=== block 1 ===
Fig. 1: block 1, congestion heat map
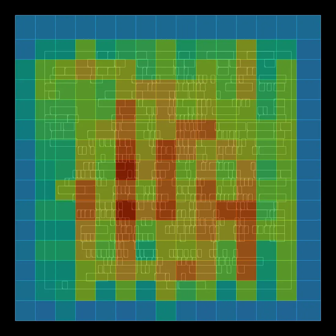

<file path="src/rtl/hub75_scan_driver.sv">
// hub75_scan_driver: read-side scan engine for a 64x64 HUB75 panel (1/32 scan).
// Ports: clk, reset_n (async, active low), enable; col_addr/row_addr out to the
// pixel store, R1..B2 in (one-cycle read latency); panel pins p_r1..p_b2, p_clk,
// p_lat, p_oe_n, p_addr; shifting (read address busy), frame_start (row 0 pulse).
module hub75_scan_driver #(
    parameter int COLS         = 64,
    parameter int ROWS         = 32,
    parameter int ON_CYCLES    = 256,
    parameter int BLANK_CYCLES = 4
) (
    input  logic       clk,
    input  logic       reset_n,
    input  logic       enable,
    output logic [5:0] col_addr,
    output logic [4:0] row_addr,
    input  logic       R1,
    input  logic       G1,
    input  logic       B1,
    input  logic       R2,
    input  logic       G2,
    input  logic       B2,
    output logic       p_r1,
    output logic       p_g1,
    output logic       p_b1,
    output logic       p_r2,
    output logic       p_g2,
    output logic       p_b2,
    output logic       p_clk,
    output logic       p_lat,
    output logic       p_oe_n,
    output logic [4:0] p_addr,
    output logic       shifting,
    output logic       frame_start
);

    typedef enum logic [2:0] {
        IDLE,
        SHIFT,
        LATCH,
        DISPLAY,
        BLANK
    } state_t;

    localparam logic [15:0] K_SHIFT_LAST = 16'(2 * COLS + 1);
    localparam logic [15:0] K_DATA_END   = 16'(2 * COLS);
    localparam logic [15:0] K_ON_LAST    = 16'(ON_CYCLES - 1);
    localparam logic [15:0] K_BLANK_LAST = 16'(BLANK_CYCLES - 1);
    localparam logic [4:0]  R_LAST       = 5'(ROWS - 1);
    localparam logic [14:0] COL_LAST     = 15'(COLS - 1);

    state_t      state, state_n;
    logic [15:0] k, k_n;
    logic [4:0]  r, r_n;
    logic [14:0] half;

    always_comb begin
        state_n = state;
        k_n     = k;
        r_n     = r;
        unique case (state)
            IDLE: begin
                r_n = 5'd0;
                if (enable) begin
                    state_n = SHIFT;
                    k_n     = 16'd0;
                end
            end
            SHIFT: begin
                if (k == K_SHIFT_LAST) begin
                    state_n = LATCH;
                    k_n     = 16'd0;
                end else begin
                    k_n = k + 16'd1;
                end
            end
            LATCH: begin
                state_n = DISPLAY;
                k_n     = 16'd0;
            end
            DISPLAY: begin
                if (k == K_ON_LAST) begin
                    state_n = BLANK;
                    k_n     = 16'd0;
                end else begin
                    k_n = k + 16'd1;
                end
            end
            BLANK: begin
                if (k == K_BLANK_LAST) begin
                    k_n = 16'd0;
                    if (enable) begin
                        state_n = SHIFT;
                        r_n     = (r == R_LAST) ? 5'd0 : r + 5'd1;
                    end else begin
                        state_n = IDLE;
                        r_n     = 5'd0;
                    end
                end else begin
                    k_n = k + 16'd1;
                end
            end
            default: begin
                state_n = IDLE;
                k_n     = 16'd0;
                r_n     = 5'd0;
            end
        endcase
    end

    // Read address: two cycles per column, last column held through the
    // two trailing shift cycles; row address prefetches outside SHIFT.
    always_comb begin
        half     = k[15:1];
        col_addr = 6'd0;
        row_addr = r;
        if (state == SHIFT) begin
            col_addr = (half >= COL_LAST) ? COL_LAST[5:0] : half[5:0];
        end
    end

    always_ff @(posedge clk or negedge reset_n) begin
        if (!reset_n) begin
            state <= IDLE;
            k     <= 16'd0;
            r     <= 5'd0;
        end else begin
            state <= state_n;
            k     <= k_n;
            r     <= r_n;
        end
    end

    // Panel controls are registered from the next-state decode so each pin
    // comes straight off a flop yet lines up with the current state.
    always_ff @(posedge clk or negedge reset_n) begin
        if (!reset_n) begin
            p_clk       <= 1'b0;
            p_lat       <= 1'b0;
            p_oe_n      <= 1'b1;
            shifting    <= 1'b0;
            frame_start <= 1'b0;
            p_addr      <= 5'd0;
        end else begin
            p_clk       <= (state_n == SHIFT) && (k_n >= 16'd2) && k_n[0];
            p_lat       <= (state_n == LATCH);
            p_oe_n      <= (state_n != DISPLAY);
            shifting    <= (state_n == SHIFT);
            frame_start <= (state_n == SHIFT) && (k_n == 16'd0) &&
                           (r_n == 5'd0);
            if (state == LATCH) begin
                p_addr <= r;
            end
        end
    end

    // Read data for column c arrives in cycle 2c+1; capture it at the end
    // of that cycle so it is stable across the following low/high p_clk.
    always_ff @(posedge clk or negedge reset_n) begin
        if (!reset_n) begin
            {p_r1, p_g1, p_b1, p_r2, p_g2, p_b2} <= 6'd0;
        end else if ((state == SHIFT) && k[0] && (k < K_DATA_END)) begin
            {p_r1, p_g1, p_b1, p_r2, p_g2, p_b2} <= {R1, G1, B1, R2, G2, B2};
        end
    end

endmodule

</file>
<file path="config.mk">
export PLATFORM = sky130hd
export DESIGN_NAME = hub75_scan_driver
export DESIGN_NICKNAME = d
export VERILOG_FILES = /design/src/rtl/hub75_scan_driver.sv
export SDC_FILE = /design/constraint.sdc
export NUM_CORES = 1
export LEC_CHECK = 0
export ABC_AREA = 1
export CAP_MARGIN = 30
export CORE_MARGIN = 10
export CORE_UTILIZATION = 36
export DETAILED_ROUTE_END_ITERATION = 8
export PLACE_DENSITY_LB_ADDON = 0.15
export SYNTH_ARGS = -nofsm -noshare
export SYNTH_HDL_FRONTEND = slang
export SYNTH_SLANG_ARGS = --single-unit
</file>
<file path="constraint.sdc">
create_clock -name clk -period 3.2 [get_ports clk]
set_input_delay 0.64 -clock clk [delete_from_list [all_inputs] [get_ports clk]]
set_output_delay 0.64 -clock clk [all_outputs]
set_load 0.005 [all_outputs]
</file>
=== block 2 ===
## src/rtl/atm_controller_param.sv

```systemverilog
// atm_controller_param: parametrised ATM session controller.
// Handles PIN entry and retry blocking. A card session can run several
// deposits, withdrawals and balance queries. Withdrawals are capped by a
// cumulative limit. Card removal and an inactivity timeout abort the session.
// Every output comes from a register.
module atm_controller_param #(
  parameter int unsigned      PIN_DIGITS   = 4,
  parameter int unsigned      MAX_TRIES    = 3,
  parameter int unsigned      BAL_W        = 64,
  parameter int unsigned      AMT_W        = 32,
  parameter logic [AMT_W:0]   WD_LIMIT     = (AMT_W+1)'(100000),
  parameter int unsigned      TIMEOUT_CYC  = 1024,
  parameter logic [BAL_W-1:0] INIT_BALANCE = BAL_W'(1524330493)
) (
  input  logic                    clock,
  input  logic                    reset,
  input  logic                    receivedCard,
  input  logic                    stbDigit,
  input  logic [3:0]              digit,
  input  logic [4*PIN_DIGITS-1:0] pin,
  input  logic                    stbTransaction,
  input  logic [1:0]              transType,
  input  logic                    stbAmount,
  input  logic [AMT_W-1:0]        amount,
  input  logic                    clearLimit,
  output logic                    balanceUpdated,
  output logic                    giveMoney,
  output logic                    insufficientFunds,
  output logic                    limitExceeded,
  output logic                    balanceValid,
  output logic [BAL_W-1:0]        balanceOut,
  output logic                    incorrectPin,
  output logic                    warning,
  output logic                    block,
  output logic                    timeout
);

  localparam int PIN_W = 4 * PIN_DIGITS;
  localparam int CNT_W = $clog2(PIN_DIGITS + 1);
  localparam int TRY_W = $clog2(MAX_TRIES + 1);
  localparam int TMO_W = $clog2(TIMEOUT_CYC + 1);

  localparam logic [CNT_W-1:0] C_FULL       = CNT_W'(PIN_DIGITS);
  localparam logic [CNT_W-1:0] C_LAST_DIGIT = CNT_W'(PIN_DIGITS - 1);
  localparam logic [TRY_W-1:0] C_MAX_TRIES  = TRY_W'(MAX_TRIES);
  localparam logic [TRY_W-1:0] C_WARN_TRIES = TRY_W'(MAX_TRIES - 1);
  localparam logic [TMO_W-1:0] C_TMO_LAST   = TMO_W'(TIMEOUT_CYC - 1);

  typedef enum logic [2:0] {
    S_IDLE, S_PIN_ENTRY, S_PIN_CHECK, S_MENU,
    S_DEPOSIT, S_WITHDRAW, S_DONE, S_BLOCKED
  } state_t;

  // Registered state
  state_t           r_state;
  logic [BAL_W-1:0] r_balance;
  logic [TRY_W-1:0] r_tries;
  logic [AMT_W:0]   r_wd_total;
  logic [CNT_W-1:0] r_count;
  logic [PIN_W-1:0] r_entry;
  logic [TMO_W-1:0] r_tmo_cnt;
  logic [BAL_W-1:0] r_bal_out;
  logic             r_bal_upd, r_give, r_insuf, r_limit, r_bal_valid, r_timeout;
  logic             r_incorrect, r_warning, r_block;

  // Next-state values
  state_t           w_state_next;
  logic [BAL_W-1:0] w_balance_next;
  logic [TRY_W-1:0] w_tries_next;
  logic [AMT_W:0]   w_wd_next;
  logic [CNT_W-1:0] w_count_next;
  logic [PIN_W-1:0] w_entry_next;
  logic [TMO_W-1:0] w_tmo_next;
  logic [BAL_W-1:0] w_bal_out_next;
  logic             w_bal_upd_next, w_give_next, w_insuf_next, w_limit_next;
  logic             w_bal_valid_next, w_timeout_next;
  logic             w_incorrect_next, w_warning_next, w_block_next;

  // Helper terms
  logic             w_card_gone;
  logic             w_any_stb;
  logic             w_counting;
  logic [TRY_W-1:0] w_tries_inc;
  logic [BAL_W-1:0] w_amt_ext;
  logic [BAL_W:0]   w_dep_sum;
  logic [AMT_W:0]   w_wd_base;
  logic [AMT_W+1:0] w_wd_sum;

  assign w_card_gone = !receivedCard && (r_state != S_IDLE) && (r_state != S_BLOCKED);
  assign w_any_stb   = stbDigit | stbTransaction | stbAmount;
  assign w_counting  = (r_state == S_PIN_ENTRY) || (r_state == S_MENU) ||
                       (r_state == S_DEPOSIT) || (r_state == S_WITHDRAW);
  assign w_tries_inc = r_tries + 1'b1;
  assign w_amt_ext   = BAL_W'(amount);
  assign w_dep_sum   = {1'b0, r_balance} + (BAL_W+1)'(amount);
  // A clear on the same edge as a withdrawal commit is applied first.
  assign w_wd_base   = clearLimit ? '0 : r_wd_total;
  assign w_wd_sum    = {1'b0, w_wd_base} + (AMT_W+2)'(amount);

  // Next-state and output decode; card removal pre-empts any state action
  always_comb begin
    w_state_next     = r_state;
    w_balance_next   = r_balance;
    w_tries_next     = r_tries;
    w_wd_next        = w_wd_base;
    w_count_next     = r_count;
    w_entry_next     = r_entry;
    w_tmo_next       = '0;
    w_bal_out_next   = r_bal_out;
    w_bal_upd_next   = 1'b0;
    w_give_next      = 1'b0;
    w_insuf_next     = 1'b0;
    w_limit_next     = 1'b0;
    w_bal_valid_next = 1'b0;
    w_timeout_next   = 1'b0;
    w_incorrect_next = r_incorrect;
    w_warning_next   = r_warning;
    w_block_next     = r_block;

    if (w_card_gone) begin
      w_state_next = S_IDLE;
    end else begin
      case (r_state)
        S_IDLE: begin
          w_incorrect_next = 1'b0;
          w_warning_next   = 1'b0;
          w_count_next     = '0;
          if (receivedCard) w_state_next = S_PIN_ENTRY;
        end
        S_PIN_ENTRY: begin
          if (stbDigit && (r_count < C_FULL)) begin
            w_entry_next = (r_entry << 4) | PIN_W'(digit);
            w_count_next = r_count + 1'b1;
            if (r_count == C_LAST_DIGIT) w_state_next = S_PIN_CHECK;
          end
        end
        S_PIN_CHECK: begin
          if (r_entry == pin) begin
            w_state_next     = S_MENU;
            w_tries_next     = '0;
            w_incorrect_next = 1'b0;
            w_warning_next   = 1'b0;
          end else begin
            w_tries_next     = w_tries_inc;
            w_incorrect_next = 1'b1;
            w_count_next     = '0;
            if (w_tries_inc == C_WARN_TRIES) w_warning_next = 1'b1;
            if (w_tries_inc == C_MAX_TRIES) begin
              w_state_next = S_BLOCKED;
              w_block_next = 1'b1;
            end else begin
              w_state_next = S_PIN_ENTRY;
            end
          end
        end
        S_MENU: begin
          if (stbTransaction) begin
            case (transType)
              2'b00: w_state_next = S_DEPOSIT;
              2'b01: w_state_next = S_WITHDRAW;
              2'b10: begin
                w_bal_out_next   = r_balance;
                w_bal_valid_next = 1'b1;
                w_state_next     = S_DONE;
              end
              default: w_state_next = S_IDLE;
            endcase
          end
        end
        S_DEPOSIT: begin
          if (stbAmount && (amount != '0)) begin
            w_balance_next = w_dep_sum[BAL_W] ? '1 : w_dep_sum[BAL_W-1:0];
            w_bal_upd_next = 1'b1;
            w_state_next   = S_DONE;
          end
        end
        S_WITHDRAW: begin
          if (stbAmount && (amount != '0)) begin
            w_state_next = S_DONE;
            if (w_amt_ext > r_balance) begin
              w_insuf_next = 1'b1;
            end else if (w_wd_sum > {1'b0, WD_LIMIT}) begin
              w_limit_next = 1'b1;
            end else begin
              w_balance_next = r_balance - w_amt_ext;
              w_wd_next      = w_wd_sum[AMT_W:0];
              w_give_next    = 1'b1;
              w_bal_upd_next = 1'b1;
            end
          end
        end
        S_DONE:    w_state_next = S_MENU;
        S_BLOCKED: w_block_next = 1'b1;
        default:   w_state_next = S_IDLE;
      endcase

      // Inactivity counter: any strobe restarts it; without a strobe these
      // states never change, so the state-change restart is the default 0.
      if (w_counting && !w_any_stb) begin
        if (r_tmo_cnt == C_TMO_LAST) begin
          w_timeout_next = 1'b1;
          w_state_next   = S_IDLE;
        end else begin
          w_tmo_next = r_tmo_cnt + 1'b1;
        end
      end
    end
  end

  // State and output registers with synchronous reset
  always_ff @(posedge clock) begin
    if (reset) begin
      r_state     <= S_IDLE;
      r_balance   <= INIT_BALANCE;
      r_tries     <= '0;
      r_wd_total  <= '0;
      r_count     <= '0;
      r_entry     <= '0;
      r_tmo_cnt   <= '0;
      r_bal_out   <= '0;
      r_bal_upd   <= 1'b0;
      r_give      <= 1'b0;
      r_insuf     <= 1'b0;
      r_limit     <= 1'b0;
      r_bal_valid <= 1'b0;
      r_timeout   <= 1'b0;
      r_incorrect <= 1'b0;
      r_warning   <= 1'b0;
      r_block     <= 1'b0;
    end else begin
      r_state     <= w_state_next;
      r_balance   <= w_balance_next;
      r_tries     <= w_tries_next;
      r_wd_total  <= w_wd_next;
      r_count     <= w_count_next;
      r_entry     <= w_entry_next;
      r_tmo_cnt   <= w_tmo_next;
      r_bal_out   <= w_bal_out_next;
      r_bal_upd   <= w_bal_upd_next;
      r_give      <= w_give_next;
      r_insuf     <= w_insuf_next;
      r_limit     <= w_limit_next;
      r_bal_valid <= w_bal_valid_next;
      r_timeout   <= w_timeout_next;
      r_incorrect <= w_incorrect_next;
      r_warning   <= w_warning_next;
      r_block     <= w_block_next;
    end
  end

  assign balanceUpdated    = r_bal_upd;
  assign giveMoney         = r_give;
  assign insufficientFunds = r_insuf;
  assign limitExceeded     = r_limit;
  assign balanceValid      = r_bal_valid;
  assign balanceOut        = r_bal_out;
  assign incorrectPin      = r_incorrect;
  assign warning           = r_warning;
  assign block             = r_block;
  assign timeout           = r_timeout;

endmodule

```

## config.mk

```make
export PLATFORM = sky130hd
export DESIGN_NAME = atm_controller_param
export DESIGN_NICKNAME = d
export VERILOG_FILES = /design/src/rtl/atm_controller_param.sv
export SDC_FILE = /design/constraint.sdc
export NUM_CORES = 1
export LEC_CHECK = 0
export CAP_MARGIN = 20
export CORE_MARGIN = 3
export CORE_UTILIZATION = 59
export DETAILED_ROUTE_END_ITERATION = 10
export DONT_BUFFER_PORTS = 1
export HOLD_SLACK_MARGIN = 0.02
export PLACE_DENSITY = 0.87
export SLEW_MARGIN = 5
export SYNTH_ARGS = -nofsm -noshare
export SYNTH_HDL_FRONTEND = slang
export SYNTH_SLANG_ARGS = --single-unit
export TNS_END_PERCENT = 20
```

## constraint.sdc

```tcl
create_clock -name clock -period 5.65 [get_ports clock]
set_input_delay 1.4125 -clock clock [delete_from_list [all_inputs] [get_ports clock]]
set_output_delay 1.4125 -clock clock [all_outputs]
set_load 0.05 [all_outputs]
```

Fig. 2: block 1, gate families picked out
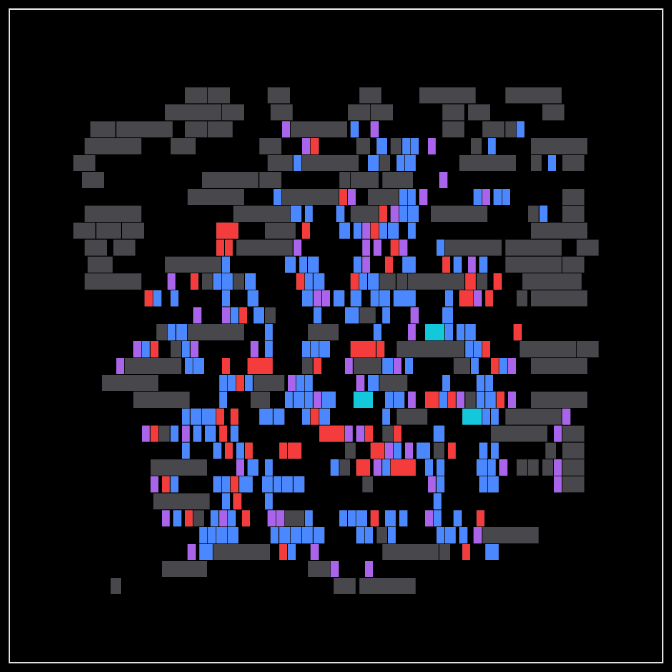
| family | color | cells |
|---|---|---|
| xor and xnor cells | cyan | 3 |
| inv cells | purple | 62 |
| nand cells | blue | 174 |
| nor cells | red | 58 |
multi-input combinational area share: 41.5%
Non-Filler Instances: 522
Commonest Layout Cell: nand2_1

Notes on Fig. 1 above:
met1 usage: 16.5%
total track usage: 13.4%
Post-Route Utilization: 46.1%

==> flow_metrics.tcl, block 1 <==
# collected from the flow reports
set metrics [dict create \
    crit_path_end "col_addr[2]" \
    p_sw_w 0.000211 \
    wl_um 7070 \
    switching_share_pct 21.2 \
    area_delta_synth_final_pct 22.8 \
    cap_violations 0 \
    n_tap_cell 96 \
    antenna_found_initial 0 \
    r2r-end "p_clk" \
    routed-wl-met3_um 439 \
    fin_skew_ns 0.00562 \
    cts-root-buf "clkbuf_8" \
    top_area_cell "dfrtp_1" \
    top_register "k" \
    postCtsSetupRepairBufs 0 \
    hold_buffers 0 \
    hp-class "in -> async" \
    comb-power_w 0.0000370 \
    timing.final.ws_setup_ns 0.255 \
    drive_gt1_share_pct 8.69 \
    arrival_ns 2.31 \
    synth_seq_share_pct 38.7 \
    via_count 2516 \
    cts.sinks 40 \
    ys_chip_area_um2 2590 \
    powerDensity_nw_per_um2 313 \
    final-comb-area_um2 1320 \
    status "finished, final reports clean" \
    fin_area_um2 3180 \
    r2r_start "k[0]" \
    ys_ff 40 \
    cts_tree "done" \
]
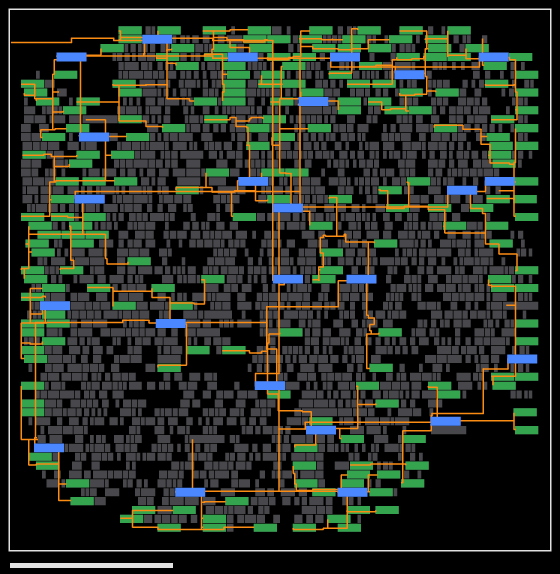
Fig. 3. Clock network drawn from the DEF (block 2).
Scale bar: 50 µm.
[clock wires] orange | length: 2,810 µm
[clock drivers] blue | count: 24
[flip-flops] green | count: 205
flops lie: all over the die

==> flow_metrics.tcl, block 2 <==
# collected from the flow reports
set metrics [dict create \
    p_seq_w 0.00145 \
    synthSimpleGateAreaFrac_pct 25.8 \
    edf_count 0 \
    cts.sinks 205 \
    worstPathRequired_ns 6.08 \
    fp_nets 2187 \
    hold_depth 2 \
    lay_top_count "nand2_1" \
    n_all_buffers 41 \
    critPathKind "in -> reg" \
    timing.final.ws_setup_ns 0.469 \
    top_cells_by_area "dfxtp_1 27%, ha_1 8.4%, a21oi_1 7.4%, nand2_1 6.1%, nor2_1 5.0%" \
    hold_viol 0 \
    grt_pass1_wl_um 72600 \
    relSlewSlack_pct 34.7 \
    top_area_share_pct 27.4 \
    ys_cells 2022 \
    power.share.sequential_pct 41.2 \
    top_cell "nand2_1" \
    dieWidth_um 165 \
    core_um2 24600 \
    ys_sh_xor_pct 2.92 \
    ys_ff 205 \
    remaining_drc_errors 0 \
    cap_violations 0 \
    gp_congestion 1.00 \
    top_area_cell "dfxtp_1" \
    p_clk_share_pct 48.7 \
    die_h_um 165 \
    power_w 0.00353 \
    hp-class "reg -> reg" \
    comb-power_w 0.000359 \
    max_freq_ghz 0.193 \
    worst_pin_slew_ns 0.954 \
    endpoint_kind "flop" \
    routed-wl-met3_um 4890 \
    antenna_found_initial 1 \
    seq-cell-share_pct 25.4 \
    via_count 15416 \
    final_cells 2309 \
    final-comb-area_um2 10100 \
    cts-root-buf "clkbuf_16" \
    grt-ovfl-total 0 \
    fin_skew_ns 0.0102 \
    place_ws_ns 0.0201 \
    yosysWarningCount 0 \
    hold_buffers 0 \
    cpPeakStageDelay_ns 0.57 \
    clk_path_buf_depth 3 \
    nClkBuffers 28 \
    critPathSlowestCell "or4_1" \
    num_rows 57 \
    compound_area_share_pct 27.0 \
    cts_resized 0 \
    nFillCells 2103 \
    r2r_setup_slack_ns 1.03 \
    synth_cell_types 85 \
    layout.area.top_class "logic gates" \
    rsz0062_at_grt "no" \
    ys_chip_area_um2 15000 \
    status "finished, final reports clean" \
    cp_common_cell "a211oi_1" \
    area_delta_synth_final_pct 7.74 \
    log.warning_count 61 \
    chip_area_um2 27300 \
    clk_share_pct 5.50 \
    drt-vias-per-instance 6.68 \
    postCtsSetupRepairBufs 0 \
    synth.comb.largest_family "AND-OR/OR-AND gates" \
]

=== block 3 ===
--- config.mk ---
export PLATFORM = sky130hd
export DESIGN_NAME = mux_rr_select
export DESIGN_NICKNAME = d
export VERILOG_FILES = /design/src/rtl/mux_sel_pkg.sv /design/src/rtl/dwell_counter.sv /design/src/rtl/mux_rr_select.sv
export SDC_FILE = /design/constraint.sdc
export NUM_CORES = 1
export LEC_CHECK = 0
export ABC_AREA = 0
export CAP_MARGIN = 0
export CELL_PAD_IN_SITES_DETAIL_PLACEMENT = 1
export CELL_PAD_IN_SITES_GLOBAL_PLACEMENT = 2
export CORE_MARGIN = 2
export CORE_UTILIZATION = 37
export DETAILED_ROUTE_END_ITERATION = 12
export GPL_TIMING_DRIVEN = 1
export HOLD_SLACK_MARGIN = 0.05
export PLACE_DENSITY_LB_ADDON = 0.1
export RECOVER_POWER = 100
export SKIP_CTS_REPAIR_TIMING = 1
export SLEW_MARGIN = 20
export SYNTH_ARGS = -nofsm -noshare
export SYNTH_HDL_FRONTEND = slang
export SYNTH_HIERARCHICAL = 1
export SYNTH_SLANG_ARGS = --single-unit
--- constraint.sdc ---
create_clock -name clk -period 5.1 [get_ports clk]
set_clock_uncertainty 0.15 [all_clocks]
set_input_delay 1.02 -clock clk [delete_from_list [all_inputs] [get_ports clk]]
set_output_delay 1.02 -clock clk [all_outputs]
set_load 0.1 [all_outputs]
--- src/rtl/mux_sel_pkg.sv ---
// Shared types and constants for the round-robin mux select controller.
// Latency: n/a (types only).
// Backpressure: n/a (types only).
package mux_sel_pkg;

  // GAP is only reachable when the build defines MUX_SEL_GAP_EN.
  typedef enum logic [1:0] {
    IDLE  = 2'd0,
    GNT_A = 2'd1,
    GNT_B = 2'd2,
    GAP   = 2'd3
  } state_e;

  // Mux select encoding: se=0 routes A, se=1 routes B.
  localparam logic SEL_A = 1'b0;
  localparam logic SEL_B = 1'b1;

endpackage

--- src/rtl/dwell_counter.sv ---
// Loadable saturating dwell counter; done when HOLD_CYCLES grant cycles are reached.
// Latency: load/inc take effect at the next clk edge; done is decoded from the register.
// Backpressure: none; inc holds at HOLD_CYCLES instead of wrapping.
// Ports: clk, rst_n (async active-low), load (restart at 1), inc (count one cycle), done.
module dwell_counter #(
  parameter int HOLD_CYCLES = 4
) (
  input  logic clk,
  input  logic rst_n,
  input  logic load,
  input  logic inc,
  output logic done
);

  localparam int CW = $clog2(HOLD_CYCLES + 1);
  localparam logic [CW-1:0] CNT_MAX = CW'(HOLD_CYCLES);
  localparam logic [CW-1:0] CNT_ONE = CW'(1);

  logic [CW-1:0] cnt_q;
  logic [CW-1:0] cnt_d;

  // Loading 1 means the first grant cycle is already counted, so a
  // dwell of HOLD_CYCLES cycles ends when the register reads HOLD_CYCLES.
  always_comb begin
    cnt_d = cnt_q;
    if (load) begin
      cnt_d = CNT_ONE;
    end else if (inc && (cnt_q < CNT_MAX)) begin
      cnt_d = cnt_q + CNT_ONE;
    end
  end

  always_ff @(posedge clk or negedge rst_n) begin
    if (!rst_n) begin
      cnt_q <= '0;
    end else begin
      cnt_q <= cnt_d;
    end
  end

  assign done = (cnt_q >= CNT_MAX);

endmodule

--- src/rtl/mux_rr_select.sv ---
// Round-robin se/en controller for the 2:1 enable-gated mux; fixed dwell per grant.
// Latency: request sampled at edge k -> grant/en registered high after edge k.
// Backpressure: sources wait while the other owns the mux; owner may release early.
// Ports: clk, rst_n (async active-low), req_a, req_b in; se, en, grant_a, grant_b, sw out.
// Build option MUX_SEL_GAP_EN: one dead cycle (en=0, se already switched) on each source change.
module mux_rr_select
  import mux_sel_pkg::*;
#(
  parameter int HOLD_CYCLES = 4
) (
  input  logic clk,
  input  logic rst_n,
  input  logic req_a,
  input  logic req_b,
  output logic se,
  output logic en,
  output logic grant_a,
  output logic grant_b,
  output logic sw
);

  if (HOLD_CYCLES < 1) begin : g_bad_hold
    $error("mux_rr_select: HOLD_CYCLES must be >= 1");
  end

  state_e state_q, state_d;
  logic   ptr_q, ptr_d;             // source favoured on a tie
  logic   last_q, last_d;           // previous owner
  logic   last_vld_q, last_vld_d;   // no owner yet since reset
  logic   se_q, se_d;
  logic   en_q, en_d;
  logic   grant_a_q, grant_a_d;
  logic   grant_b_q, grant_b_d;
  logic   sw_q, sw_d;

  logic   cnt_load, cnt_inc, cnt_done;
  logic   gnt_vld, gnt_sel;
  logic   own_sel, own_req, oth_req;

  dwell_counter #(.HOLD_CYCLES(HOLD_CYCLES)) u_dwell (
    .clk   (clk),
    .rst_n (rst_n),
    .load  (cnt_load),
    .inc   (cnt_inc),
    .done  (cnt_done)
  );

  always_comb begin
    state_d    = state_q;
    ptr_d      = ptr_q;
    last_d     = last_q;
    last_vld_d = last_vld_q;
    se_d       = se_q;
    cnt_load   = 1'b0;
    cnt_inc    = 1'b0;
    gnt_vld    = 1'b0;
    gnt_sel    = SEL_A;
    own_sel    = (state_q == GNT_B) ? SEL_B : SEL_A;
    own_req    = (state_q == GNT_B) ? req_b : req_a;
    oth_req    = (state_q == GNT_B) ? req_a : req_b;

    case (state_q)
      IDLE: begin
        if (req_a && req_b) begin
          gnt_vld = 1'b1;
          gnt_sel = ptr_q;
        end else if (req_a || req_b) begin
          gnt_vld = 1'b1;
          gnt_sel = req_b ? SEL_B : SEL_A;
        end
      end
      GNT_A, GNT_B: begin
        // Re-arbitrate at the end of the dwell or as soon as the owner lets go.
        if (!own_req || cnt_done) begin
          if (oth_req) begin
`ifdef MUX_SEL_GAP_EN
            state_d = GAP;
            se_d    = ~own_sel;   // pre-steer the mux during the dead cycle
`else
            gnt_vld = 1'b1;
            gnt_sel = ~own_sel;
`endif
          end else if (own_req) begin
            gnt_vld = 1'b1;
            gnt_sel = own_sel;
          end else begin
            state_d = IDLE;
          end
        end else begin
          cnt_inc = 1'b1;
        end
      end
`ifdef MUX_SEL_GAP_EN
      GAP: begin
        // se_q already holds the switch target.
        if (se_q ? req_b : req_a) begin
          gnt_vld = 1'b1;
          gnt_sel = se_q;
        end else begin
          state_d = IDLE;
        end
      end
`endif
      default: state_d = IDLE;
    endcase

    if (gnt_vld) begin
      state_d    = (gnt_sel == SEL_B) ? GNT_B : GNT_A;
      cnt_load   = 1'b1;
      ptr_d      = ~gnt_sel;
      last_d     = gnt_sel;
      last_vld_d = 1'b1;
      se_d       = gnt_sel;
    end

    // Outputs are decoded from the next state so they register with it.
    grant_a_d = (state_d == GNT_A);
    grant_b_d = (state_d == GNT_B);
    en_d      = grant_a_d || grant_b_d;
    sw_d      = gnt_vld && (!last_vld_q || (gnt_sel != last_q));
  end

  always_ff @(posedge clk or negedge rst_n) begin
    if (!rst_n) begin
      state_q    <= IDLE;
      ptr_q      <= SEL_A;
      last_q     <= SEL_A;
      last_vld_q <= 1'b0;
      se_q       <= 1'b0;
      en_q       <= 1'b0;
      grant_a_q  <= 1'b0;
      grant_b_q  <= 1'b0;
      sw_q       <= 1'b0;
    end else begin
      state_q    <= state_d;
      ptr_q      <= ptr_d;
      last_q     <= last_d;
      last_vld_q <= last_vld_d;
      se_q       <= se_d;
      en_q       <= en_d;
      grant_a_q  <= grant_a_d;
      grant_b_q  <= grant_b_d;
      sw_q       <= sw_d;
    end
  end

  assign se      = se_q;
  assign en      = en_q;
  assign grant_a = grant_a_q;
  assign grant_b = grant_b_q;
  assign sw      = sw_q;

endmodule

=== block 4 ===
==> config.mk <==
export PLATFORM = sky130hd
export DESIGN_NAME = load_store_unit
export DESIGN_NICKNAME = d
export VERILOG_FILES = /design/src/rtl/load_store_unit.sv
export SDC_FILE = /design/constraint.sdc
export NUM_CORES = 1
export LEC_CHECK = 0
export ABC_CLOCK_PERIOD_IN_PS = 5120
export CORE_MARGIN = 5
export CORE_UTILIZATION = 48
export DETAILED_ROUTE_END_ITERATION = 7
export PLACE_DENSITY_LB_ADDON = 0.12
export RECOVER_POWER = 100
export REMOVE_ABC_BUFFERS = 1
export SLEW_MARGIN = 20
export SYNTH_ARGS = -nofsm -noshare
export SYNTH_HDL_FRONTEND = slang
export SYNTH_SLANG_ARGS = --single-unit
==> constraint.sdc <==
create_clock -name i_clk -period 5.12 [get_ports i_clk]
set_input_delay 0.768 -clock i_clk [delete_from_list [all_inputs] [get_ports i_clk]]
set_output_delay 0.768 -clock i_clk [all_outputs]
set_load 0.01 [all_outputs]
==> src/rtl/load_store_unit.sv <==
`default_nettype none
// ============================================================================
// Module   : load_store_unit
// Purpose  : RV32I data-memory access stage. Accepts one load/store at a
//            time, rejects illegal or misaligned requests, drives a word-wide
//            memory port with byte enables and a request/ack handshake, and
//            returns an extended load result or store completion as a
//            one-cycle response pulse. A timeout aborts an unanswered access.
// Ports    : i_clk, i_reset_n            - clock, async active-low reset
//            i_request_valid/o_request_ready, i_write, i_funct3, i_address,
//            i_store_data                - request from execute stage
//            o_response_valid, o_load_data, o_error
//                                        - completion back to the core
//            o_mem_request, o_mem_write, o_mem_address, o_mem_write_data,
//            o_mem_byte_enable, i_mem_ack, i_mem_read_data
//                                        - data memory port
// Revision : 1.0 - initial release
// ============================================================================
module load_store_unit #(
  parameter int unsigned TIMEOUT_CYCLES = 255
) (
  input  logic        i_clk,
  input  logic        i_reset_n,
  input  logic        i_request_valid,
  output logic        o_request_ready,
  input  logic        i_write,
  input  logic [2:0]  i_funct3,
  input  logic [31:0] i_address,
  input  logic [31:0] i_store_data,
  output logic        o_response_valid,
  output logic [31:0] o_load_data,
  output logic        o_error,
  output logic        o_mem_request,
  output logic        o_mem_write,
  output logic [31:0] o_mem_address,
  output logic [31:0] o_mem_write_data,
  output logic [3:0]  o_mem_byte_enable,
  input  logic        i_mem_ack,
  input  logic [31:0] i_mem_read_data
);

  localparam logic [1:0] IDLE    = 2'd0;
  localparam logic [1:0] ACCESS  = 2'd1;
  localparam logic [1:0] RESPOND = 2'd2;

  // For TIMEOUT_CYCLES == 0 this wraps, but the compare is disabled then.
  localparam logic [31:0] TIMEOUT_LAST = TIMEOUT_CYCLES - 1;

  logic [1:0]  state;
  logic [2:0]  funct3;
  logic        write;
  logic [1:0]  addr_lo;
  logic [31:0] mem_address;
  logic [31:0] mem_write_data;
  logic [3:0]  byte_enable;
  logic [31:0] counter;
  logic [31:0] load_data;
  logic        error;

  logic        bad_request;
  logic [3:0]  lane_enable;
  logic [31:0] lane_write_data;
  logic [31:0] read_shifted;
  logic [31:0] load_extended;
  logic        in_access;

  // Request decode: legality, alignment and lane placement from raw inputs.
  always_comb begin
    bad_request     = 1'b0;
    lane_enable     = 4'b0000;
    lane_write_data = i_store_data;
    case (i_funct3)
      3'b000, 3'b100: begin
        lane_enable     = 4'b0001 << i_address[1:0];
        lane_write_data = {4{i_store_data[7:0]}};
        bad_request     = i_funct3[2] & i_write;
      end
      3'b001, 3'b101: begin
        lane_enable     = 4'b0011 << i_address[1:0];
        lane_write_data = {2{i_store_data[15:0]}};
        bad_request     = i_address[0] | (i_funct3[2] & i_write);
      end
      3'b010: begin
        lane_enable = 4'b1111;
        bad_request = (i_address[1:0] != 2'b00);
      end
      default: bad_request = 1'b1;
    endcase
  end

  // Move the addressed lane down to bit 0; W accesses are aligned so k = 0.
  assign read_shifted = i_mem_read_data >> {addr_lo, 3'b000};

  always_comb begin
    case (funct3)
      3'b000:  load_extended = {{24{read_shifted[7]}}, read_shifted[7:0]};
      3'b100:  load_extended = {24'b0, read_shifted[7:0]};
      3'b001:  load_extended = {{16{read_shifted[15]}}, read_shifted[15:0]};
      3'b101:  load_extended = {16'b0, read_shifted[15:0]};
      default: load_extended = read_shifted;
    endcase
  end

  always_ff @(posedge i_clk or negedge i_reset_n) begin
    if (!i_reset_n) begin
      state          <= IDLE;
      funct3         <= 3'b000;
      write          <= 1'b0;
      addr_lo        <= 2'b00;
      mem_address    <= 32'b0;
      mem_write_data <= 32'b0;
      byte_enable    <= 4'b0000;
      counter        <= 32'b0;
      load_data      <= 32'b0;
      error          <= 1'b0;
    end else begin
      case (state)
        IDLE: begin
          if (i_request_valid) begin
            funct3         <= i_funct3;
            write          <= i_write;
            addr_lo        <= i_address[1:0];
            mem_address    <= {i_address[31:2], 2'b00};
            mem_write_data <= lane_write_data;
            byte_enable    <= lane_enable;
            counter        <= 32'b0;
            if (bad_request) begin
              load_data <= 32'b0;
              error     <= 1'b1;
              state     <= RESPOND;
            end else begin
              state <= ACCESS;
            end
          end
        end
        ACCESS: begin
          // Ack takes priority, so an ack on the final timeout cycle succeeds.
          if (i_mem_ack) begin
            load_data <= write ? 32'b0 : load_extended;
            error     <= 1'b0;
            state     <= RESPOND;
          end else if ((TIMEOUT_CYCLES != 0) && (counter == TIMEOUT_LAST)) begin
            load_data <= 32'b0;
            error     <= 1'b1;
            state     <= RESPOND;
          end else begin
            counter <= counter + 32'd1;
          end
        end
        RESPOND: state <= IDLE;
        default: state <= IDLE;
      endcase
    end
  end

  // Memory outputs derive from state so an async reset drops them at once.
  assign in_access         = (state == ACCESS);
  assign o_request_ready   = (state == IDLE);
  assign o_response_valid  = (state == RESPOND);
  assign o_load_data       = load_data;
  assign o_error           = error;
  assign o_mem_request     = in_access;
  assign o_mem_write       = in_access & write;
  assign o_mem_address     = in_access ? mem_address    : 32'b0;
  assign o_mem_write_data  = in_access ? mem_write_data : 32'b0;
  assign o_mem_byte_enable = in_access ? byte_enable    : 4'b0000;

endmodule
`default_nettype wire

Fig. 4: block 4, congestion heat map
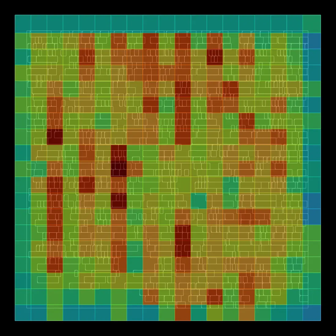
met1 usage: 30.0%
met3 GRT Util: 5.15%
routed len/inst: 17.6 µm

==> flow_metrics.tcl, block 4 <==
# collected from the flow reports
set metrics [dict create \
    status "finished with violations" \
    violations "capacitance limit, slew limit" \
    cap_violations 2 \
    grt.busiest_layer "met2" \
    synthCells 759 \
    lay_top_count "nand2_1" \
    hold_depth 2 \
    use_met2_pct 37.9 \
    ff_type "dfrtp_1" \
    place_ws_ns 1.77 \
    grt_max_degree 100 \
    grt-ovfl-total 0 \
    htreeDepth 4 \
    rsz0062_at_grt "no" \
    r2r_start "state[1]" \
    drt-initial-drc-count 454 \
    placed_cell_area_um2 9290 \
    min_from "mem_write_data[5]" \
    edf_count 0 \
    worst_pin_slew_ns 2.46 \
    layout.area.top_class "sequential cells" \
    report.final.slew_viol_count 174 \
    gp_congestion 0.858 \
    numCtsBuffers 17 \
    r2r_cells 6 \
    path_clk_slew_ns 0.06 \
    cpPeakStageDelay_ns 1.30 \
    ys_ff 139 \
    whs_ns 0.464 \
    log.warning_count 26 \
    area_delta_synth_final_pct 38.8 \
    yosys-top-cells-count "186 x nand2_1, 139 x dfrtp_1, 68 x and2_1" \
    die_h_um 132 \
]
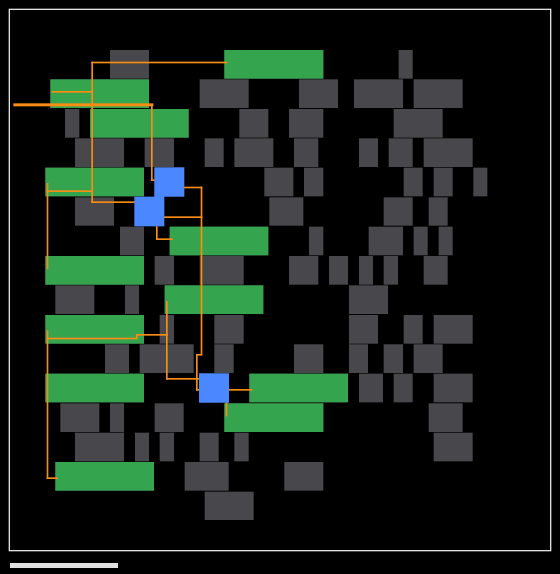
Fig. 5. Clock network drawn from the DEF (block 3).
Scale bar: 10 µm.
[clock wires] orange | length: 140 µm
[flip-flops] green | count: 12
[clock drivers] blue | count: 3
routed clock nets: 4
Worst-Skew Late Latency: 0.26 ns

==> flow_metrics.tcl, block 3 <==
# collected from the flow reports
set metrics [dict create \
    synth.comb.largest_family "AND-OR/OR-AND gates" \
    drtAntennaViolNets 0 \
    ys_chip_area_um2 779 \
    critPathKind "in -> reg" \
    top_area_cell "dfrtp_1" \
    seq-cell-share_pct 34.4 \
    synth_seq_share_pct 38.5 \
    area_delta_synth_final_pct 12.0 \
    wl_met1_um 757 \
    final_cell_mix "12 x dfrtp_1, 9 x inv_1, 8 x a21oi_1, 8 x ha_1, 7 x dlygate4sd3_1" \
    nonClkBufAreaFrac_pct 9.17 \
    synth_cell_types 32 \
    die_h_um 49.9 \
    grt-ovfl-total 0 \
    status "finished, final reports clean" \
    hp-class "reg -> reg" \
    comb_share_pct 46.1 \
    initCoreUtil_pct 39.3 \
    fin_area_um2 873 \
    grt_pass1_vias 622 \
    ff_count 12 \
    grt_pass1_wl_um 2970 \
    clk_path_buf_depth 2 \
    clk_share_pct 2.58 \
    cp.depth 7 \
    arrival_ns 3.26 \
    antennaDiodeCount 0 \
    setup-violations-final 0 \
    nFillCells 218 \
    via_count 587 \
]

==> notes/layouts.md <==
Pictures saved along the way, in no particular order.

Gate families picked out.
image #1
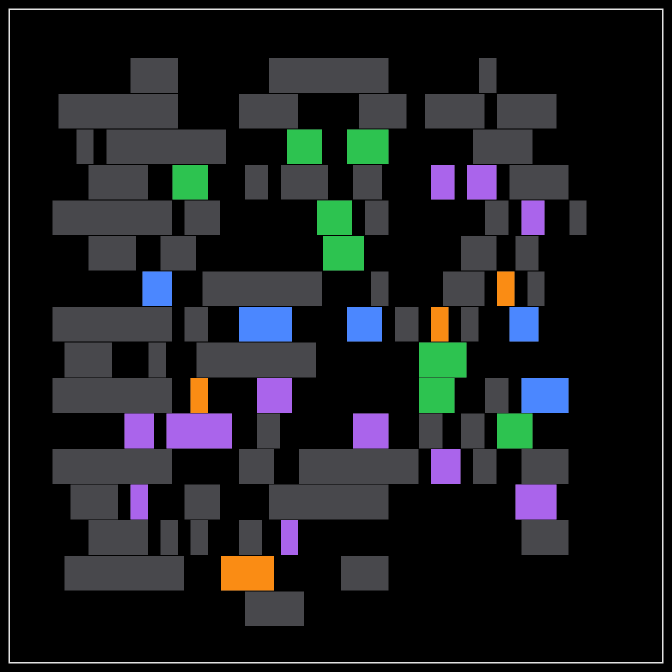
image #2
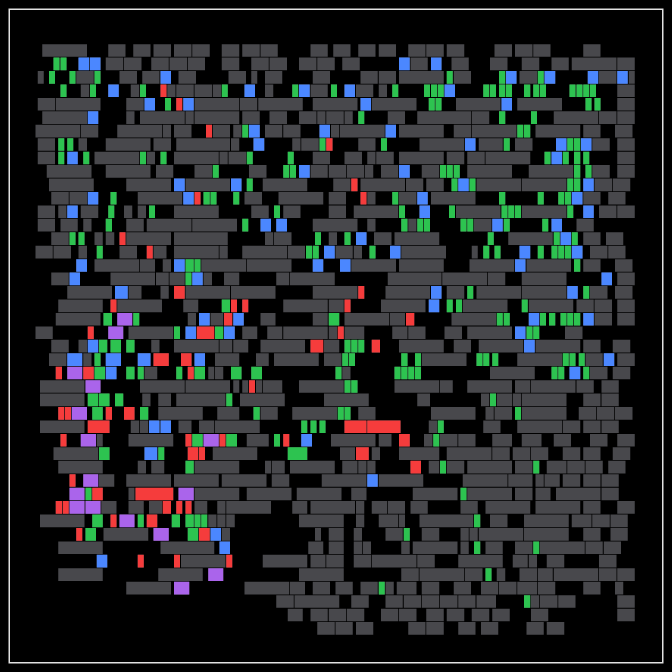
Image #2 comes from block 4.
Image #1 comes from block 3.
The one with the most cells is image #2.

Key to image #2:
| family | color | cells |
|---|---|---|
| nand cells | green | 214 |
| nor cells | red | 59 |
| xor and xnor cells | purple | 16 |
| and/or cells | blue | 87 |


=== block 5 ===
Fig. 6: block 5, clock network drawn from the DEF
Scale bar: 50 µm.
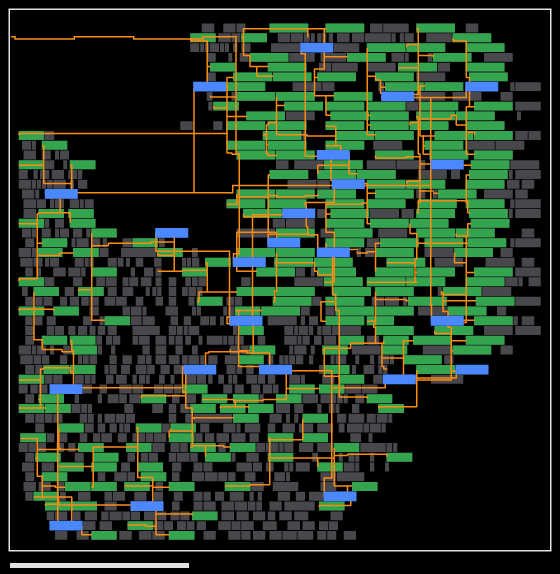

===== src/rtl/glb_io_stream_ctrl.sv =====
`default_nettype none
// glb_io_stream_ctrl -- per-column GLB <-> IO-tile stream controller: counted load path,
// store FIFO and config-bus register file.  Rev 1.0
module glb_io_stream_ctrl #(
  parameter int TILE_ID = 0,
  parameter int DEPTH   = 8,
  parameter int LEN_W   = 16
) (
  input  logic        clk,
  input  logic        reset,
  input  logic        stall,
  input  logic [31:0] config_addr,
  input  logic [31:0] config_data,
  input  logic        config_read,
  input  logic        config_write,
  output logic [31:0] read_config_data,
  input  logic [15:0] src_data,
  input  logic        src_valid,
  output logic        src_ready,
  output logic [15:0] glb2io_16,
  output logic        glb2io_1,
  input  logic [15:0] io2glb_16,
  input  logic        io2glb_1,
  output logic [15:0] snk_data,
  output logic        snk_valid,
  input  logic        snk_ready,
  output logic        load_done
);

  localparam int AW = $clog2(DEPTH);
  localparam logic [7:0] OFF_CTRL   = 8'h00;
  localparam logic [7:0] OFF_LEN    = 8'h04;
  localparam logic [7:0] OFF_STATUS = 8'h08;

  typedef enum logic [1:0] {
    IDLE   = 2'd0,
    STREAM = 2'd1,
    DONE   = 2'd2
  } state_t;

  state_t state, state_next;

  logic             sel, cfg_wr, cfg_rd;
  logic [7:0]       offset;
  logic             start, clear, can_start, start_ok;
  logic [LEN_W-1:0] len, count, count_inc;
  logic             accept, last_word, zero_start;
  logic             done_flag, overflow;
  logic [31:0]      rd_mux;

  logic [15:0]      mem [DEPTH];
  logic [AW-1:0]    wptr, rptr;
  logic [AW:0]      occ;
  logic             full, empty, pop, push_ok;

  // Address bits between the tile id and the offset carry no meaning here.
  logic unused_cfg;
  assign unused_cfg = ^{config_addr[23:8], config_data};

  assign sel       = (config_addr[31:24] == 8'(TILE_ID));
  assign cfg_wr    = sel && config_write;
  assign cfg_rd    = sel && config_read;
  assign offset    = config_addr[7:0];
  assign start     = cfg_wr && (offset == OFF_CTRL) && config_data[0];
  assign clear     = cfg_wr && (offset == OFF_CTRL) && config_data[1];
  assign can_start = (state == IDLE) || (state == DONE);
  assign start_ok  = start && can_start;
  assign count_inc = count + LEN_W'(1);

  assign src_ready = (state == STREAM) && !stall;

  always_comb begin
    state_next = state;
    accept     = 1'b0;
    last_word  = 1'b0;
    zero_start = 1'b0;
    case (state)
      IDLE, DONE: begin
        if (start) begin
          if (len == '0) begin
            state_next = DONE;
            zero_start = 1'b1;
          end else begin
            state_next = STREAM;
          end
        end
      end
      STREAM: begin
        if (src_valid && !stall) begin
          accept = 1'b1;
          if (count_inc == len) begin
            last_word  = 1'b1;
            state_next = DONE;
          end
        end
      end
      default: state_next = IDLE;
    endcase
  end

  always_ff @(posedge clk) begin
    if (!reset) state <= IDLE;
    else        state <= state_next;
  end

  // Load datapath: one-cycle registered hand-off to the IO tile.
  always_ff @(posedge clk) begin
    if (!reset) begin
      count     <= '0;
      glb2io_16 <= '0;
      glb2io_1  <= 1'b0;
      load_done <= 1'b0;
    end else begin
      glb2io_1  <= accept;
      load_done <= last_word || zero_start;
      if (accept) begin
        glb2io_16 <= src_data;
        count     <= count_inc;
      end else if (start_ok) begin
        count <= '0;
      end
    end
  end

  always_ff @(posedge clk) begin
    if (!reset) begin
      len <= '0;
    end else if (cfg_wr && (offset == OFF_LEN)) begin
      len <= config_data[LEN_W-1:0];
    end
  end

  always_ff @(posedge clk) begin
    if (!reset) begin
      done_flag <= 1'b0;
    end else if (last_word || zero_start) begin
      done_flag <= 1'b1;
    end else if (start_ok || clear) begin
      done_flag <= 1'b0;
    end
  end

  // Store FIFO: a push into a full FIFO is legal only when the head leaves the same cycle.
  assign full      = (occ == (AW+1)'(DEPTH));
  assign empty     = (occ == '0);
  assign pop       = !empty && snk_ready;
  assign push_ok   = io2glb_1 && (!full || pop);
  assign snk_valid = !empty;
  assign snk_data  = empty ? 16'h0000 : mem[rptr];

  always_ff @(posedge clk) begin
    if (push_ok && !clear) mem[wptr] <= io2glb_16;
  end

  always_ff @(posedge clk) begin
    if (!reset) begin
      wptr     <= '0;
      rptr     <= '0;
      occ      <= '0;
      overflow <= 1'b0;
    end else if (clear) begin
      wptr     <= '0;
      rptr     <= '0;
      occ      <= '0;
      overflow <= 1'b0;
    end else begin
      if (push_ok) wptr <= wptr + AW'(1);
      if (pop)     rptr <= rptr + AW'(1);
      case ({push_ok, pop})
        2'b10:   occ <= occ + (AW+1)'(1);
        2'b01:   occ <= occ - (AW+1)'(1);
        default: occ <= occ;
      endcase
      if (io2glb_1 && full && !pop) overflow <= 1'b1;
    end
  end

  always_comb begin
    rd_mux = 32'h0;
    case (offset)
      OFF_LEN:    rd_mux = 32'(len);
      OFF_STATUS: rd_mux = {16'(count), 8'(occ), 5'b0, overflow, done_flag, (state == STREAM)};
      default:    rd_mux = 32'h0;
    endcase
  end

  // Read data is sampled before any same-cycle write lands.
  always_ff @(posedge clk) begin
    if (!reset)      read_config_data <= 32'h0;
    else if (cfg_rd) read_config_data <= rd_mux;
  end

endmodule
`default_nettype wire


===== config.mk =====
export PLATFORM = sky130hd
export DESIGN_NAME = glb_io_stream_ctrl
export DESIGN_NICKNAME = d
export VERILOG_FILES = /design/src/rtl/glb_io_stream_ctrl.sv
export SDC_FILE = /design/constraint.sdc
export NUM_CORES = 1
export LEC_CHECK = 0
export CAP_MARGIN = 40
export CORE_MARGIN = 2
export CORE_UTILIZATION = 45
export CTS_CLUSTER_SIZE = 30
export DETAILED_ROUTE_END_ITERATION = 10
export HOLD_SLACK_MARGIN = 0.03
export PLACE_DENSITY = 0.8
export SKIP_CTS_REPAIR_TIMING = 1
export SYNTH_ARGS = -nofsm -noshare
export SYNTH_HDL_FRONTEND = slang
export SYNTH_SLANG_ARGS = --single-unit

===== constraint.sdc =====
create_clock -name clk -period 3 [get_ports clk]
set_input_delay 0.45 -clock clk [delete_from_list [all_inputs] [get_ports clk]]
set_output_delay 0.45 -clock clk [all_outputs]
set_load 0.1 [all_outputs]

=== block 6 ===
<file path="src/rtl/c3lib_cg_seq_ctrl_if.sv">
// Handshake/status bundle between a power/clock manager (master) and the
// gating-cell sequencer (slave). force_on exists only with C3LIB_CG_SEQ_FORCE_EN.
interface c3lib_cg_seq_ctrl_if #(
    parameter int NUM_LANES = 4
);
    logic                 en_req;
`ifdef C3LIB_CG_SEQ_FORCE_EN
    logic                 force_on;
`endif
    logic [NUM_LANES-1:0] gate_en;
    logic                 all_on;
    logic                 all_off;
    logic                 busy;

    modport master (
        output en_req,
`ifdef C3LIB_CG_SEQ_FORCE_EN
        output force_on,
`endif
        input  gate_en,
        input  all_on,
        input  all_off,
        input  busy
    );

    modport slave (
        input  en_req,
`ifdef C3LIB_CG_SEQ_FORCE_EN
        input  force_on,
`endif
        output gate_en,
        output all_on,
        output all_off,
        output busy
    );
endinterface

</file>
<file path="src/rtl/c3lib_cg_seq_ctrl.sv">
// Staggered enable sequencer for a bank of c3lib AND gating cells.
// Optional override via `define C3LIB_CG_SEQ_FORCE_EN (adds bus.force_on).
module c3lib_cg_seq_ctrl #(
    parameter int NUM_LANES   = 4,
    parameter int STAGGER_CYC = 2
) (
    input  logic               clk,
    input  logic               rst_n,
    c3lib_cg_seq_ctrl_if.slave bus
);

    localparam int CNT_W = $clog2(NUM_LANES + 1);
    localparam int TMR_W = $clog2(STAGGER_CYC + 1);
    localparam logic [TMR_W-1:0] TMR_RLD = TMR_W'(STAGGER_CYC - 1);
    localparam logic [CNT_W-1:0] CNT_MAX = CNT_W'(NUM_LANES);

    typedef enum logic [1:0] {
        OFF       = 2'd0,
        RAMP_UP   = 2'd1,
        ON        = 2'd2,
        RAMP_DOWN = 2'd3
    } state_t;

    state_t               state_q, state_d;
    logic [CNT_W-1:0]     lane_cnt_q, lane_cnt_d;
    logic [TMR_W-1:0]     tmr_q, tmr_d;
    logic [NUM_LANES-1:0] gate_en_q, gate_en_d;
    logic                 all_on_q, all_on_d;
    logic                 all_off_q, all_off_d;
    logic                 busy_q, busy_d;
`ifdef C3LIB_CG_SEQ_FORCE_EN
    logic                 force_q, force_d;
`endif

    // Lane i is enabled while i < n; lanes fill from bit 0 upward.
    function automatic logic [NUM_LANES-1:0] therm(input logic [CNT_W-1:0] n);
        logic [NUM_LANES-1:0] t;
        t = '0;
        for (int i = 0; i < NUM_LANES; i++) begin
            t[i] = (CNT_W'(i) < n);
        end
        return t;
    endfunction

    always_comb begin
        state_d    = state_q;
        lane_cnt_d = lane_cnt_q;
        tmr_d      = tmr_q;

        unique case (state_q)
            OFF: begin
                if (bus.en_req) begin
                    state_d    = RAMP_UP;
                    lane_cnt_d = CNT_W'(1);
                    tmr_d      = TMR_RLD;
                end
            end
            RAMP_UP: begin
                // Reversal drops the most recently enabled lane first.
                if (!bus.en_req) begin
                    state_d    = RAMP_DOWN;
                    lane_cnt_d = lane_cnt_q - 1'b1;
                    tmr_d      = TMR_RLD;
                end else if (tmr_q != '0) begin
                    tmr_d = tmr_q - 1'b1;
                end else if (lane_cnt_q < CNT_MAX) begin
                    lane_cnt_d = lane_cnt_q + 1'b1;
                    tmr_d      = TMR_RLD;
                end else begin
                    state_d = ON;
                end
            end
            ON: begin
                if (!bus.en_req) begin
                    state_d    = RAMP_DOWN;
                    lane_cnt_d = CNT_MAX - 1'b1;
                    tmr_d      = TMR_RLD;
                end
            end
            RAMP_DOWN: begin
                // lane_cnt is at most NUM_LANES-1 here, so +1 cannot overflow.
                if (bus.en_req) begin
                    state_d    = RAMP_UP;
                    lane_cnt_d = lane_cnt_q + 1'b1;
                    tmr_d      = TMR_RLD;
                end else if (tmr_q != '0) begin
                    tmr_d = tmr_q - 1'b1;
                end else if (lane_cnt_q != '0) begin
                    lane_cnt_d = lane_cnt_q - 1'b1;
                    tmr_d      = TMR_RLD;
                end else begin
                    state_d = OFF;
                end
            end
            default: begin
                state_d    = OFF;
                lane_cnt_d = '0;
                tmr_d      = '0;
            end
        endcase

`ifdef C3LIB_CG_SEQ_FORCE_EN
        // Freeze while forced and for the release edge, so gate_en first
        // returns to the frozen lane count before the ramp continues.
        force_d = bus.force_on;
        if (bus.force_on || force_q) begin
            state_d    = state_q;
            lane_cnt_d = lane_cnt_q;
            tmr_d      = tmr_q;
        end
        gate_en_d = bus.force_on ? '1 : therm(lane_cnt_d);
`else
        gate_en_d = therm(lane_cnt_d);
`endif

        all_on_d  = (state_d == ON);
        all_off_d = (state_d == OFF);
        busy_d    = (state_d == RAMP_UP) || (state_d == RAMP_DOWN);
    end

    always_ff @(posedge clk or negedge rst_n) begin
        if (!rst_n) begin
            state_q    <= OFF;
            lane_cnt_q <= '0;
            tmr_q      <= '0;
            gate_en_q  <= '0;
            all_on_q   <= 1'b0;
            all_off_q  <= 1'b1;
            busy_q     <= 1'b0;
        end else begin
            state_q    <= state_d;
            lane_cnt_q <= lane_cnt_d;
            tmr_q      <= tmr_d;
            gate_en_q  <= gate_en_d;
            all_on_q   <= all_on_d;
            all_off_q  <= all_off_d;
            busy_q     <= busy_d;
        end
    end

`ifdef C3LIB_CG_SEQ_FORCE_EN
    always_ff @(posedge clk or negedge rst_n) begin
        if (!rst_n) begin
            force_q <= 1'b0;
        end else begin
            force_q <= force_d;
        end
    end
`endif

    assign bus.gate_en = gate_en_q;
    assign bus.all_on  = all_on_q;
    assign bus.all_off = all_off_q;
    assign bus.busy    = busy_q;

endmodule

</file>
<file path="src/flat_wrapper.sv">
// flat-port wrapper written by rule: the top's interface ports become plain ports
module c3lib_cg_seq_ctrl_flat 
#(
    parameter int NUM_LANES   = 4,
    parameter int STAGGER_CYC = 2
)
  (clk, rst_n, bus_en_req, bus_gate_en, bus_all_on, bus_all_off, bus_busy);
  c3lib_cg_seq_ctrl_if #(.NUM_LANES(NUM_LANES)) bus_i ();
  input  logic clk;
  input  logic rst_n;
  input wire logic [$bits(bus_i.en_req)-1:0] bus_en_req;
  output wire logic [$bits(bus_i.gate_en)-1:0] bus_gate_en;
  output wire logic [$bits(bus_i.all_on)-1:0] bus_all_on;
  output wire logic [$bits(bus_i.all_off)-1:0] bus_all_off;
  output wire logic [$bits(bus_i.busy)-1:0] bus_busy;
  assign bus_i.en_req = bus_en_req;
  assign bus_gate_en = bus_i.gate_en;
  assign bus_all_on = bus_i.all_on;
  assign bus_all_off = bus_i.all_off;
  assign bus_busy = bus_i.busy;
  c3lib_cg_seq_ctrl #(.NUM_LANES(NUM_LANES), .STAGGER_CYC(STAGGER_CYC)) u_core (.clk(clk), .rst_n(rst_n), .bus(bus_i));
endmodule
</file>
<file path="config.mk">
export PLATFORM = sky130hd
export DESIGN_NAME = c3lib_cg_seq_ctrl_flat
export DESIGN_NICKNAME = d
export VERILOG_FILES = /design/src/rtl/c3lib_cg_seq_ctrl_if.sv /design/src/rtl/c3lib_cg_seq_ctrl.sv /design/src/flat_wrapper.sv
export SDC_FILE = /design/constraint.sdc
export NUM_CORES = 1
export LEC_CHECK = 0
export CAP_MARGIN = 25
export CORE_UTILIZATION = 47
export CTS_CLUSTER_DIAMETER = 40
export CTS_CLUSTER_SIZE = 16
export DETAILED_ROUTE_END_ITERATION = 6
export PLACE_DENSITY = 0.71
export SLEW_MARGIN = 20
export SYNTH_ARGS = -nofsm -noshare
export SYNTH_HDL_FRONTEND = slang
export SYNTH_SLANG_ARGS = --single-unit
</file>
<file path="constraint.sdc">
create_clock -name clk -period 1.75 [get_ports clk]
set_input_delay 0.35 -clock clk [delete_from_list [all_inputs] [get_ports clk]]
set_output_delay 0.35 -clock clk [all_outputs]
set_load 0.01 [all_outputs]
</file>
=== block 7 ===
**src/rtl/bfl_pkg.sv**
```systemverilog
// Shared types, defaults and parameter legality check for the bound_flasher_param LED sequencer.
package bfl_pkg;

    typedef enum logic [2:0] {
        IDLE,
        UP1,
        DN1,
        UP2,
        DN2,
        UP3,
        DN3,
        KB
    } bfl_state_t;

    localparam int BFL_N_LED = 16;
    localparam int BFL_LO    = 5;
    localparam int BFL_HI    = 10;

    // Bounds must satisfy 0 < LO < HI < N_LED; the prescaler must fit a 16-bit count.
    function automatic bit bfl_params_ok(int n_led, int lo, int hi, int step_div);
        return (n_led >= 4) && (n_led <= 64) &&
               (lo > 0) && (lo < hi) && (hi < n_led) &&
               (step_div >= 1) && (step_div <= 65535);
    endfunction

endpackage

```
**src/rtl/bfl_step_div.sv**
```systemverilog
// Step-rate prescaler: tick is high on the last clock of every STEP_DIV-clock window.
module bfl_step_div #(
    parameter int STEP_DIV = 1
) (
    input  logic CLK,
    input  logic RST,
    input  logic clr,
    output logic tick
);

    localparam int CW = (STEP_DIV > 1) ? $clog2(STEP_DIV) : 1;
    localparam logic [CW-1:0] LAST = CW'(STEP_DIV - 1);

    logic [CW-1:0] div_cnt;

    assign tick = (div_cnt == LAST);

    // clr holds the window at its start so the first step after a start is a full window away.
    always_ff @(posedge CLK or negedge RST) begin
        if (!RST) begin
            div_cnt <= '0;
        end else if (clr || tick) begin
            div_cnt <= '0;
        end else begin
            div_cnt <= div_cnt + 1'b1;
        end
    end

endmodule

```
**src/rtl/bound_flasher_param.sv**
```systemverilog
// Parametrised bound flasher: six-phase thermometer LED sequence with kickback, prescaler and status.
// Optional bar mirroring is enabled by defining BFL_MIRROR_EN.
module bound_flasher_param
    import bfl_pkg::*;
#(
    parameter int N_LED    = BFL_N_LED,
    parameter int LO       = BFL_LO,
    parameter int HI       = BFL_HI,
    parameter int STEP_DIV = 1
) (
    input  logic             CLK,
    input  logic             RST,
    input  logic             FLICK,
`ifdef BFL_MIRROR_EN
    input  logic             MIRROR,
`endif
    output logic [N_LED-1:0] LED,
    output logic             BUSY,
    output logic             DONE
);

    localparam int PW = $clog2(N_LED + 1);
    localparam logic [PW-1:0] N_P  = PW'(N_LED);
    localparam logic [PW-1:0] LO_P = PW'(LO);
    localparam logic [PW-1:0] HI_P = PW'(HI);

    if (!bfl_params_ok(N_LED, LO, HI, STEP_DIV)) begin : g_param_check
        $fatal(1, "bound_flasher_param: illegal N_LED/LO/HI/STEP_DIV combination");
    end

    bfl_state_t      state, state_n, ret, ret_n;
    logic [PW-1:0]   pos, pos_n, pos_inc, pos_dec;
    logic            flick_pend, pend_n;
    logic            armed;
    logic            tick, clr, kick, done_n;
    logic [N_LED-1:0] bar, led_n;
`ifdef BFL_MIRROR_EN
    logic            mirror_q, mirror_n;
`endif

    assign pos_inc = pos + 1'b1;
    assign pos_dec = pos - 1'b1;

    bfl_step_div #(.STEP_DIV(STEP_DIV)) u_div (
        .CLK  (CLK),
        .RST  (RST),
        .clr  (clr),
        .tick (tick)
    );

    function automatic logic [PW-1:0] floor_of(bfl_state_t s);
        return (s == UP2) ? LO_P : '0;
    endfunction

    function automatic logic [PW-1:0] target_of(bfl_state_t s);
        case (s)
            UP1:     return N_P;
            DN1:     return LO_P;
            UP2:     return HI_P;
            UP3:     return LO_P;
            default: return '0;
        endcase
    endfunction

    function automatic bfl_state_t next_of(bfl_state_t s);
        case (s)
            UP1:     return DN1;
            DN1:     return UP2;
            UP2:     return DN2;
            DN2:     return UP3;
            UP3:     return DN3;
            default: return IDLE;
        endcase
    endfunction

    // A FLICK on the tick cycle counts for that tick; otherwise it waits in flick_pend until the tick.
    always_comb begin
        state_n = state;
        ret_n   = ret;
        pos_n   = pos;
        pend_n  = flick_pend;
        done_n  = 1'b0;
        clr     = 1'b0;
        kick    = 1'b0;
        if (state == IDLE) begin
            clr    = 1'b1;
            pend_n = 1'b0;
            if (FLICK && armed) begin
                state_n = UP1;
            end
        end else begin
            if (FLICK) begin
                pend_n = 1'b1;
            end
            if (tick) begin
                pend_n = 1'b0;
                kick   = (FLICK || flick_pend) && ((pos == LO_P) || (pos == HI_P)) &&
                         (pos > floor_of(state));
                case (state)
                    UP1, UP2, UP3: begin
                        if (kick) begin
                            ret_n   = state;
                            state_n = KB;
                            pos_n   = pos_dec;
                        end else begin
                            pos_n = pos_inc;
                            if (pos_inc == target_of(state)) begin
                                state_n = next_of(state);
                            end
                        end
                    end
                    DN1, DN2, DN3: begin
                        pos_n = pos_dec;
                        if (pos_dec == target_of(state)) begin
                            state_n = next_of(state);
                            done_n  = (state == DN3);
                        end
                    end
                    KB: begin
                        pos_n = pos_dec;
                        if (pos_dec == floor_of(ret)) begin
                            state_n = ret;
                        end
                    end
                    default: begin
                    end
                endcase
            end
        end
    end

`ifdef BFL_MIRROR_EN
    always_comb begin
        mirror_n = mirror_q;
        if ((state == IDLE) && (state_n == UP1)) begin
            mirror_n = MIRROR;
        end
    end
`endif

    // Outputs are decoded from next state/pos so the registered LED/BUSY line up with pos and state.
    always_comb begin
        bar = '0;
        for (int i = 0; i < N_LED; i++) begin
            bar[i] = (PW'(i) < pos_n);
        end
        led_n = bar;
`ifdef BFL_MIRROR_EN
        if (mirror_n) begin
            for (int i = 0; i < N_LED; i++) begin
                led_n[N_LED-1-i] = bar[i];
            end
        end
`endif
    end

    // armed stays low for the first clock after reset so a FLICK there cannot start a sequence.
    always_ff @(posedge CLK or negedge RST) begin
        if (!RST) begin
            state      <= IDLE;
            ret        <= IDLE;
            pos        <= '0;
            flick_pend <= 1'b0;
            armed      <= 1'b0;
            LED        <= '0;
            BUSY       <= 1'b0;
            DONE       <= 1'b0;
`ifdef BFL_MIRROR_EN
            mirror_q   <= 1'b0;
`endif
        end else begin
            state      <= state_n;
            ret        <= ret_n;
            pos        <= pos_n;
            flick_pend <= pend_n;
            armed      <= 1'b1;
            LED        <= led_n;
            BUSY       <= (state_n != IDLE);
            DONE       <= done_n;
`ifdef BFL_MIRROR_EN
            mirror_q   <= mirror_n;
`endif
        end
    end

endmodule
```
**config.mk**
```make
export PLATFORM = sky130hd
export DESIGN_NAME = bound_flasher_param
export DESIGN_NICKNAME = d
export VERILOG_FILES = /design/src/rtl/bfl_pkg.sv /design/src/rtl/bfl_step_div.sv /design/src/rtl/bound_flasher_param.sv
export SDC_FILE = /design/constraint.sdc
export NUM_CORES = 1
export LEC_CHECK = 0
export CELL_PAD_IN_SITES_DETAIL_PLACEMENT = 2
export CELL_PAD_IN_SITES_GLOBAL_PLACEMENT = 2
export CORE_MARGIN = 2
export CORE_UTILIZATION = 31
export CTS_CLUSTER_DIAMETER = 150
export DETAILED_ROUTE_END_ITERATION = 8
export GPL_ROUTABILITY_DRIVEN = 0
export HOLD_SLACK_MARGIN = 0.02
export PLACE_DENSITY = 0.73
export SKIP_LAST_GASP = 1
export SLEW_MARGIN = 25
export SYNTH_ARGS = -nofsm -noshare
export SYNTH_HDL_FRONTEND = slang
export SYNTH_SLANG_ARGS = --single-unit
```
**constraint.sdc**
```tcl
create_clock -name CLK -period 2.93 [get_ports CLK]
set_clock_uncertainty 0.05 [all_clocks]
set_input_delay 0.293 -clock CLK [delete_from_list [all_inputs] [get_ports CLK]]
set_output_delay 0.293 -clock CLK [all_outputs]
set_load 0.02 [all_outputs]
```
=== block 8 ===
[src/rtl/weight_ram_sched_if.sv]
`default_nettype none
// ============================================================================
//  weight_ram_sched_if
//  Requester, init-control and RAM-side signals of the weight RAM scheduler.
//  Revision: 1.0
// ============================================================================
interface weight_ram_sched_if #(
   parameter int N = 10
);
   logic                  start_init;
   logic                  init_done;
   logic                  rd_req;
   logic [6:0]            rd_addr;
   logic                  rd_gnt;
   logic                  rd_valid;
   logic [0:N-1][9:0]     rd_data;
   logic                  wr_req;
   logic [6:0]            wr_addr;
   logic [0:N-1][9:0]     wr_data;
   logic                  wr_gnt;
   logic                  err;
   logic                  busy;
   logic                  ram_In;
   logic                  ram_WE;
   logic [6:0]            ram_Address;
   logic [0:N-1][9:0]     ram_D;
   logic [0:N-1][9:0]     ram_Q;

   // Environment side: requesters, init controller and the RAM itself
   modport master (
      output start_init, rd_req, rd_addr, wr_req, wr_addr, wr_data, ram_Q,
      input  init_done, rd_gnt, rd_valid, rd_data, wr_gnt, err, busy,
             ram_In, ram_WE, ram_Address, ram_D
   );

   modport slave (
      input  start_init, rd_req, rd_addr, wr_req, wr_addr, wr_data, ram_Q,
      output init_done, rd_gnt, rd_valid, rd_data, wr_gnt, err, busy,
             ram_In, ram_WE, ram_Address, ram_D
   );
endinterface
`default_nettype wire

[src/rtl/weight_ram_sched.sv]
`default_nettype none
// ============================================================================
//  weight_ram_sched
//  Sequences the weight RAM randomisation pass, then arbitrates the N-word
//  burst port between the forward-pass reader and the update writer.
//  Option: define WEIGHT_SCHED_RR_EN for round-robin instead of write priority.
//  Revision: 1.0
// ============================================================================
module weight_ram_sched #(
   parameter int N           = 10,
   parameter int DEPTH       = 65,
   parameter int INIT_CYCLES = 66
) (
   input wire               Clock,
   input wire               Rst,
   weight_ram_sched_if.slave bus
);

   localparam int         CW         = $clog2(INIT_CYCLES + 1);
   localparam logic [6:0] c_max_base = 7'(DEPTH - N);

   typedef logic [0:N-1][9:0] burst_t;

   typedef enum logic [2:0] {
      S_IDLE     = 3'd0,
      S_INIT     = 3'd1,
      S_RD_ISSUE = 3'd2,
      S_RD_WAIT  = 3'd3,
      S_RD_DONE  = 3'd4,
      S_WR_ISSUE = 3'd5
   } state_t;

   state_t        r_state, w_state_nxt;
   logic [CW-1:0] r_cnt, w_cnt_nxt;
   logic          r_init_done, w_init_done_nxt;
   logic          r_rd_gnt, w_rd_gnt_nxt;
   logic          r_rd_valid, w_rd_valid_nxt;
   logic          r_wr_gnt, w_wr_gnt_nxt;
   logic          r_err, w_err_nxt;
   logic          r_busy, w_busy_nxt;
   logic          r_ram_in, w_ram_in_nxt;
   logic          r_ram_we, w_ram_we_nxt;
   logic [6:0]    r_ram_addr, w_ram_addr_nxt;
   burst_t        r_ram_d, w_ram_d_nxt;
   burst_t        r_rd_data, w_rd_data_nxt;

   logic          w_pick_wr;
   logic          w_rd_legal;
   logic          w_wr_legal;

   assign w_rd_legal = (bus.rd_addr <= c_max_base);
   assign w_wr_legal = (bus.wr_addr <= c_max_base);

`ifdef WEIGHT_SCHED_RR_EN
   // High when the reader should win a tie, i.e. the last grant went to the writer
   logic r_prio_rd;

   always_ff @(posedge Clock) begin
      if (Rst) begin
         r_prio_rd <= 1'b0;
      end else if (w_rd_gnt_nxt || w_wr_gnt_nxt) begin
         r_prio_rd <= w_wr_gnt_nxt;
      end
   end

   assign w_pick_wr = bus.wr_req && (!bus.rd_req || !r_prio_rd);
`else
   assign w_pick_wr = bus.wr_req;
`endif

   always_ff @(posedge Clock) begin
      if (Rst) begin
         r_state     <= S_IDLE;
         r_cnt       <= '0;
         r_init_done <= 1'b0;
         r_rd_gnt    <= 1'b0;
         r_rd_valid  <= 1'b0;
         r_wr_gnt    <= 1'b0;
         r_err       <= 1'b0;
         r_busy      <= 1'b0;
         r_ram_in    <= 1'b0;
         r_ram_we    <= 1'b0;
         r_ram_addr  <= '0;
         r_ram_d     <= '0;
         r_rd_data   <= '0;
      end else begin
         r_state     <= w_state_nxt;
         r_cnt       <= w_cnt_nxt;
         r_init_done <= w_init_done_nxt;
         r_rd_gnt    <= w_rd_gnt_nxt;
         r_rd_valid  <= w_rd_valid_nxt;
         r_wr_gnt    <= w_wr_gnt_nxt;
         r_err       <= w_err_nxt;
         r_busy      <= w_busy_nxt;
         r_ram_in    <= w_ram_in_nxt;
         r_ram_we    <= w_ram_we_nxt;
         r_ram_addr  <= w_ram_addr_nxt;
         r_ram_d     <= w_ram_d_nxt;
         r_rd_data   <= w_rd_data_nxt;
      end
   end

   always_comb begin
      w_state_nxt     = r_state;
      w_cnt_nxt       = r_cnt;
      w_init_done_nxt = r_init_done;
      w_rd_gnt_nxt    = 1'b0;
      w_rd_valid_nxt  = 1'b0;
      w_wr_gnt_nxt    = 1'b0;
      w_err_nxt       = 1'b0;
      w_ram_in_nxt    = 1'b0;
      w_ram_we_nxt    = 1'b0;
      w_ram_addr_nxt  = r_ram_addr;
      w_ram_d_nxt     = r_ram_d;
      w_rd_data_nxt   = r_rd_data;

      case (r_state)
         // RD_DONE arbitrates like IDLE so reads can issue every third cycle
         S_IDLE, S_RD_DONE: begin
            w_state_nxt = S_IDLE;
            if (bus.start_init) begin
               w_state_nxt     = S_INIT;
               w_cnt_nxt       = '0;
               w_init_done_nxt = 1'b0;
               w_ram_in_nxt    = 1'b1;
            end else if (r_init_done) begin
               if (w_pick_wr) begin
                  w_state_nxt  = S_WR_ISSUE;
                  w_wr_gnt_nxt = 1'b1;
                  if (w_wr_legal) begin
                     w_ram_we_nxt   = 1'b1;
                     w_ram_addr_nxt = bus.wr_addr;
                     w_ram_d_nxt    = bus.wr_data;
                  end else begin
                     w_err_nxt = 1'b1;
                  end
               end else if (bus.rd_req) begin
                  w_state_nxt  = S_RD_ISSUE;
                  w_rd_gnt_nxt = 1'b1;
                  if (w_rd_legal) begin
                     w_ram_addr_nxt = bus.rd_addr;
                  end else begin
                     w_err_nxt = 1'b1;
                  end
               end
            end
         end
         S_INIT: begin
            if (r_cnt == CW'(INIT_CYCLES - 1)) begin
               w_state_nxt     = S_IDLE;
               w_init_done_nxt = 1'b1;
            end else begin
               w_cnt_nxt    = r_cnt + CW'(1);
               w_ram_in_nxt = 1'b1;
            end
         end
         // An out-of-range read never touched the RAM, so skip the data phase
         S_RD_ISSUE: w_state_nxt = r_err ? S_IDLE : S_RD_WAIT;
         S_RD_WAIT: begin
            w_state_nxt    = S_RD_DONE;
            w_rd_data_nxt  = bus.ram_Q;
            w_rd_valid_nxt = 1'b1;
         end
         S_WR_ISSUE: w_state_nxt = S_IDLE;
         default:    w_state_nxt = S_IDLE;
      endcase

      w_busy_nxt = (w_state_nxt != S_IDLE);
   end

   assign bus.init_done   = r_init_done;
   assign bus.rd_gnt      = r_rd_gnt;
   assign bus.rd_valid    = r_rd_valid;
   assign bus.rd_data     = r_rd_data;
   assign bus.wr_gnt      = r_wr_gnt;
   assign bus.err         = r_err;
   assign bus.busy        = r_busy;
   assign bus.ram_In      = r_ram_in;
   assign bus.ram_WE      = r_ram_we;
   assign bus.ram_Address = r_ram_addr;
   assign bus.ram_D       = r_ram_d;

endmodule
`default_nettype wire

[src/flat_wrapper.sv]
// flat-port wrapper written by rule: the top's interface ports become plain ports
module weight_ram_sched_flat 
#(
   parameter int N           = 10,
   parameter int DEPTH       = 65,
   parameter int INIT_CYCLES = 66
)
  (Clock, Rst, bus_start_init, bus_rd_req, bus_rd_addr, bus_wr_req, bus_wr_addr, bus_wr_data, bus_ram_Q, bus_init_done, bus_rd_gnt, bus_rd_valid, bus_rd_data, bus_wr_gnt, bus_err, bus_busy, bus_ram_In, bus_ram_WE, bus_ram_Address, bus_ram_D);
  weight_ram_sched_if #(.N(N)) bus_i ();
  input wire Clock;
  input wire Rst;
  input wire logic [$bits(bus_i.start_init)-1:0] bus_start_init;
  input wire logic [$bits(bus_i.rd_req)-1:0] bus_rd_req;
  input wire logic [$bits(bus_i.rd_addr)-1:0] bus_rd_addr;
  input wire logic [$bits(bus_i.wr_req)-1:0] bus_wr_req;
  input wire logic [$bits(bus_i.wr_addr)-1:0] bus_wr_addr;
  input wire logic [$bits(bus_i.wr_data)-1:0] bus_wr_data;
  input wire logic [$bits(bus_i.ram_Q)-1:0] bus_ram_Q;
  output wire logic [$bits(bus_i.init_done)-1:0] bus_init_done;
  output wire logic [$bits(bus_i.rd_gnt)-1:0] bus_rd_gnt;
  output wire logic [$bits(bus_i.rd_valid)-1:0] bus_rd_valid;
  output wire logic [$bits(bus_i.rd_data)-1:0] bus_rd_data;
  output wire logic [$bits(bus_i.wr_gnt)-1:0] bus_wr_gnt;
  output wire logic [$bits(bus_i.err)-1:0] bus_err;
  output wire logic [$bits(bus_i.busy)-1:0] bus_busy;
  output wire logic [$bits(bus_i.ram_In)-1:0] bus_ram_In;
  output wire logic [$bits(bus_i.ram_WE)-1:0] bus_ram_WE;
  output wire logic [$bits(bus_i.ram_Address)-1:0] bus_ram_Address;
  output wire logic [$bits(bus_i.ram_D)-1:0] bus_ram_D;
  assign bus_i.start_init = bus_start_init;
  assign bus_i.rd_req = bus_rd_req;
  assign bus_i.rd_addr = bus_rd_addr;
  assign bus_i.wr_req = bus_wr_req;
  assign bus_i.wr_addr = bus_wr_addr;
  assign bus_i.wr_data = bus_wr_data;
  assign bus_i.ram_Q = bus_ram_Q;
  assign bus_init_done = bus_i.init_done;
  assign bus_rd_gnt = bus_i.rd_gnt;
  assign bus_rd_valid = bus_i.rd_valid;
  assign bus_rd_data = bus_i.rd_data;
  assign bus_wr_gnt = bus_i.wr_gnt;
  assign bus_err = bus_i.err;
  assign bus_busy = bus_i.busy;
  assign bus_ram_In = bus_i.ram_In;
  assign bus_ram_WE = bus_i.ram_WE;
  assign bus_ram_Address = bus_i.ram_Address;
  assign bus_ram_D = bus_i.ram_D;
  weight_ram_sched #(.N(N), .DEPTH(DEPTH), .INIT_CYCLES(INIT_CYCLES)) u_core (.Clock(Clock), .Rst(Rst), .bus(bus_i));
endmodule
[config.mk]
export PLATFORM = sky130hd
export DESIGN_NAME = weight_ram_sched_flat
export DESIGN_NICKNAME = d
export VERILOG_FILES = /design/src/rtl/weight_ram_sched_if.sv /design/src/rtl/weight_ram_sched.sv /design/src/flat_wrapper.sv
export SDC_FILE = /design/constraint.sdc
export NUM_CORES = 1
export LEC_CHECK = 0
export ABC_AREA = 1
export ABC_CLOCK_PERIOD_IN_PS = 3660
export CAP_MARGIN = 30
export CORE_AREA = 5 5 165 167
export CTS_BUF_LIST = sky130_fd_sc_hd__clkbuf_8
export DETAILED_ROUTE_END_ITERATION = 7
export DIE_AREA = 0 0 170 172
export GPL_TIMING_DRIVEN = 0
export PLACE_DENSITY = 0.7
export RECOVER_POWER = 50
export SETUP_SLACK_MARGIN = 0.3
export SYNTH_ARGS = -nofsm -noshare
export SYNTH_HDL_FRONTEND = slang
export SYNTH_SLANG_ARGS = --single-unit
[constraint.sdc]
create_clock -name Clock -period 3.66 [get_ports Clock]
set_input_delay 0.549 -clock Clock [delete_from_list [all_inputs] [get_ports Clock]]
set_output_delay 0.549 -clock Clock [all_outputs]
set_load 0.02 [all_outputs]
Fig. 7: block 5, cells colored by class
Scale bar: 50 µm.
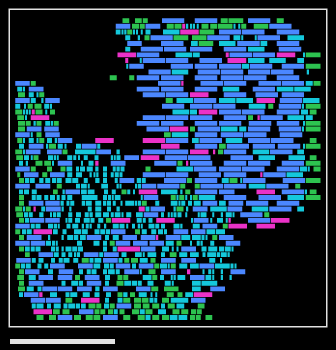
| class | color | cells | share of their area |
|---|---|---|---|
| remaining buffers and delay cells | green | 169 | 14% |
| sequential cells | blue | 227 | 49% |
| combinational and other logic | cyan | 467 | 31% |
| clock drivers and dummy loads | magenta | 42 | 6.2% |
CORE AREA: 21,000 µm²
Rows: 53
Post-Route Utilization: 58.0%

Notes on Fig. 6 above:
[flip-flops] green | count: 227
[clock drivers] blue | count: 23
[clock wires] orange | length: 2,650 µm
flops lie: all over the die
routed clock nets: 24
Setup Skew: 0.00572 ns
Clock Power: 0.00279 W
clock power share: 29.0%
Worst-Skew Late Latency: 0.51 ns

==> flow_metrics.tcl, block 5 <==
# collected from the flow reports
set metrics [dict create \
    status "finished, final reports clean" \
    grt_pass1_vias 6328 \
    numCtsBuffers 23 \
    comb-power_w 0.00328 \
    async_flop_share_pct 0 \
    use_met1_pct 23.9 \
    grt_pass1_wl_um 33700 \
    holdPathEnd "glb2io_16[4]" \
    final-comb-area_um2 3590 \
    gp_congestion 0.927 \
    yosys-top-cells-count "128 x edfxtp_1, 99 x dfxtp_1, 65 x nand2_1" \
    maxPowerGroup "sequential cells" \
    r2r_cells 8 \
    relSlewSlack_pct 52.5 \
    synth_cell_types 56 \
    r2r_start "count[1]" \
    cpPeakStageDelay_ns 0.55 \
    seq-cell-share_pct 47.8 \
    remaining_drc_errors 0 \
    largest_reg_flops 128 \
    numPlacedInstances 1138 \
    placed_cell_area_um2 11400 \
    intPower_w 0.00630 \
    grt_max_degree 58 \
    worst_pin_slew_ns 0.711 \
    whs_ns 0.395 \
    report.final.slew_viol_count 0 \
    lay_top_count "edfxtp_1" \
    inverters 7 \
    antenna_found_initial 0 \
    p_seq_w 0.00354 \
    power_w 0.00961 \
    fin_area_um2 12200 \
    clk_path_buf_depth 3 \
    nClkBuffers 29 \
    nonClkBufAreaFrac_pct 13.6 \
    nets 999 \
    p_comb_share_pct 34.1 \
    synthSimpleGateAreaFrac_pct 13.4 \
    clk_share_pct 6.03 \
    cts_tree "done" \
    wl_per_cell_um 17.9 \
    grt_util_met3_pct 3.67 \
    crit_path_end "snk_data[1]" \
    critPathKind "reg -> out" \
    syn_area_um2 9670 \
    top_register "mem" \
    layout.area.top_class "sequential cells" \
    io_buffer_count 139 \
    place_ws_ns 0.108 \
    nFillCells 1645 \
    cts.sinks 227 \
    worstPathRequired_ns 2.55 \
    synthCells 740 \
    use_met2_pct 32.7 \
    grt-ovfl-total 0 \
    yosysWarningCount 0 \
    endpoint_kind "output pin" \
    top_cells_by_area "edfxtp_1 40%, dfxtp_1 21%, mux4_2 7.5%, mux2i_1 3.7%, nor2b_1 3.5%" \
    area_delta_synth_final_pct 26.0 \
    wl_um 21100 \
]
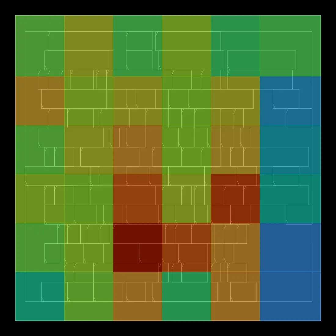
Fig. 8. Congestion heat map (block 6).
met1 usage: 21.7%
met3 GRT Util: 7.23%
routed len/inst: 13.4 µm

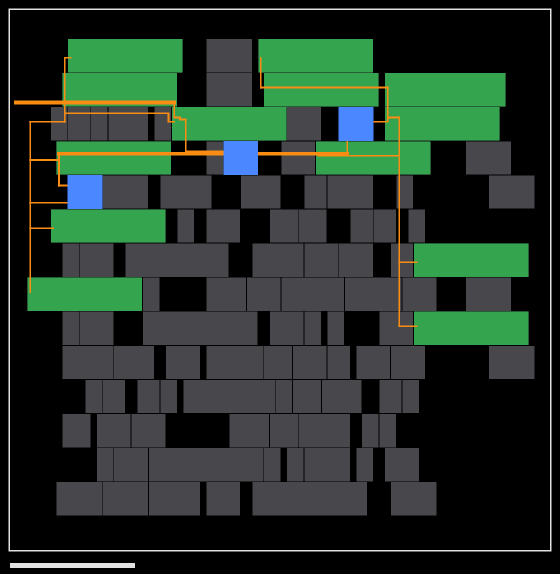
Fig. 9. Clock network drawn from the DEF (block 6).
Scale bar: 10 µm.
[clock drivers] blue | count: 3
[clock wires] orange | length: 135 µm
[flip-flops] green | count: 13
routed clock nets: 4
Clock Power: 0.000174 W
Setup Skew: 0.000281 ns
Worst-Skew Late Latency: 0.27 ns
clock power share: 8.5%

==> flow_metrics.tcl, block 6 <==
# collected from the flow reports
set metrics [dict create \
    top_area_cell "dfrtp_1" \
    core_um2 1540 \
    r2r_setup_slack_ns 0.02 \
    synthCells 82 \
    tns_ns 0 \
    ys_chip_area_um2 793 \
    wl_met2_um 825 \
    postCtsSetupRepairBufs 0 \
    whs_ns 0.432 \
    critPathKind "reg -> reg" \
    gr-usage-all-layers_pct 19.8 \
    remaining_drc_errors 0 \
    cts_resized 4 \
    synth_cell_types 37 \
    edf_count 0 \
    r2r_start "u_core.lane_cnt_q[1]" \
    area_delta_synth_final_pct 34.9 \
    status "finished, final reports clean" \
    log.warning_count 29 \
    top_cell "dfrtp_1" \
    n_all_buffers 22 \
    cp_num_buf_inv 1 \
    worst_pin_slew_ns 0.574 \
    worstPathRequired_ns 1.95 \
    synth.comb.largest_family "AND-OR/OR-AND gates" \
    numCtsBuffers 3 \
    endpoint_kind "flop" \
    cp.depth 7 \
    drt-vias-per-instance 5.58 \
    critPathSlowestCell "mux4_2" \
    hp-class "in -> async" \
    arrival_ns 1.93 \
    nFillCells 118 \
    cts-root-buf "clkbuf_4" \
    grt_pass1_wl_um 2730 \
    ys_sh_xor_pct 2.21 \
    r2r_cells 7 \
    synthSimpleGateAreaFrac_pct 16.4 \
    cpPeakStageDelay_ns 0.47 \
    syn_area_um2 793 \
    yosys-top-cells-count "12 x dfrtp_1, 10 x inv_1, 7 x nand2_1" \
    mux_share_pct 5.52 \
    boundaryPins 10 \
    fin_util_pct 69.4 \
    powerDensity_nw_per_um2 1910 \
    ff_type "dfrtp_1" \
    path_max_fanout 3 \
    clk_share_pct 2.46 \
    n_tap_cell 16 \
    multi_input_comb_cells 55 \
    wl_met1_um 696 \
    timing.final.ws_setup_ns 0.0166 \
    relSlewSlack_pct 61.4 \
    chip_area_um2 1860 \
    ff_count 13 \
    numPlacedInstances 116 \
    p_sw_w 0.000819 \
    rsz0062_at_grt "yes" \
    nets 112 \
    use_met2_pct 34.3 \
    p_comb_share_pct 64.6 \
    top_area_share_pct 37.9 \
    cp-start-kind "flop" \
]
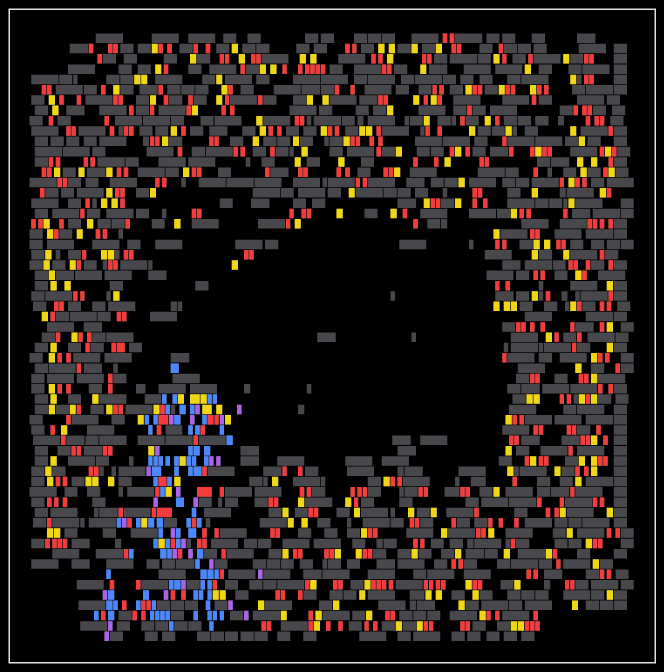
Fig. 10. Gate families picked out (block 8).
| family | color | cells | where |
|---|---|---|---|
| inv cells | purple | 26 | south-west |
| nand cells | blue | 84 | south-west |
| aoi and oai cells | yellow | 216 | all over the die |
| nor cells | red | 437 | all over the die |
multi-input combinational area share: 22.9%
Commonest Layout Cell: nor2_1
Non-Filler Instances: 1,890

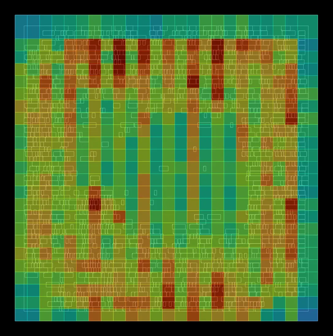
Fig. 11. Congestion heat map (block 8).
met1 usage: 22.7%
GRT met2 Usage: 35.5%

==> flow_metrics.tcl, block 8 <==
# collected from the flow reports
set metrics [dict create \
    nFillCells 2373 \
    drt-initial-drc-count 425 \
    tns_ns 0 \
    chip_area_um2 29200 \
    grt_util_met3_pct 6.93 \
    n_all_buffers 501 \
    critPathKind "in -> reg" \
    maxPowerGroup "sequential cells" \
    r2r_cells 7 \
    antenna_found_initial 2 \
    syn_area_um2 8240 \
    status "finished, final reports clean" \
    clk_share_pct 5.15 \
    p_sw_w 0.00110 \
    cap_violations 0 \
    ff_count 225 \
    numPlacedInstances 1826 \
    timing.final.ws_setup_ns 0.914 \
    top_cell "nor2_1" \
    max-vdd-ir-drop_v 0.000268 \
    drtAntennaViolNets 0 \
    layout_worst_path_cycle_share_pct 75.0 \
    drive_gt1_share_pct 5.15 \
    cts-root-buf "clkbuf_8" \
    grt-ovfl-total 0 \
    power_w 0.00493 \
    cpPeakStageDelay_ns 0.58 \
    max_freq_ghz 0.364 \
    power.share.sequential_pct 49.9 \
    layout.area.top_class "non-clock buffers" \
    hold_buffers 0 \
    compound_area_share_pct 13.2 \
    clk_path_buf_depth 3 \
    synth_cell_types 26 \
    antennaDiodeCount 1 \
    synthCells 1059 \
    yosysWarningCount 0 \
]
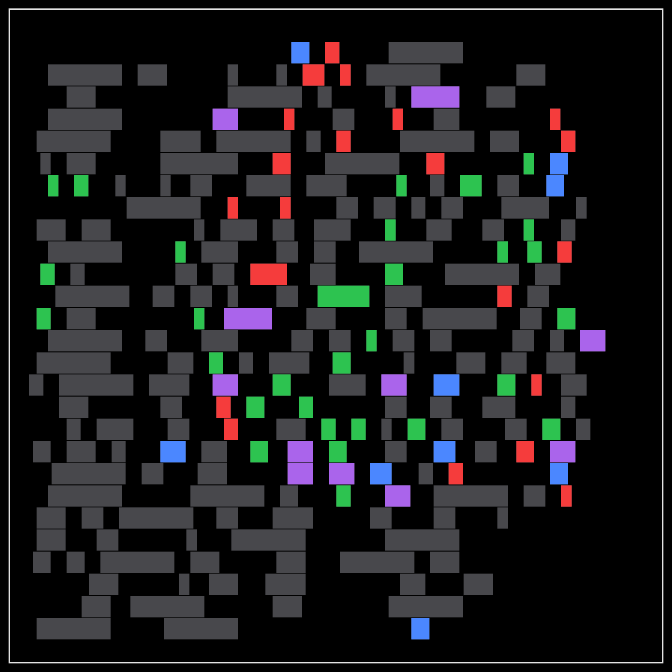
Fig. 12. Gate families picked out (block 7).
| family | color | cells |
|---|---|---|
| nor cells | red | 21 |
| nand cells | green | 30 |
| and/or cells | blue | 9 |
| xor and xnor cells | purple | 11 |
Non-Filler Instances: 297
Commonest Layout Cell: dfrtp_1
multi-input combinational area share: 41.5%

==> flow_metrics.tcl, block 7 <==
# collected from the flow reports
set metrics [dict create \
    largest_reg_flops 16 \
    worstPathRequired_ns 3.04 \
    r2r-end "BUSY" \
    seq-cell-share_pct 33.3 \
    gr-usage-all-layers_pct 19.3 \
    ff_count 31 \
    hp-class "in -> async" \
    p_seq_w 0.000752 \
    drt-initial-drc-count 80 \
    cts-root-buf "clkbuf_8" \
    synthSimpleGateAreaFrac_pct 17.9 \
    clk_share_pct 3.75 \
    ff_type "dfrtp_1" \
    top_area_share_pct 43.3 \
    whs_ns 0.371 \
    top_cells_by_area "dfrtp_1 43%, ha_1 4.2%, xnor2_1 3.9%, o31ai_1 3.3%, nand2b_1 2.8%" \
    cts.sinks 31 \
    antennaDiodeCount 0 \
    cpPeakStageDelay_ns 0.51 \
    p_comb_share_pct 64.8 \
    path_clk_slew_ns 0.06 \
    status "finished, final reports clean" \
    power_w 0.00310 \
    use_met2_pct 36.7 \
    n_tap_cell 72 \
    die_h_um 80.1 \
    final-comb-area_um2 970 \
    ys_ff 31 \
    htreeDepth 2 \
    numPlacedInstances 287 \
    top_cell "dfrtp_1" \
    wl_met1_um 2450 \
    nFillCells 607 \
    syn_avg_cell_area_um2 9.54 \
    setup-violations-final 0 \
    relSlewSlack_pct 62.5 \
    r2r_start "state[2]" \
]


==> layout pictures side by side <==
Gate families picked out.
(a)
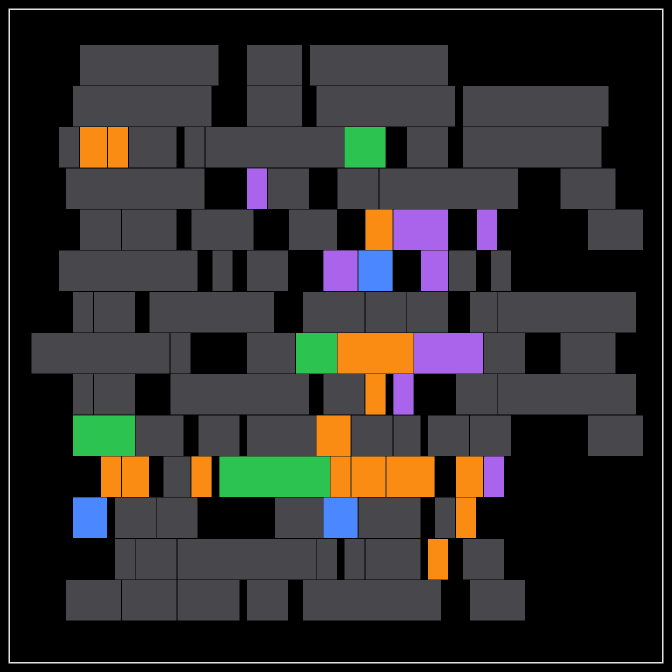
(b)
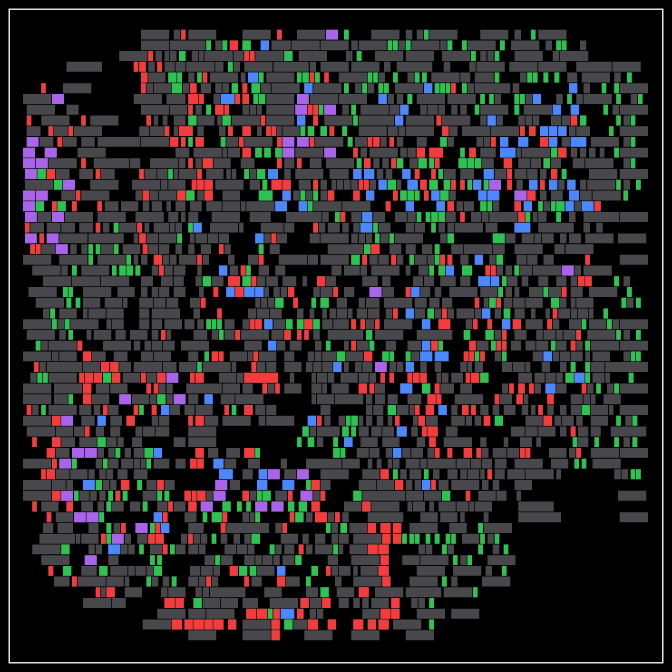
(c)
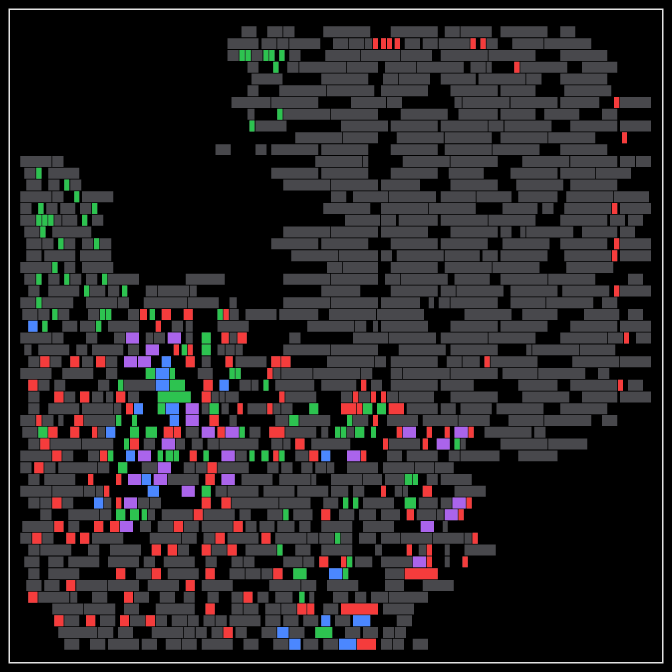
- fewest cells: (a)
- most cells: (b)
For block 6, see (a).
For block 2, see (b).
For block 5, see (c).

Key to (b):
| family | color | cells |
|---|---|---|
| and/or cells | blue | 96 |
| nor cells | red | 351 |
| nand cells | green | 346 |
| xor and xnor cells | purple | 50 |


## Gallery

Clock network drawn from the DEF.
picture 1
Scale bar: 20 µm.
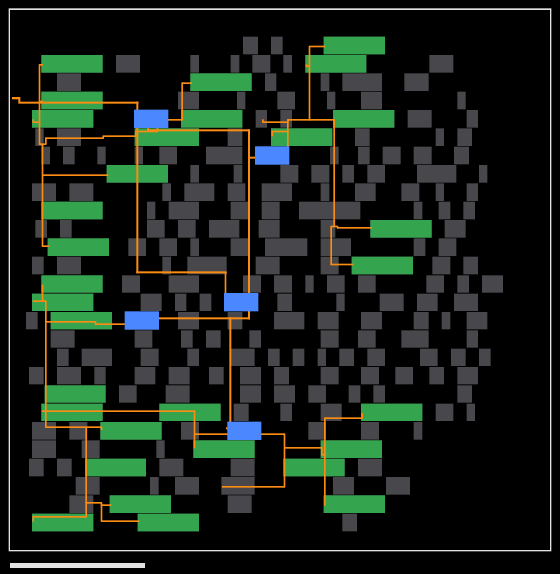
picture 2
Scale bar: 50 µm.
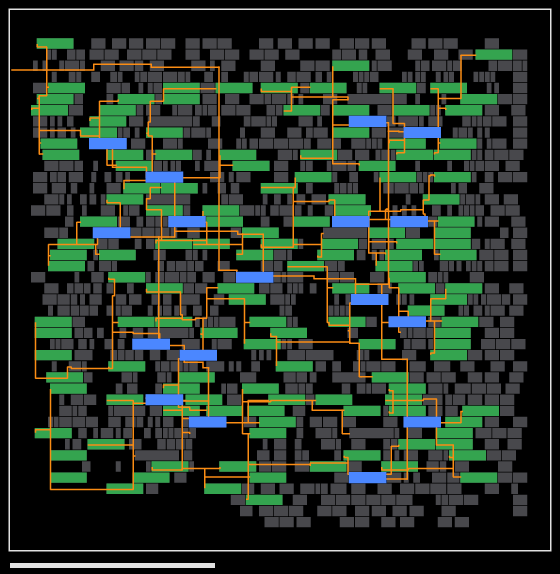
picture 3
Scale bar: 20 µm.
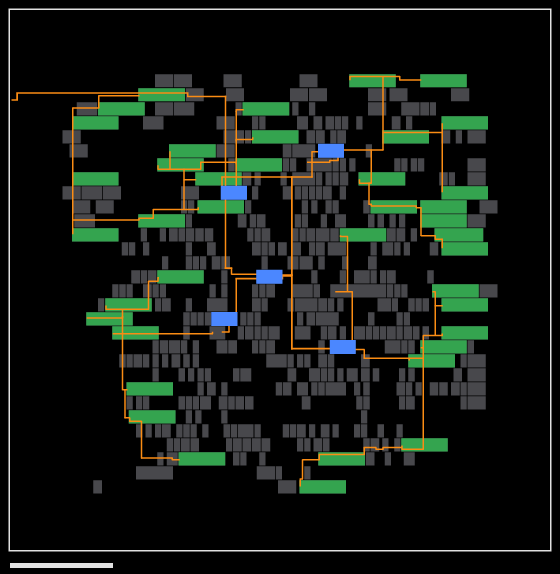
picture 4
Scale bar: 50 µm.
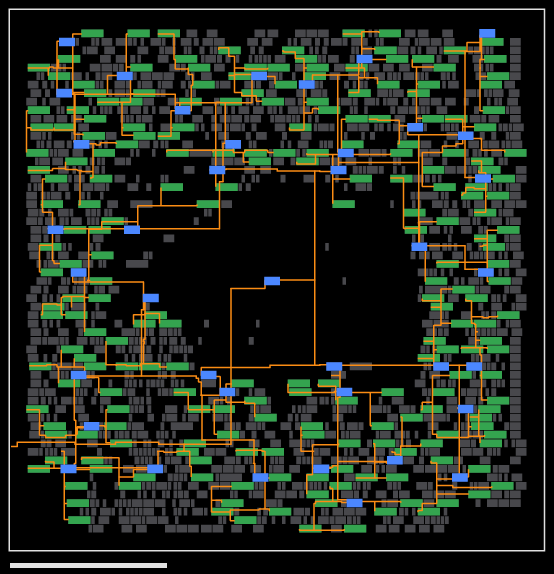
- block 7 = picture 1
- block 8 = picture 4
- block 4 = picture 2
- block 1 = picture 3
The one with the most sequential cells is picture 4.
The one with the smallest die is picture 1.

Power is estimated from default activity; no workload was simulated.
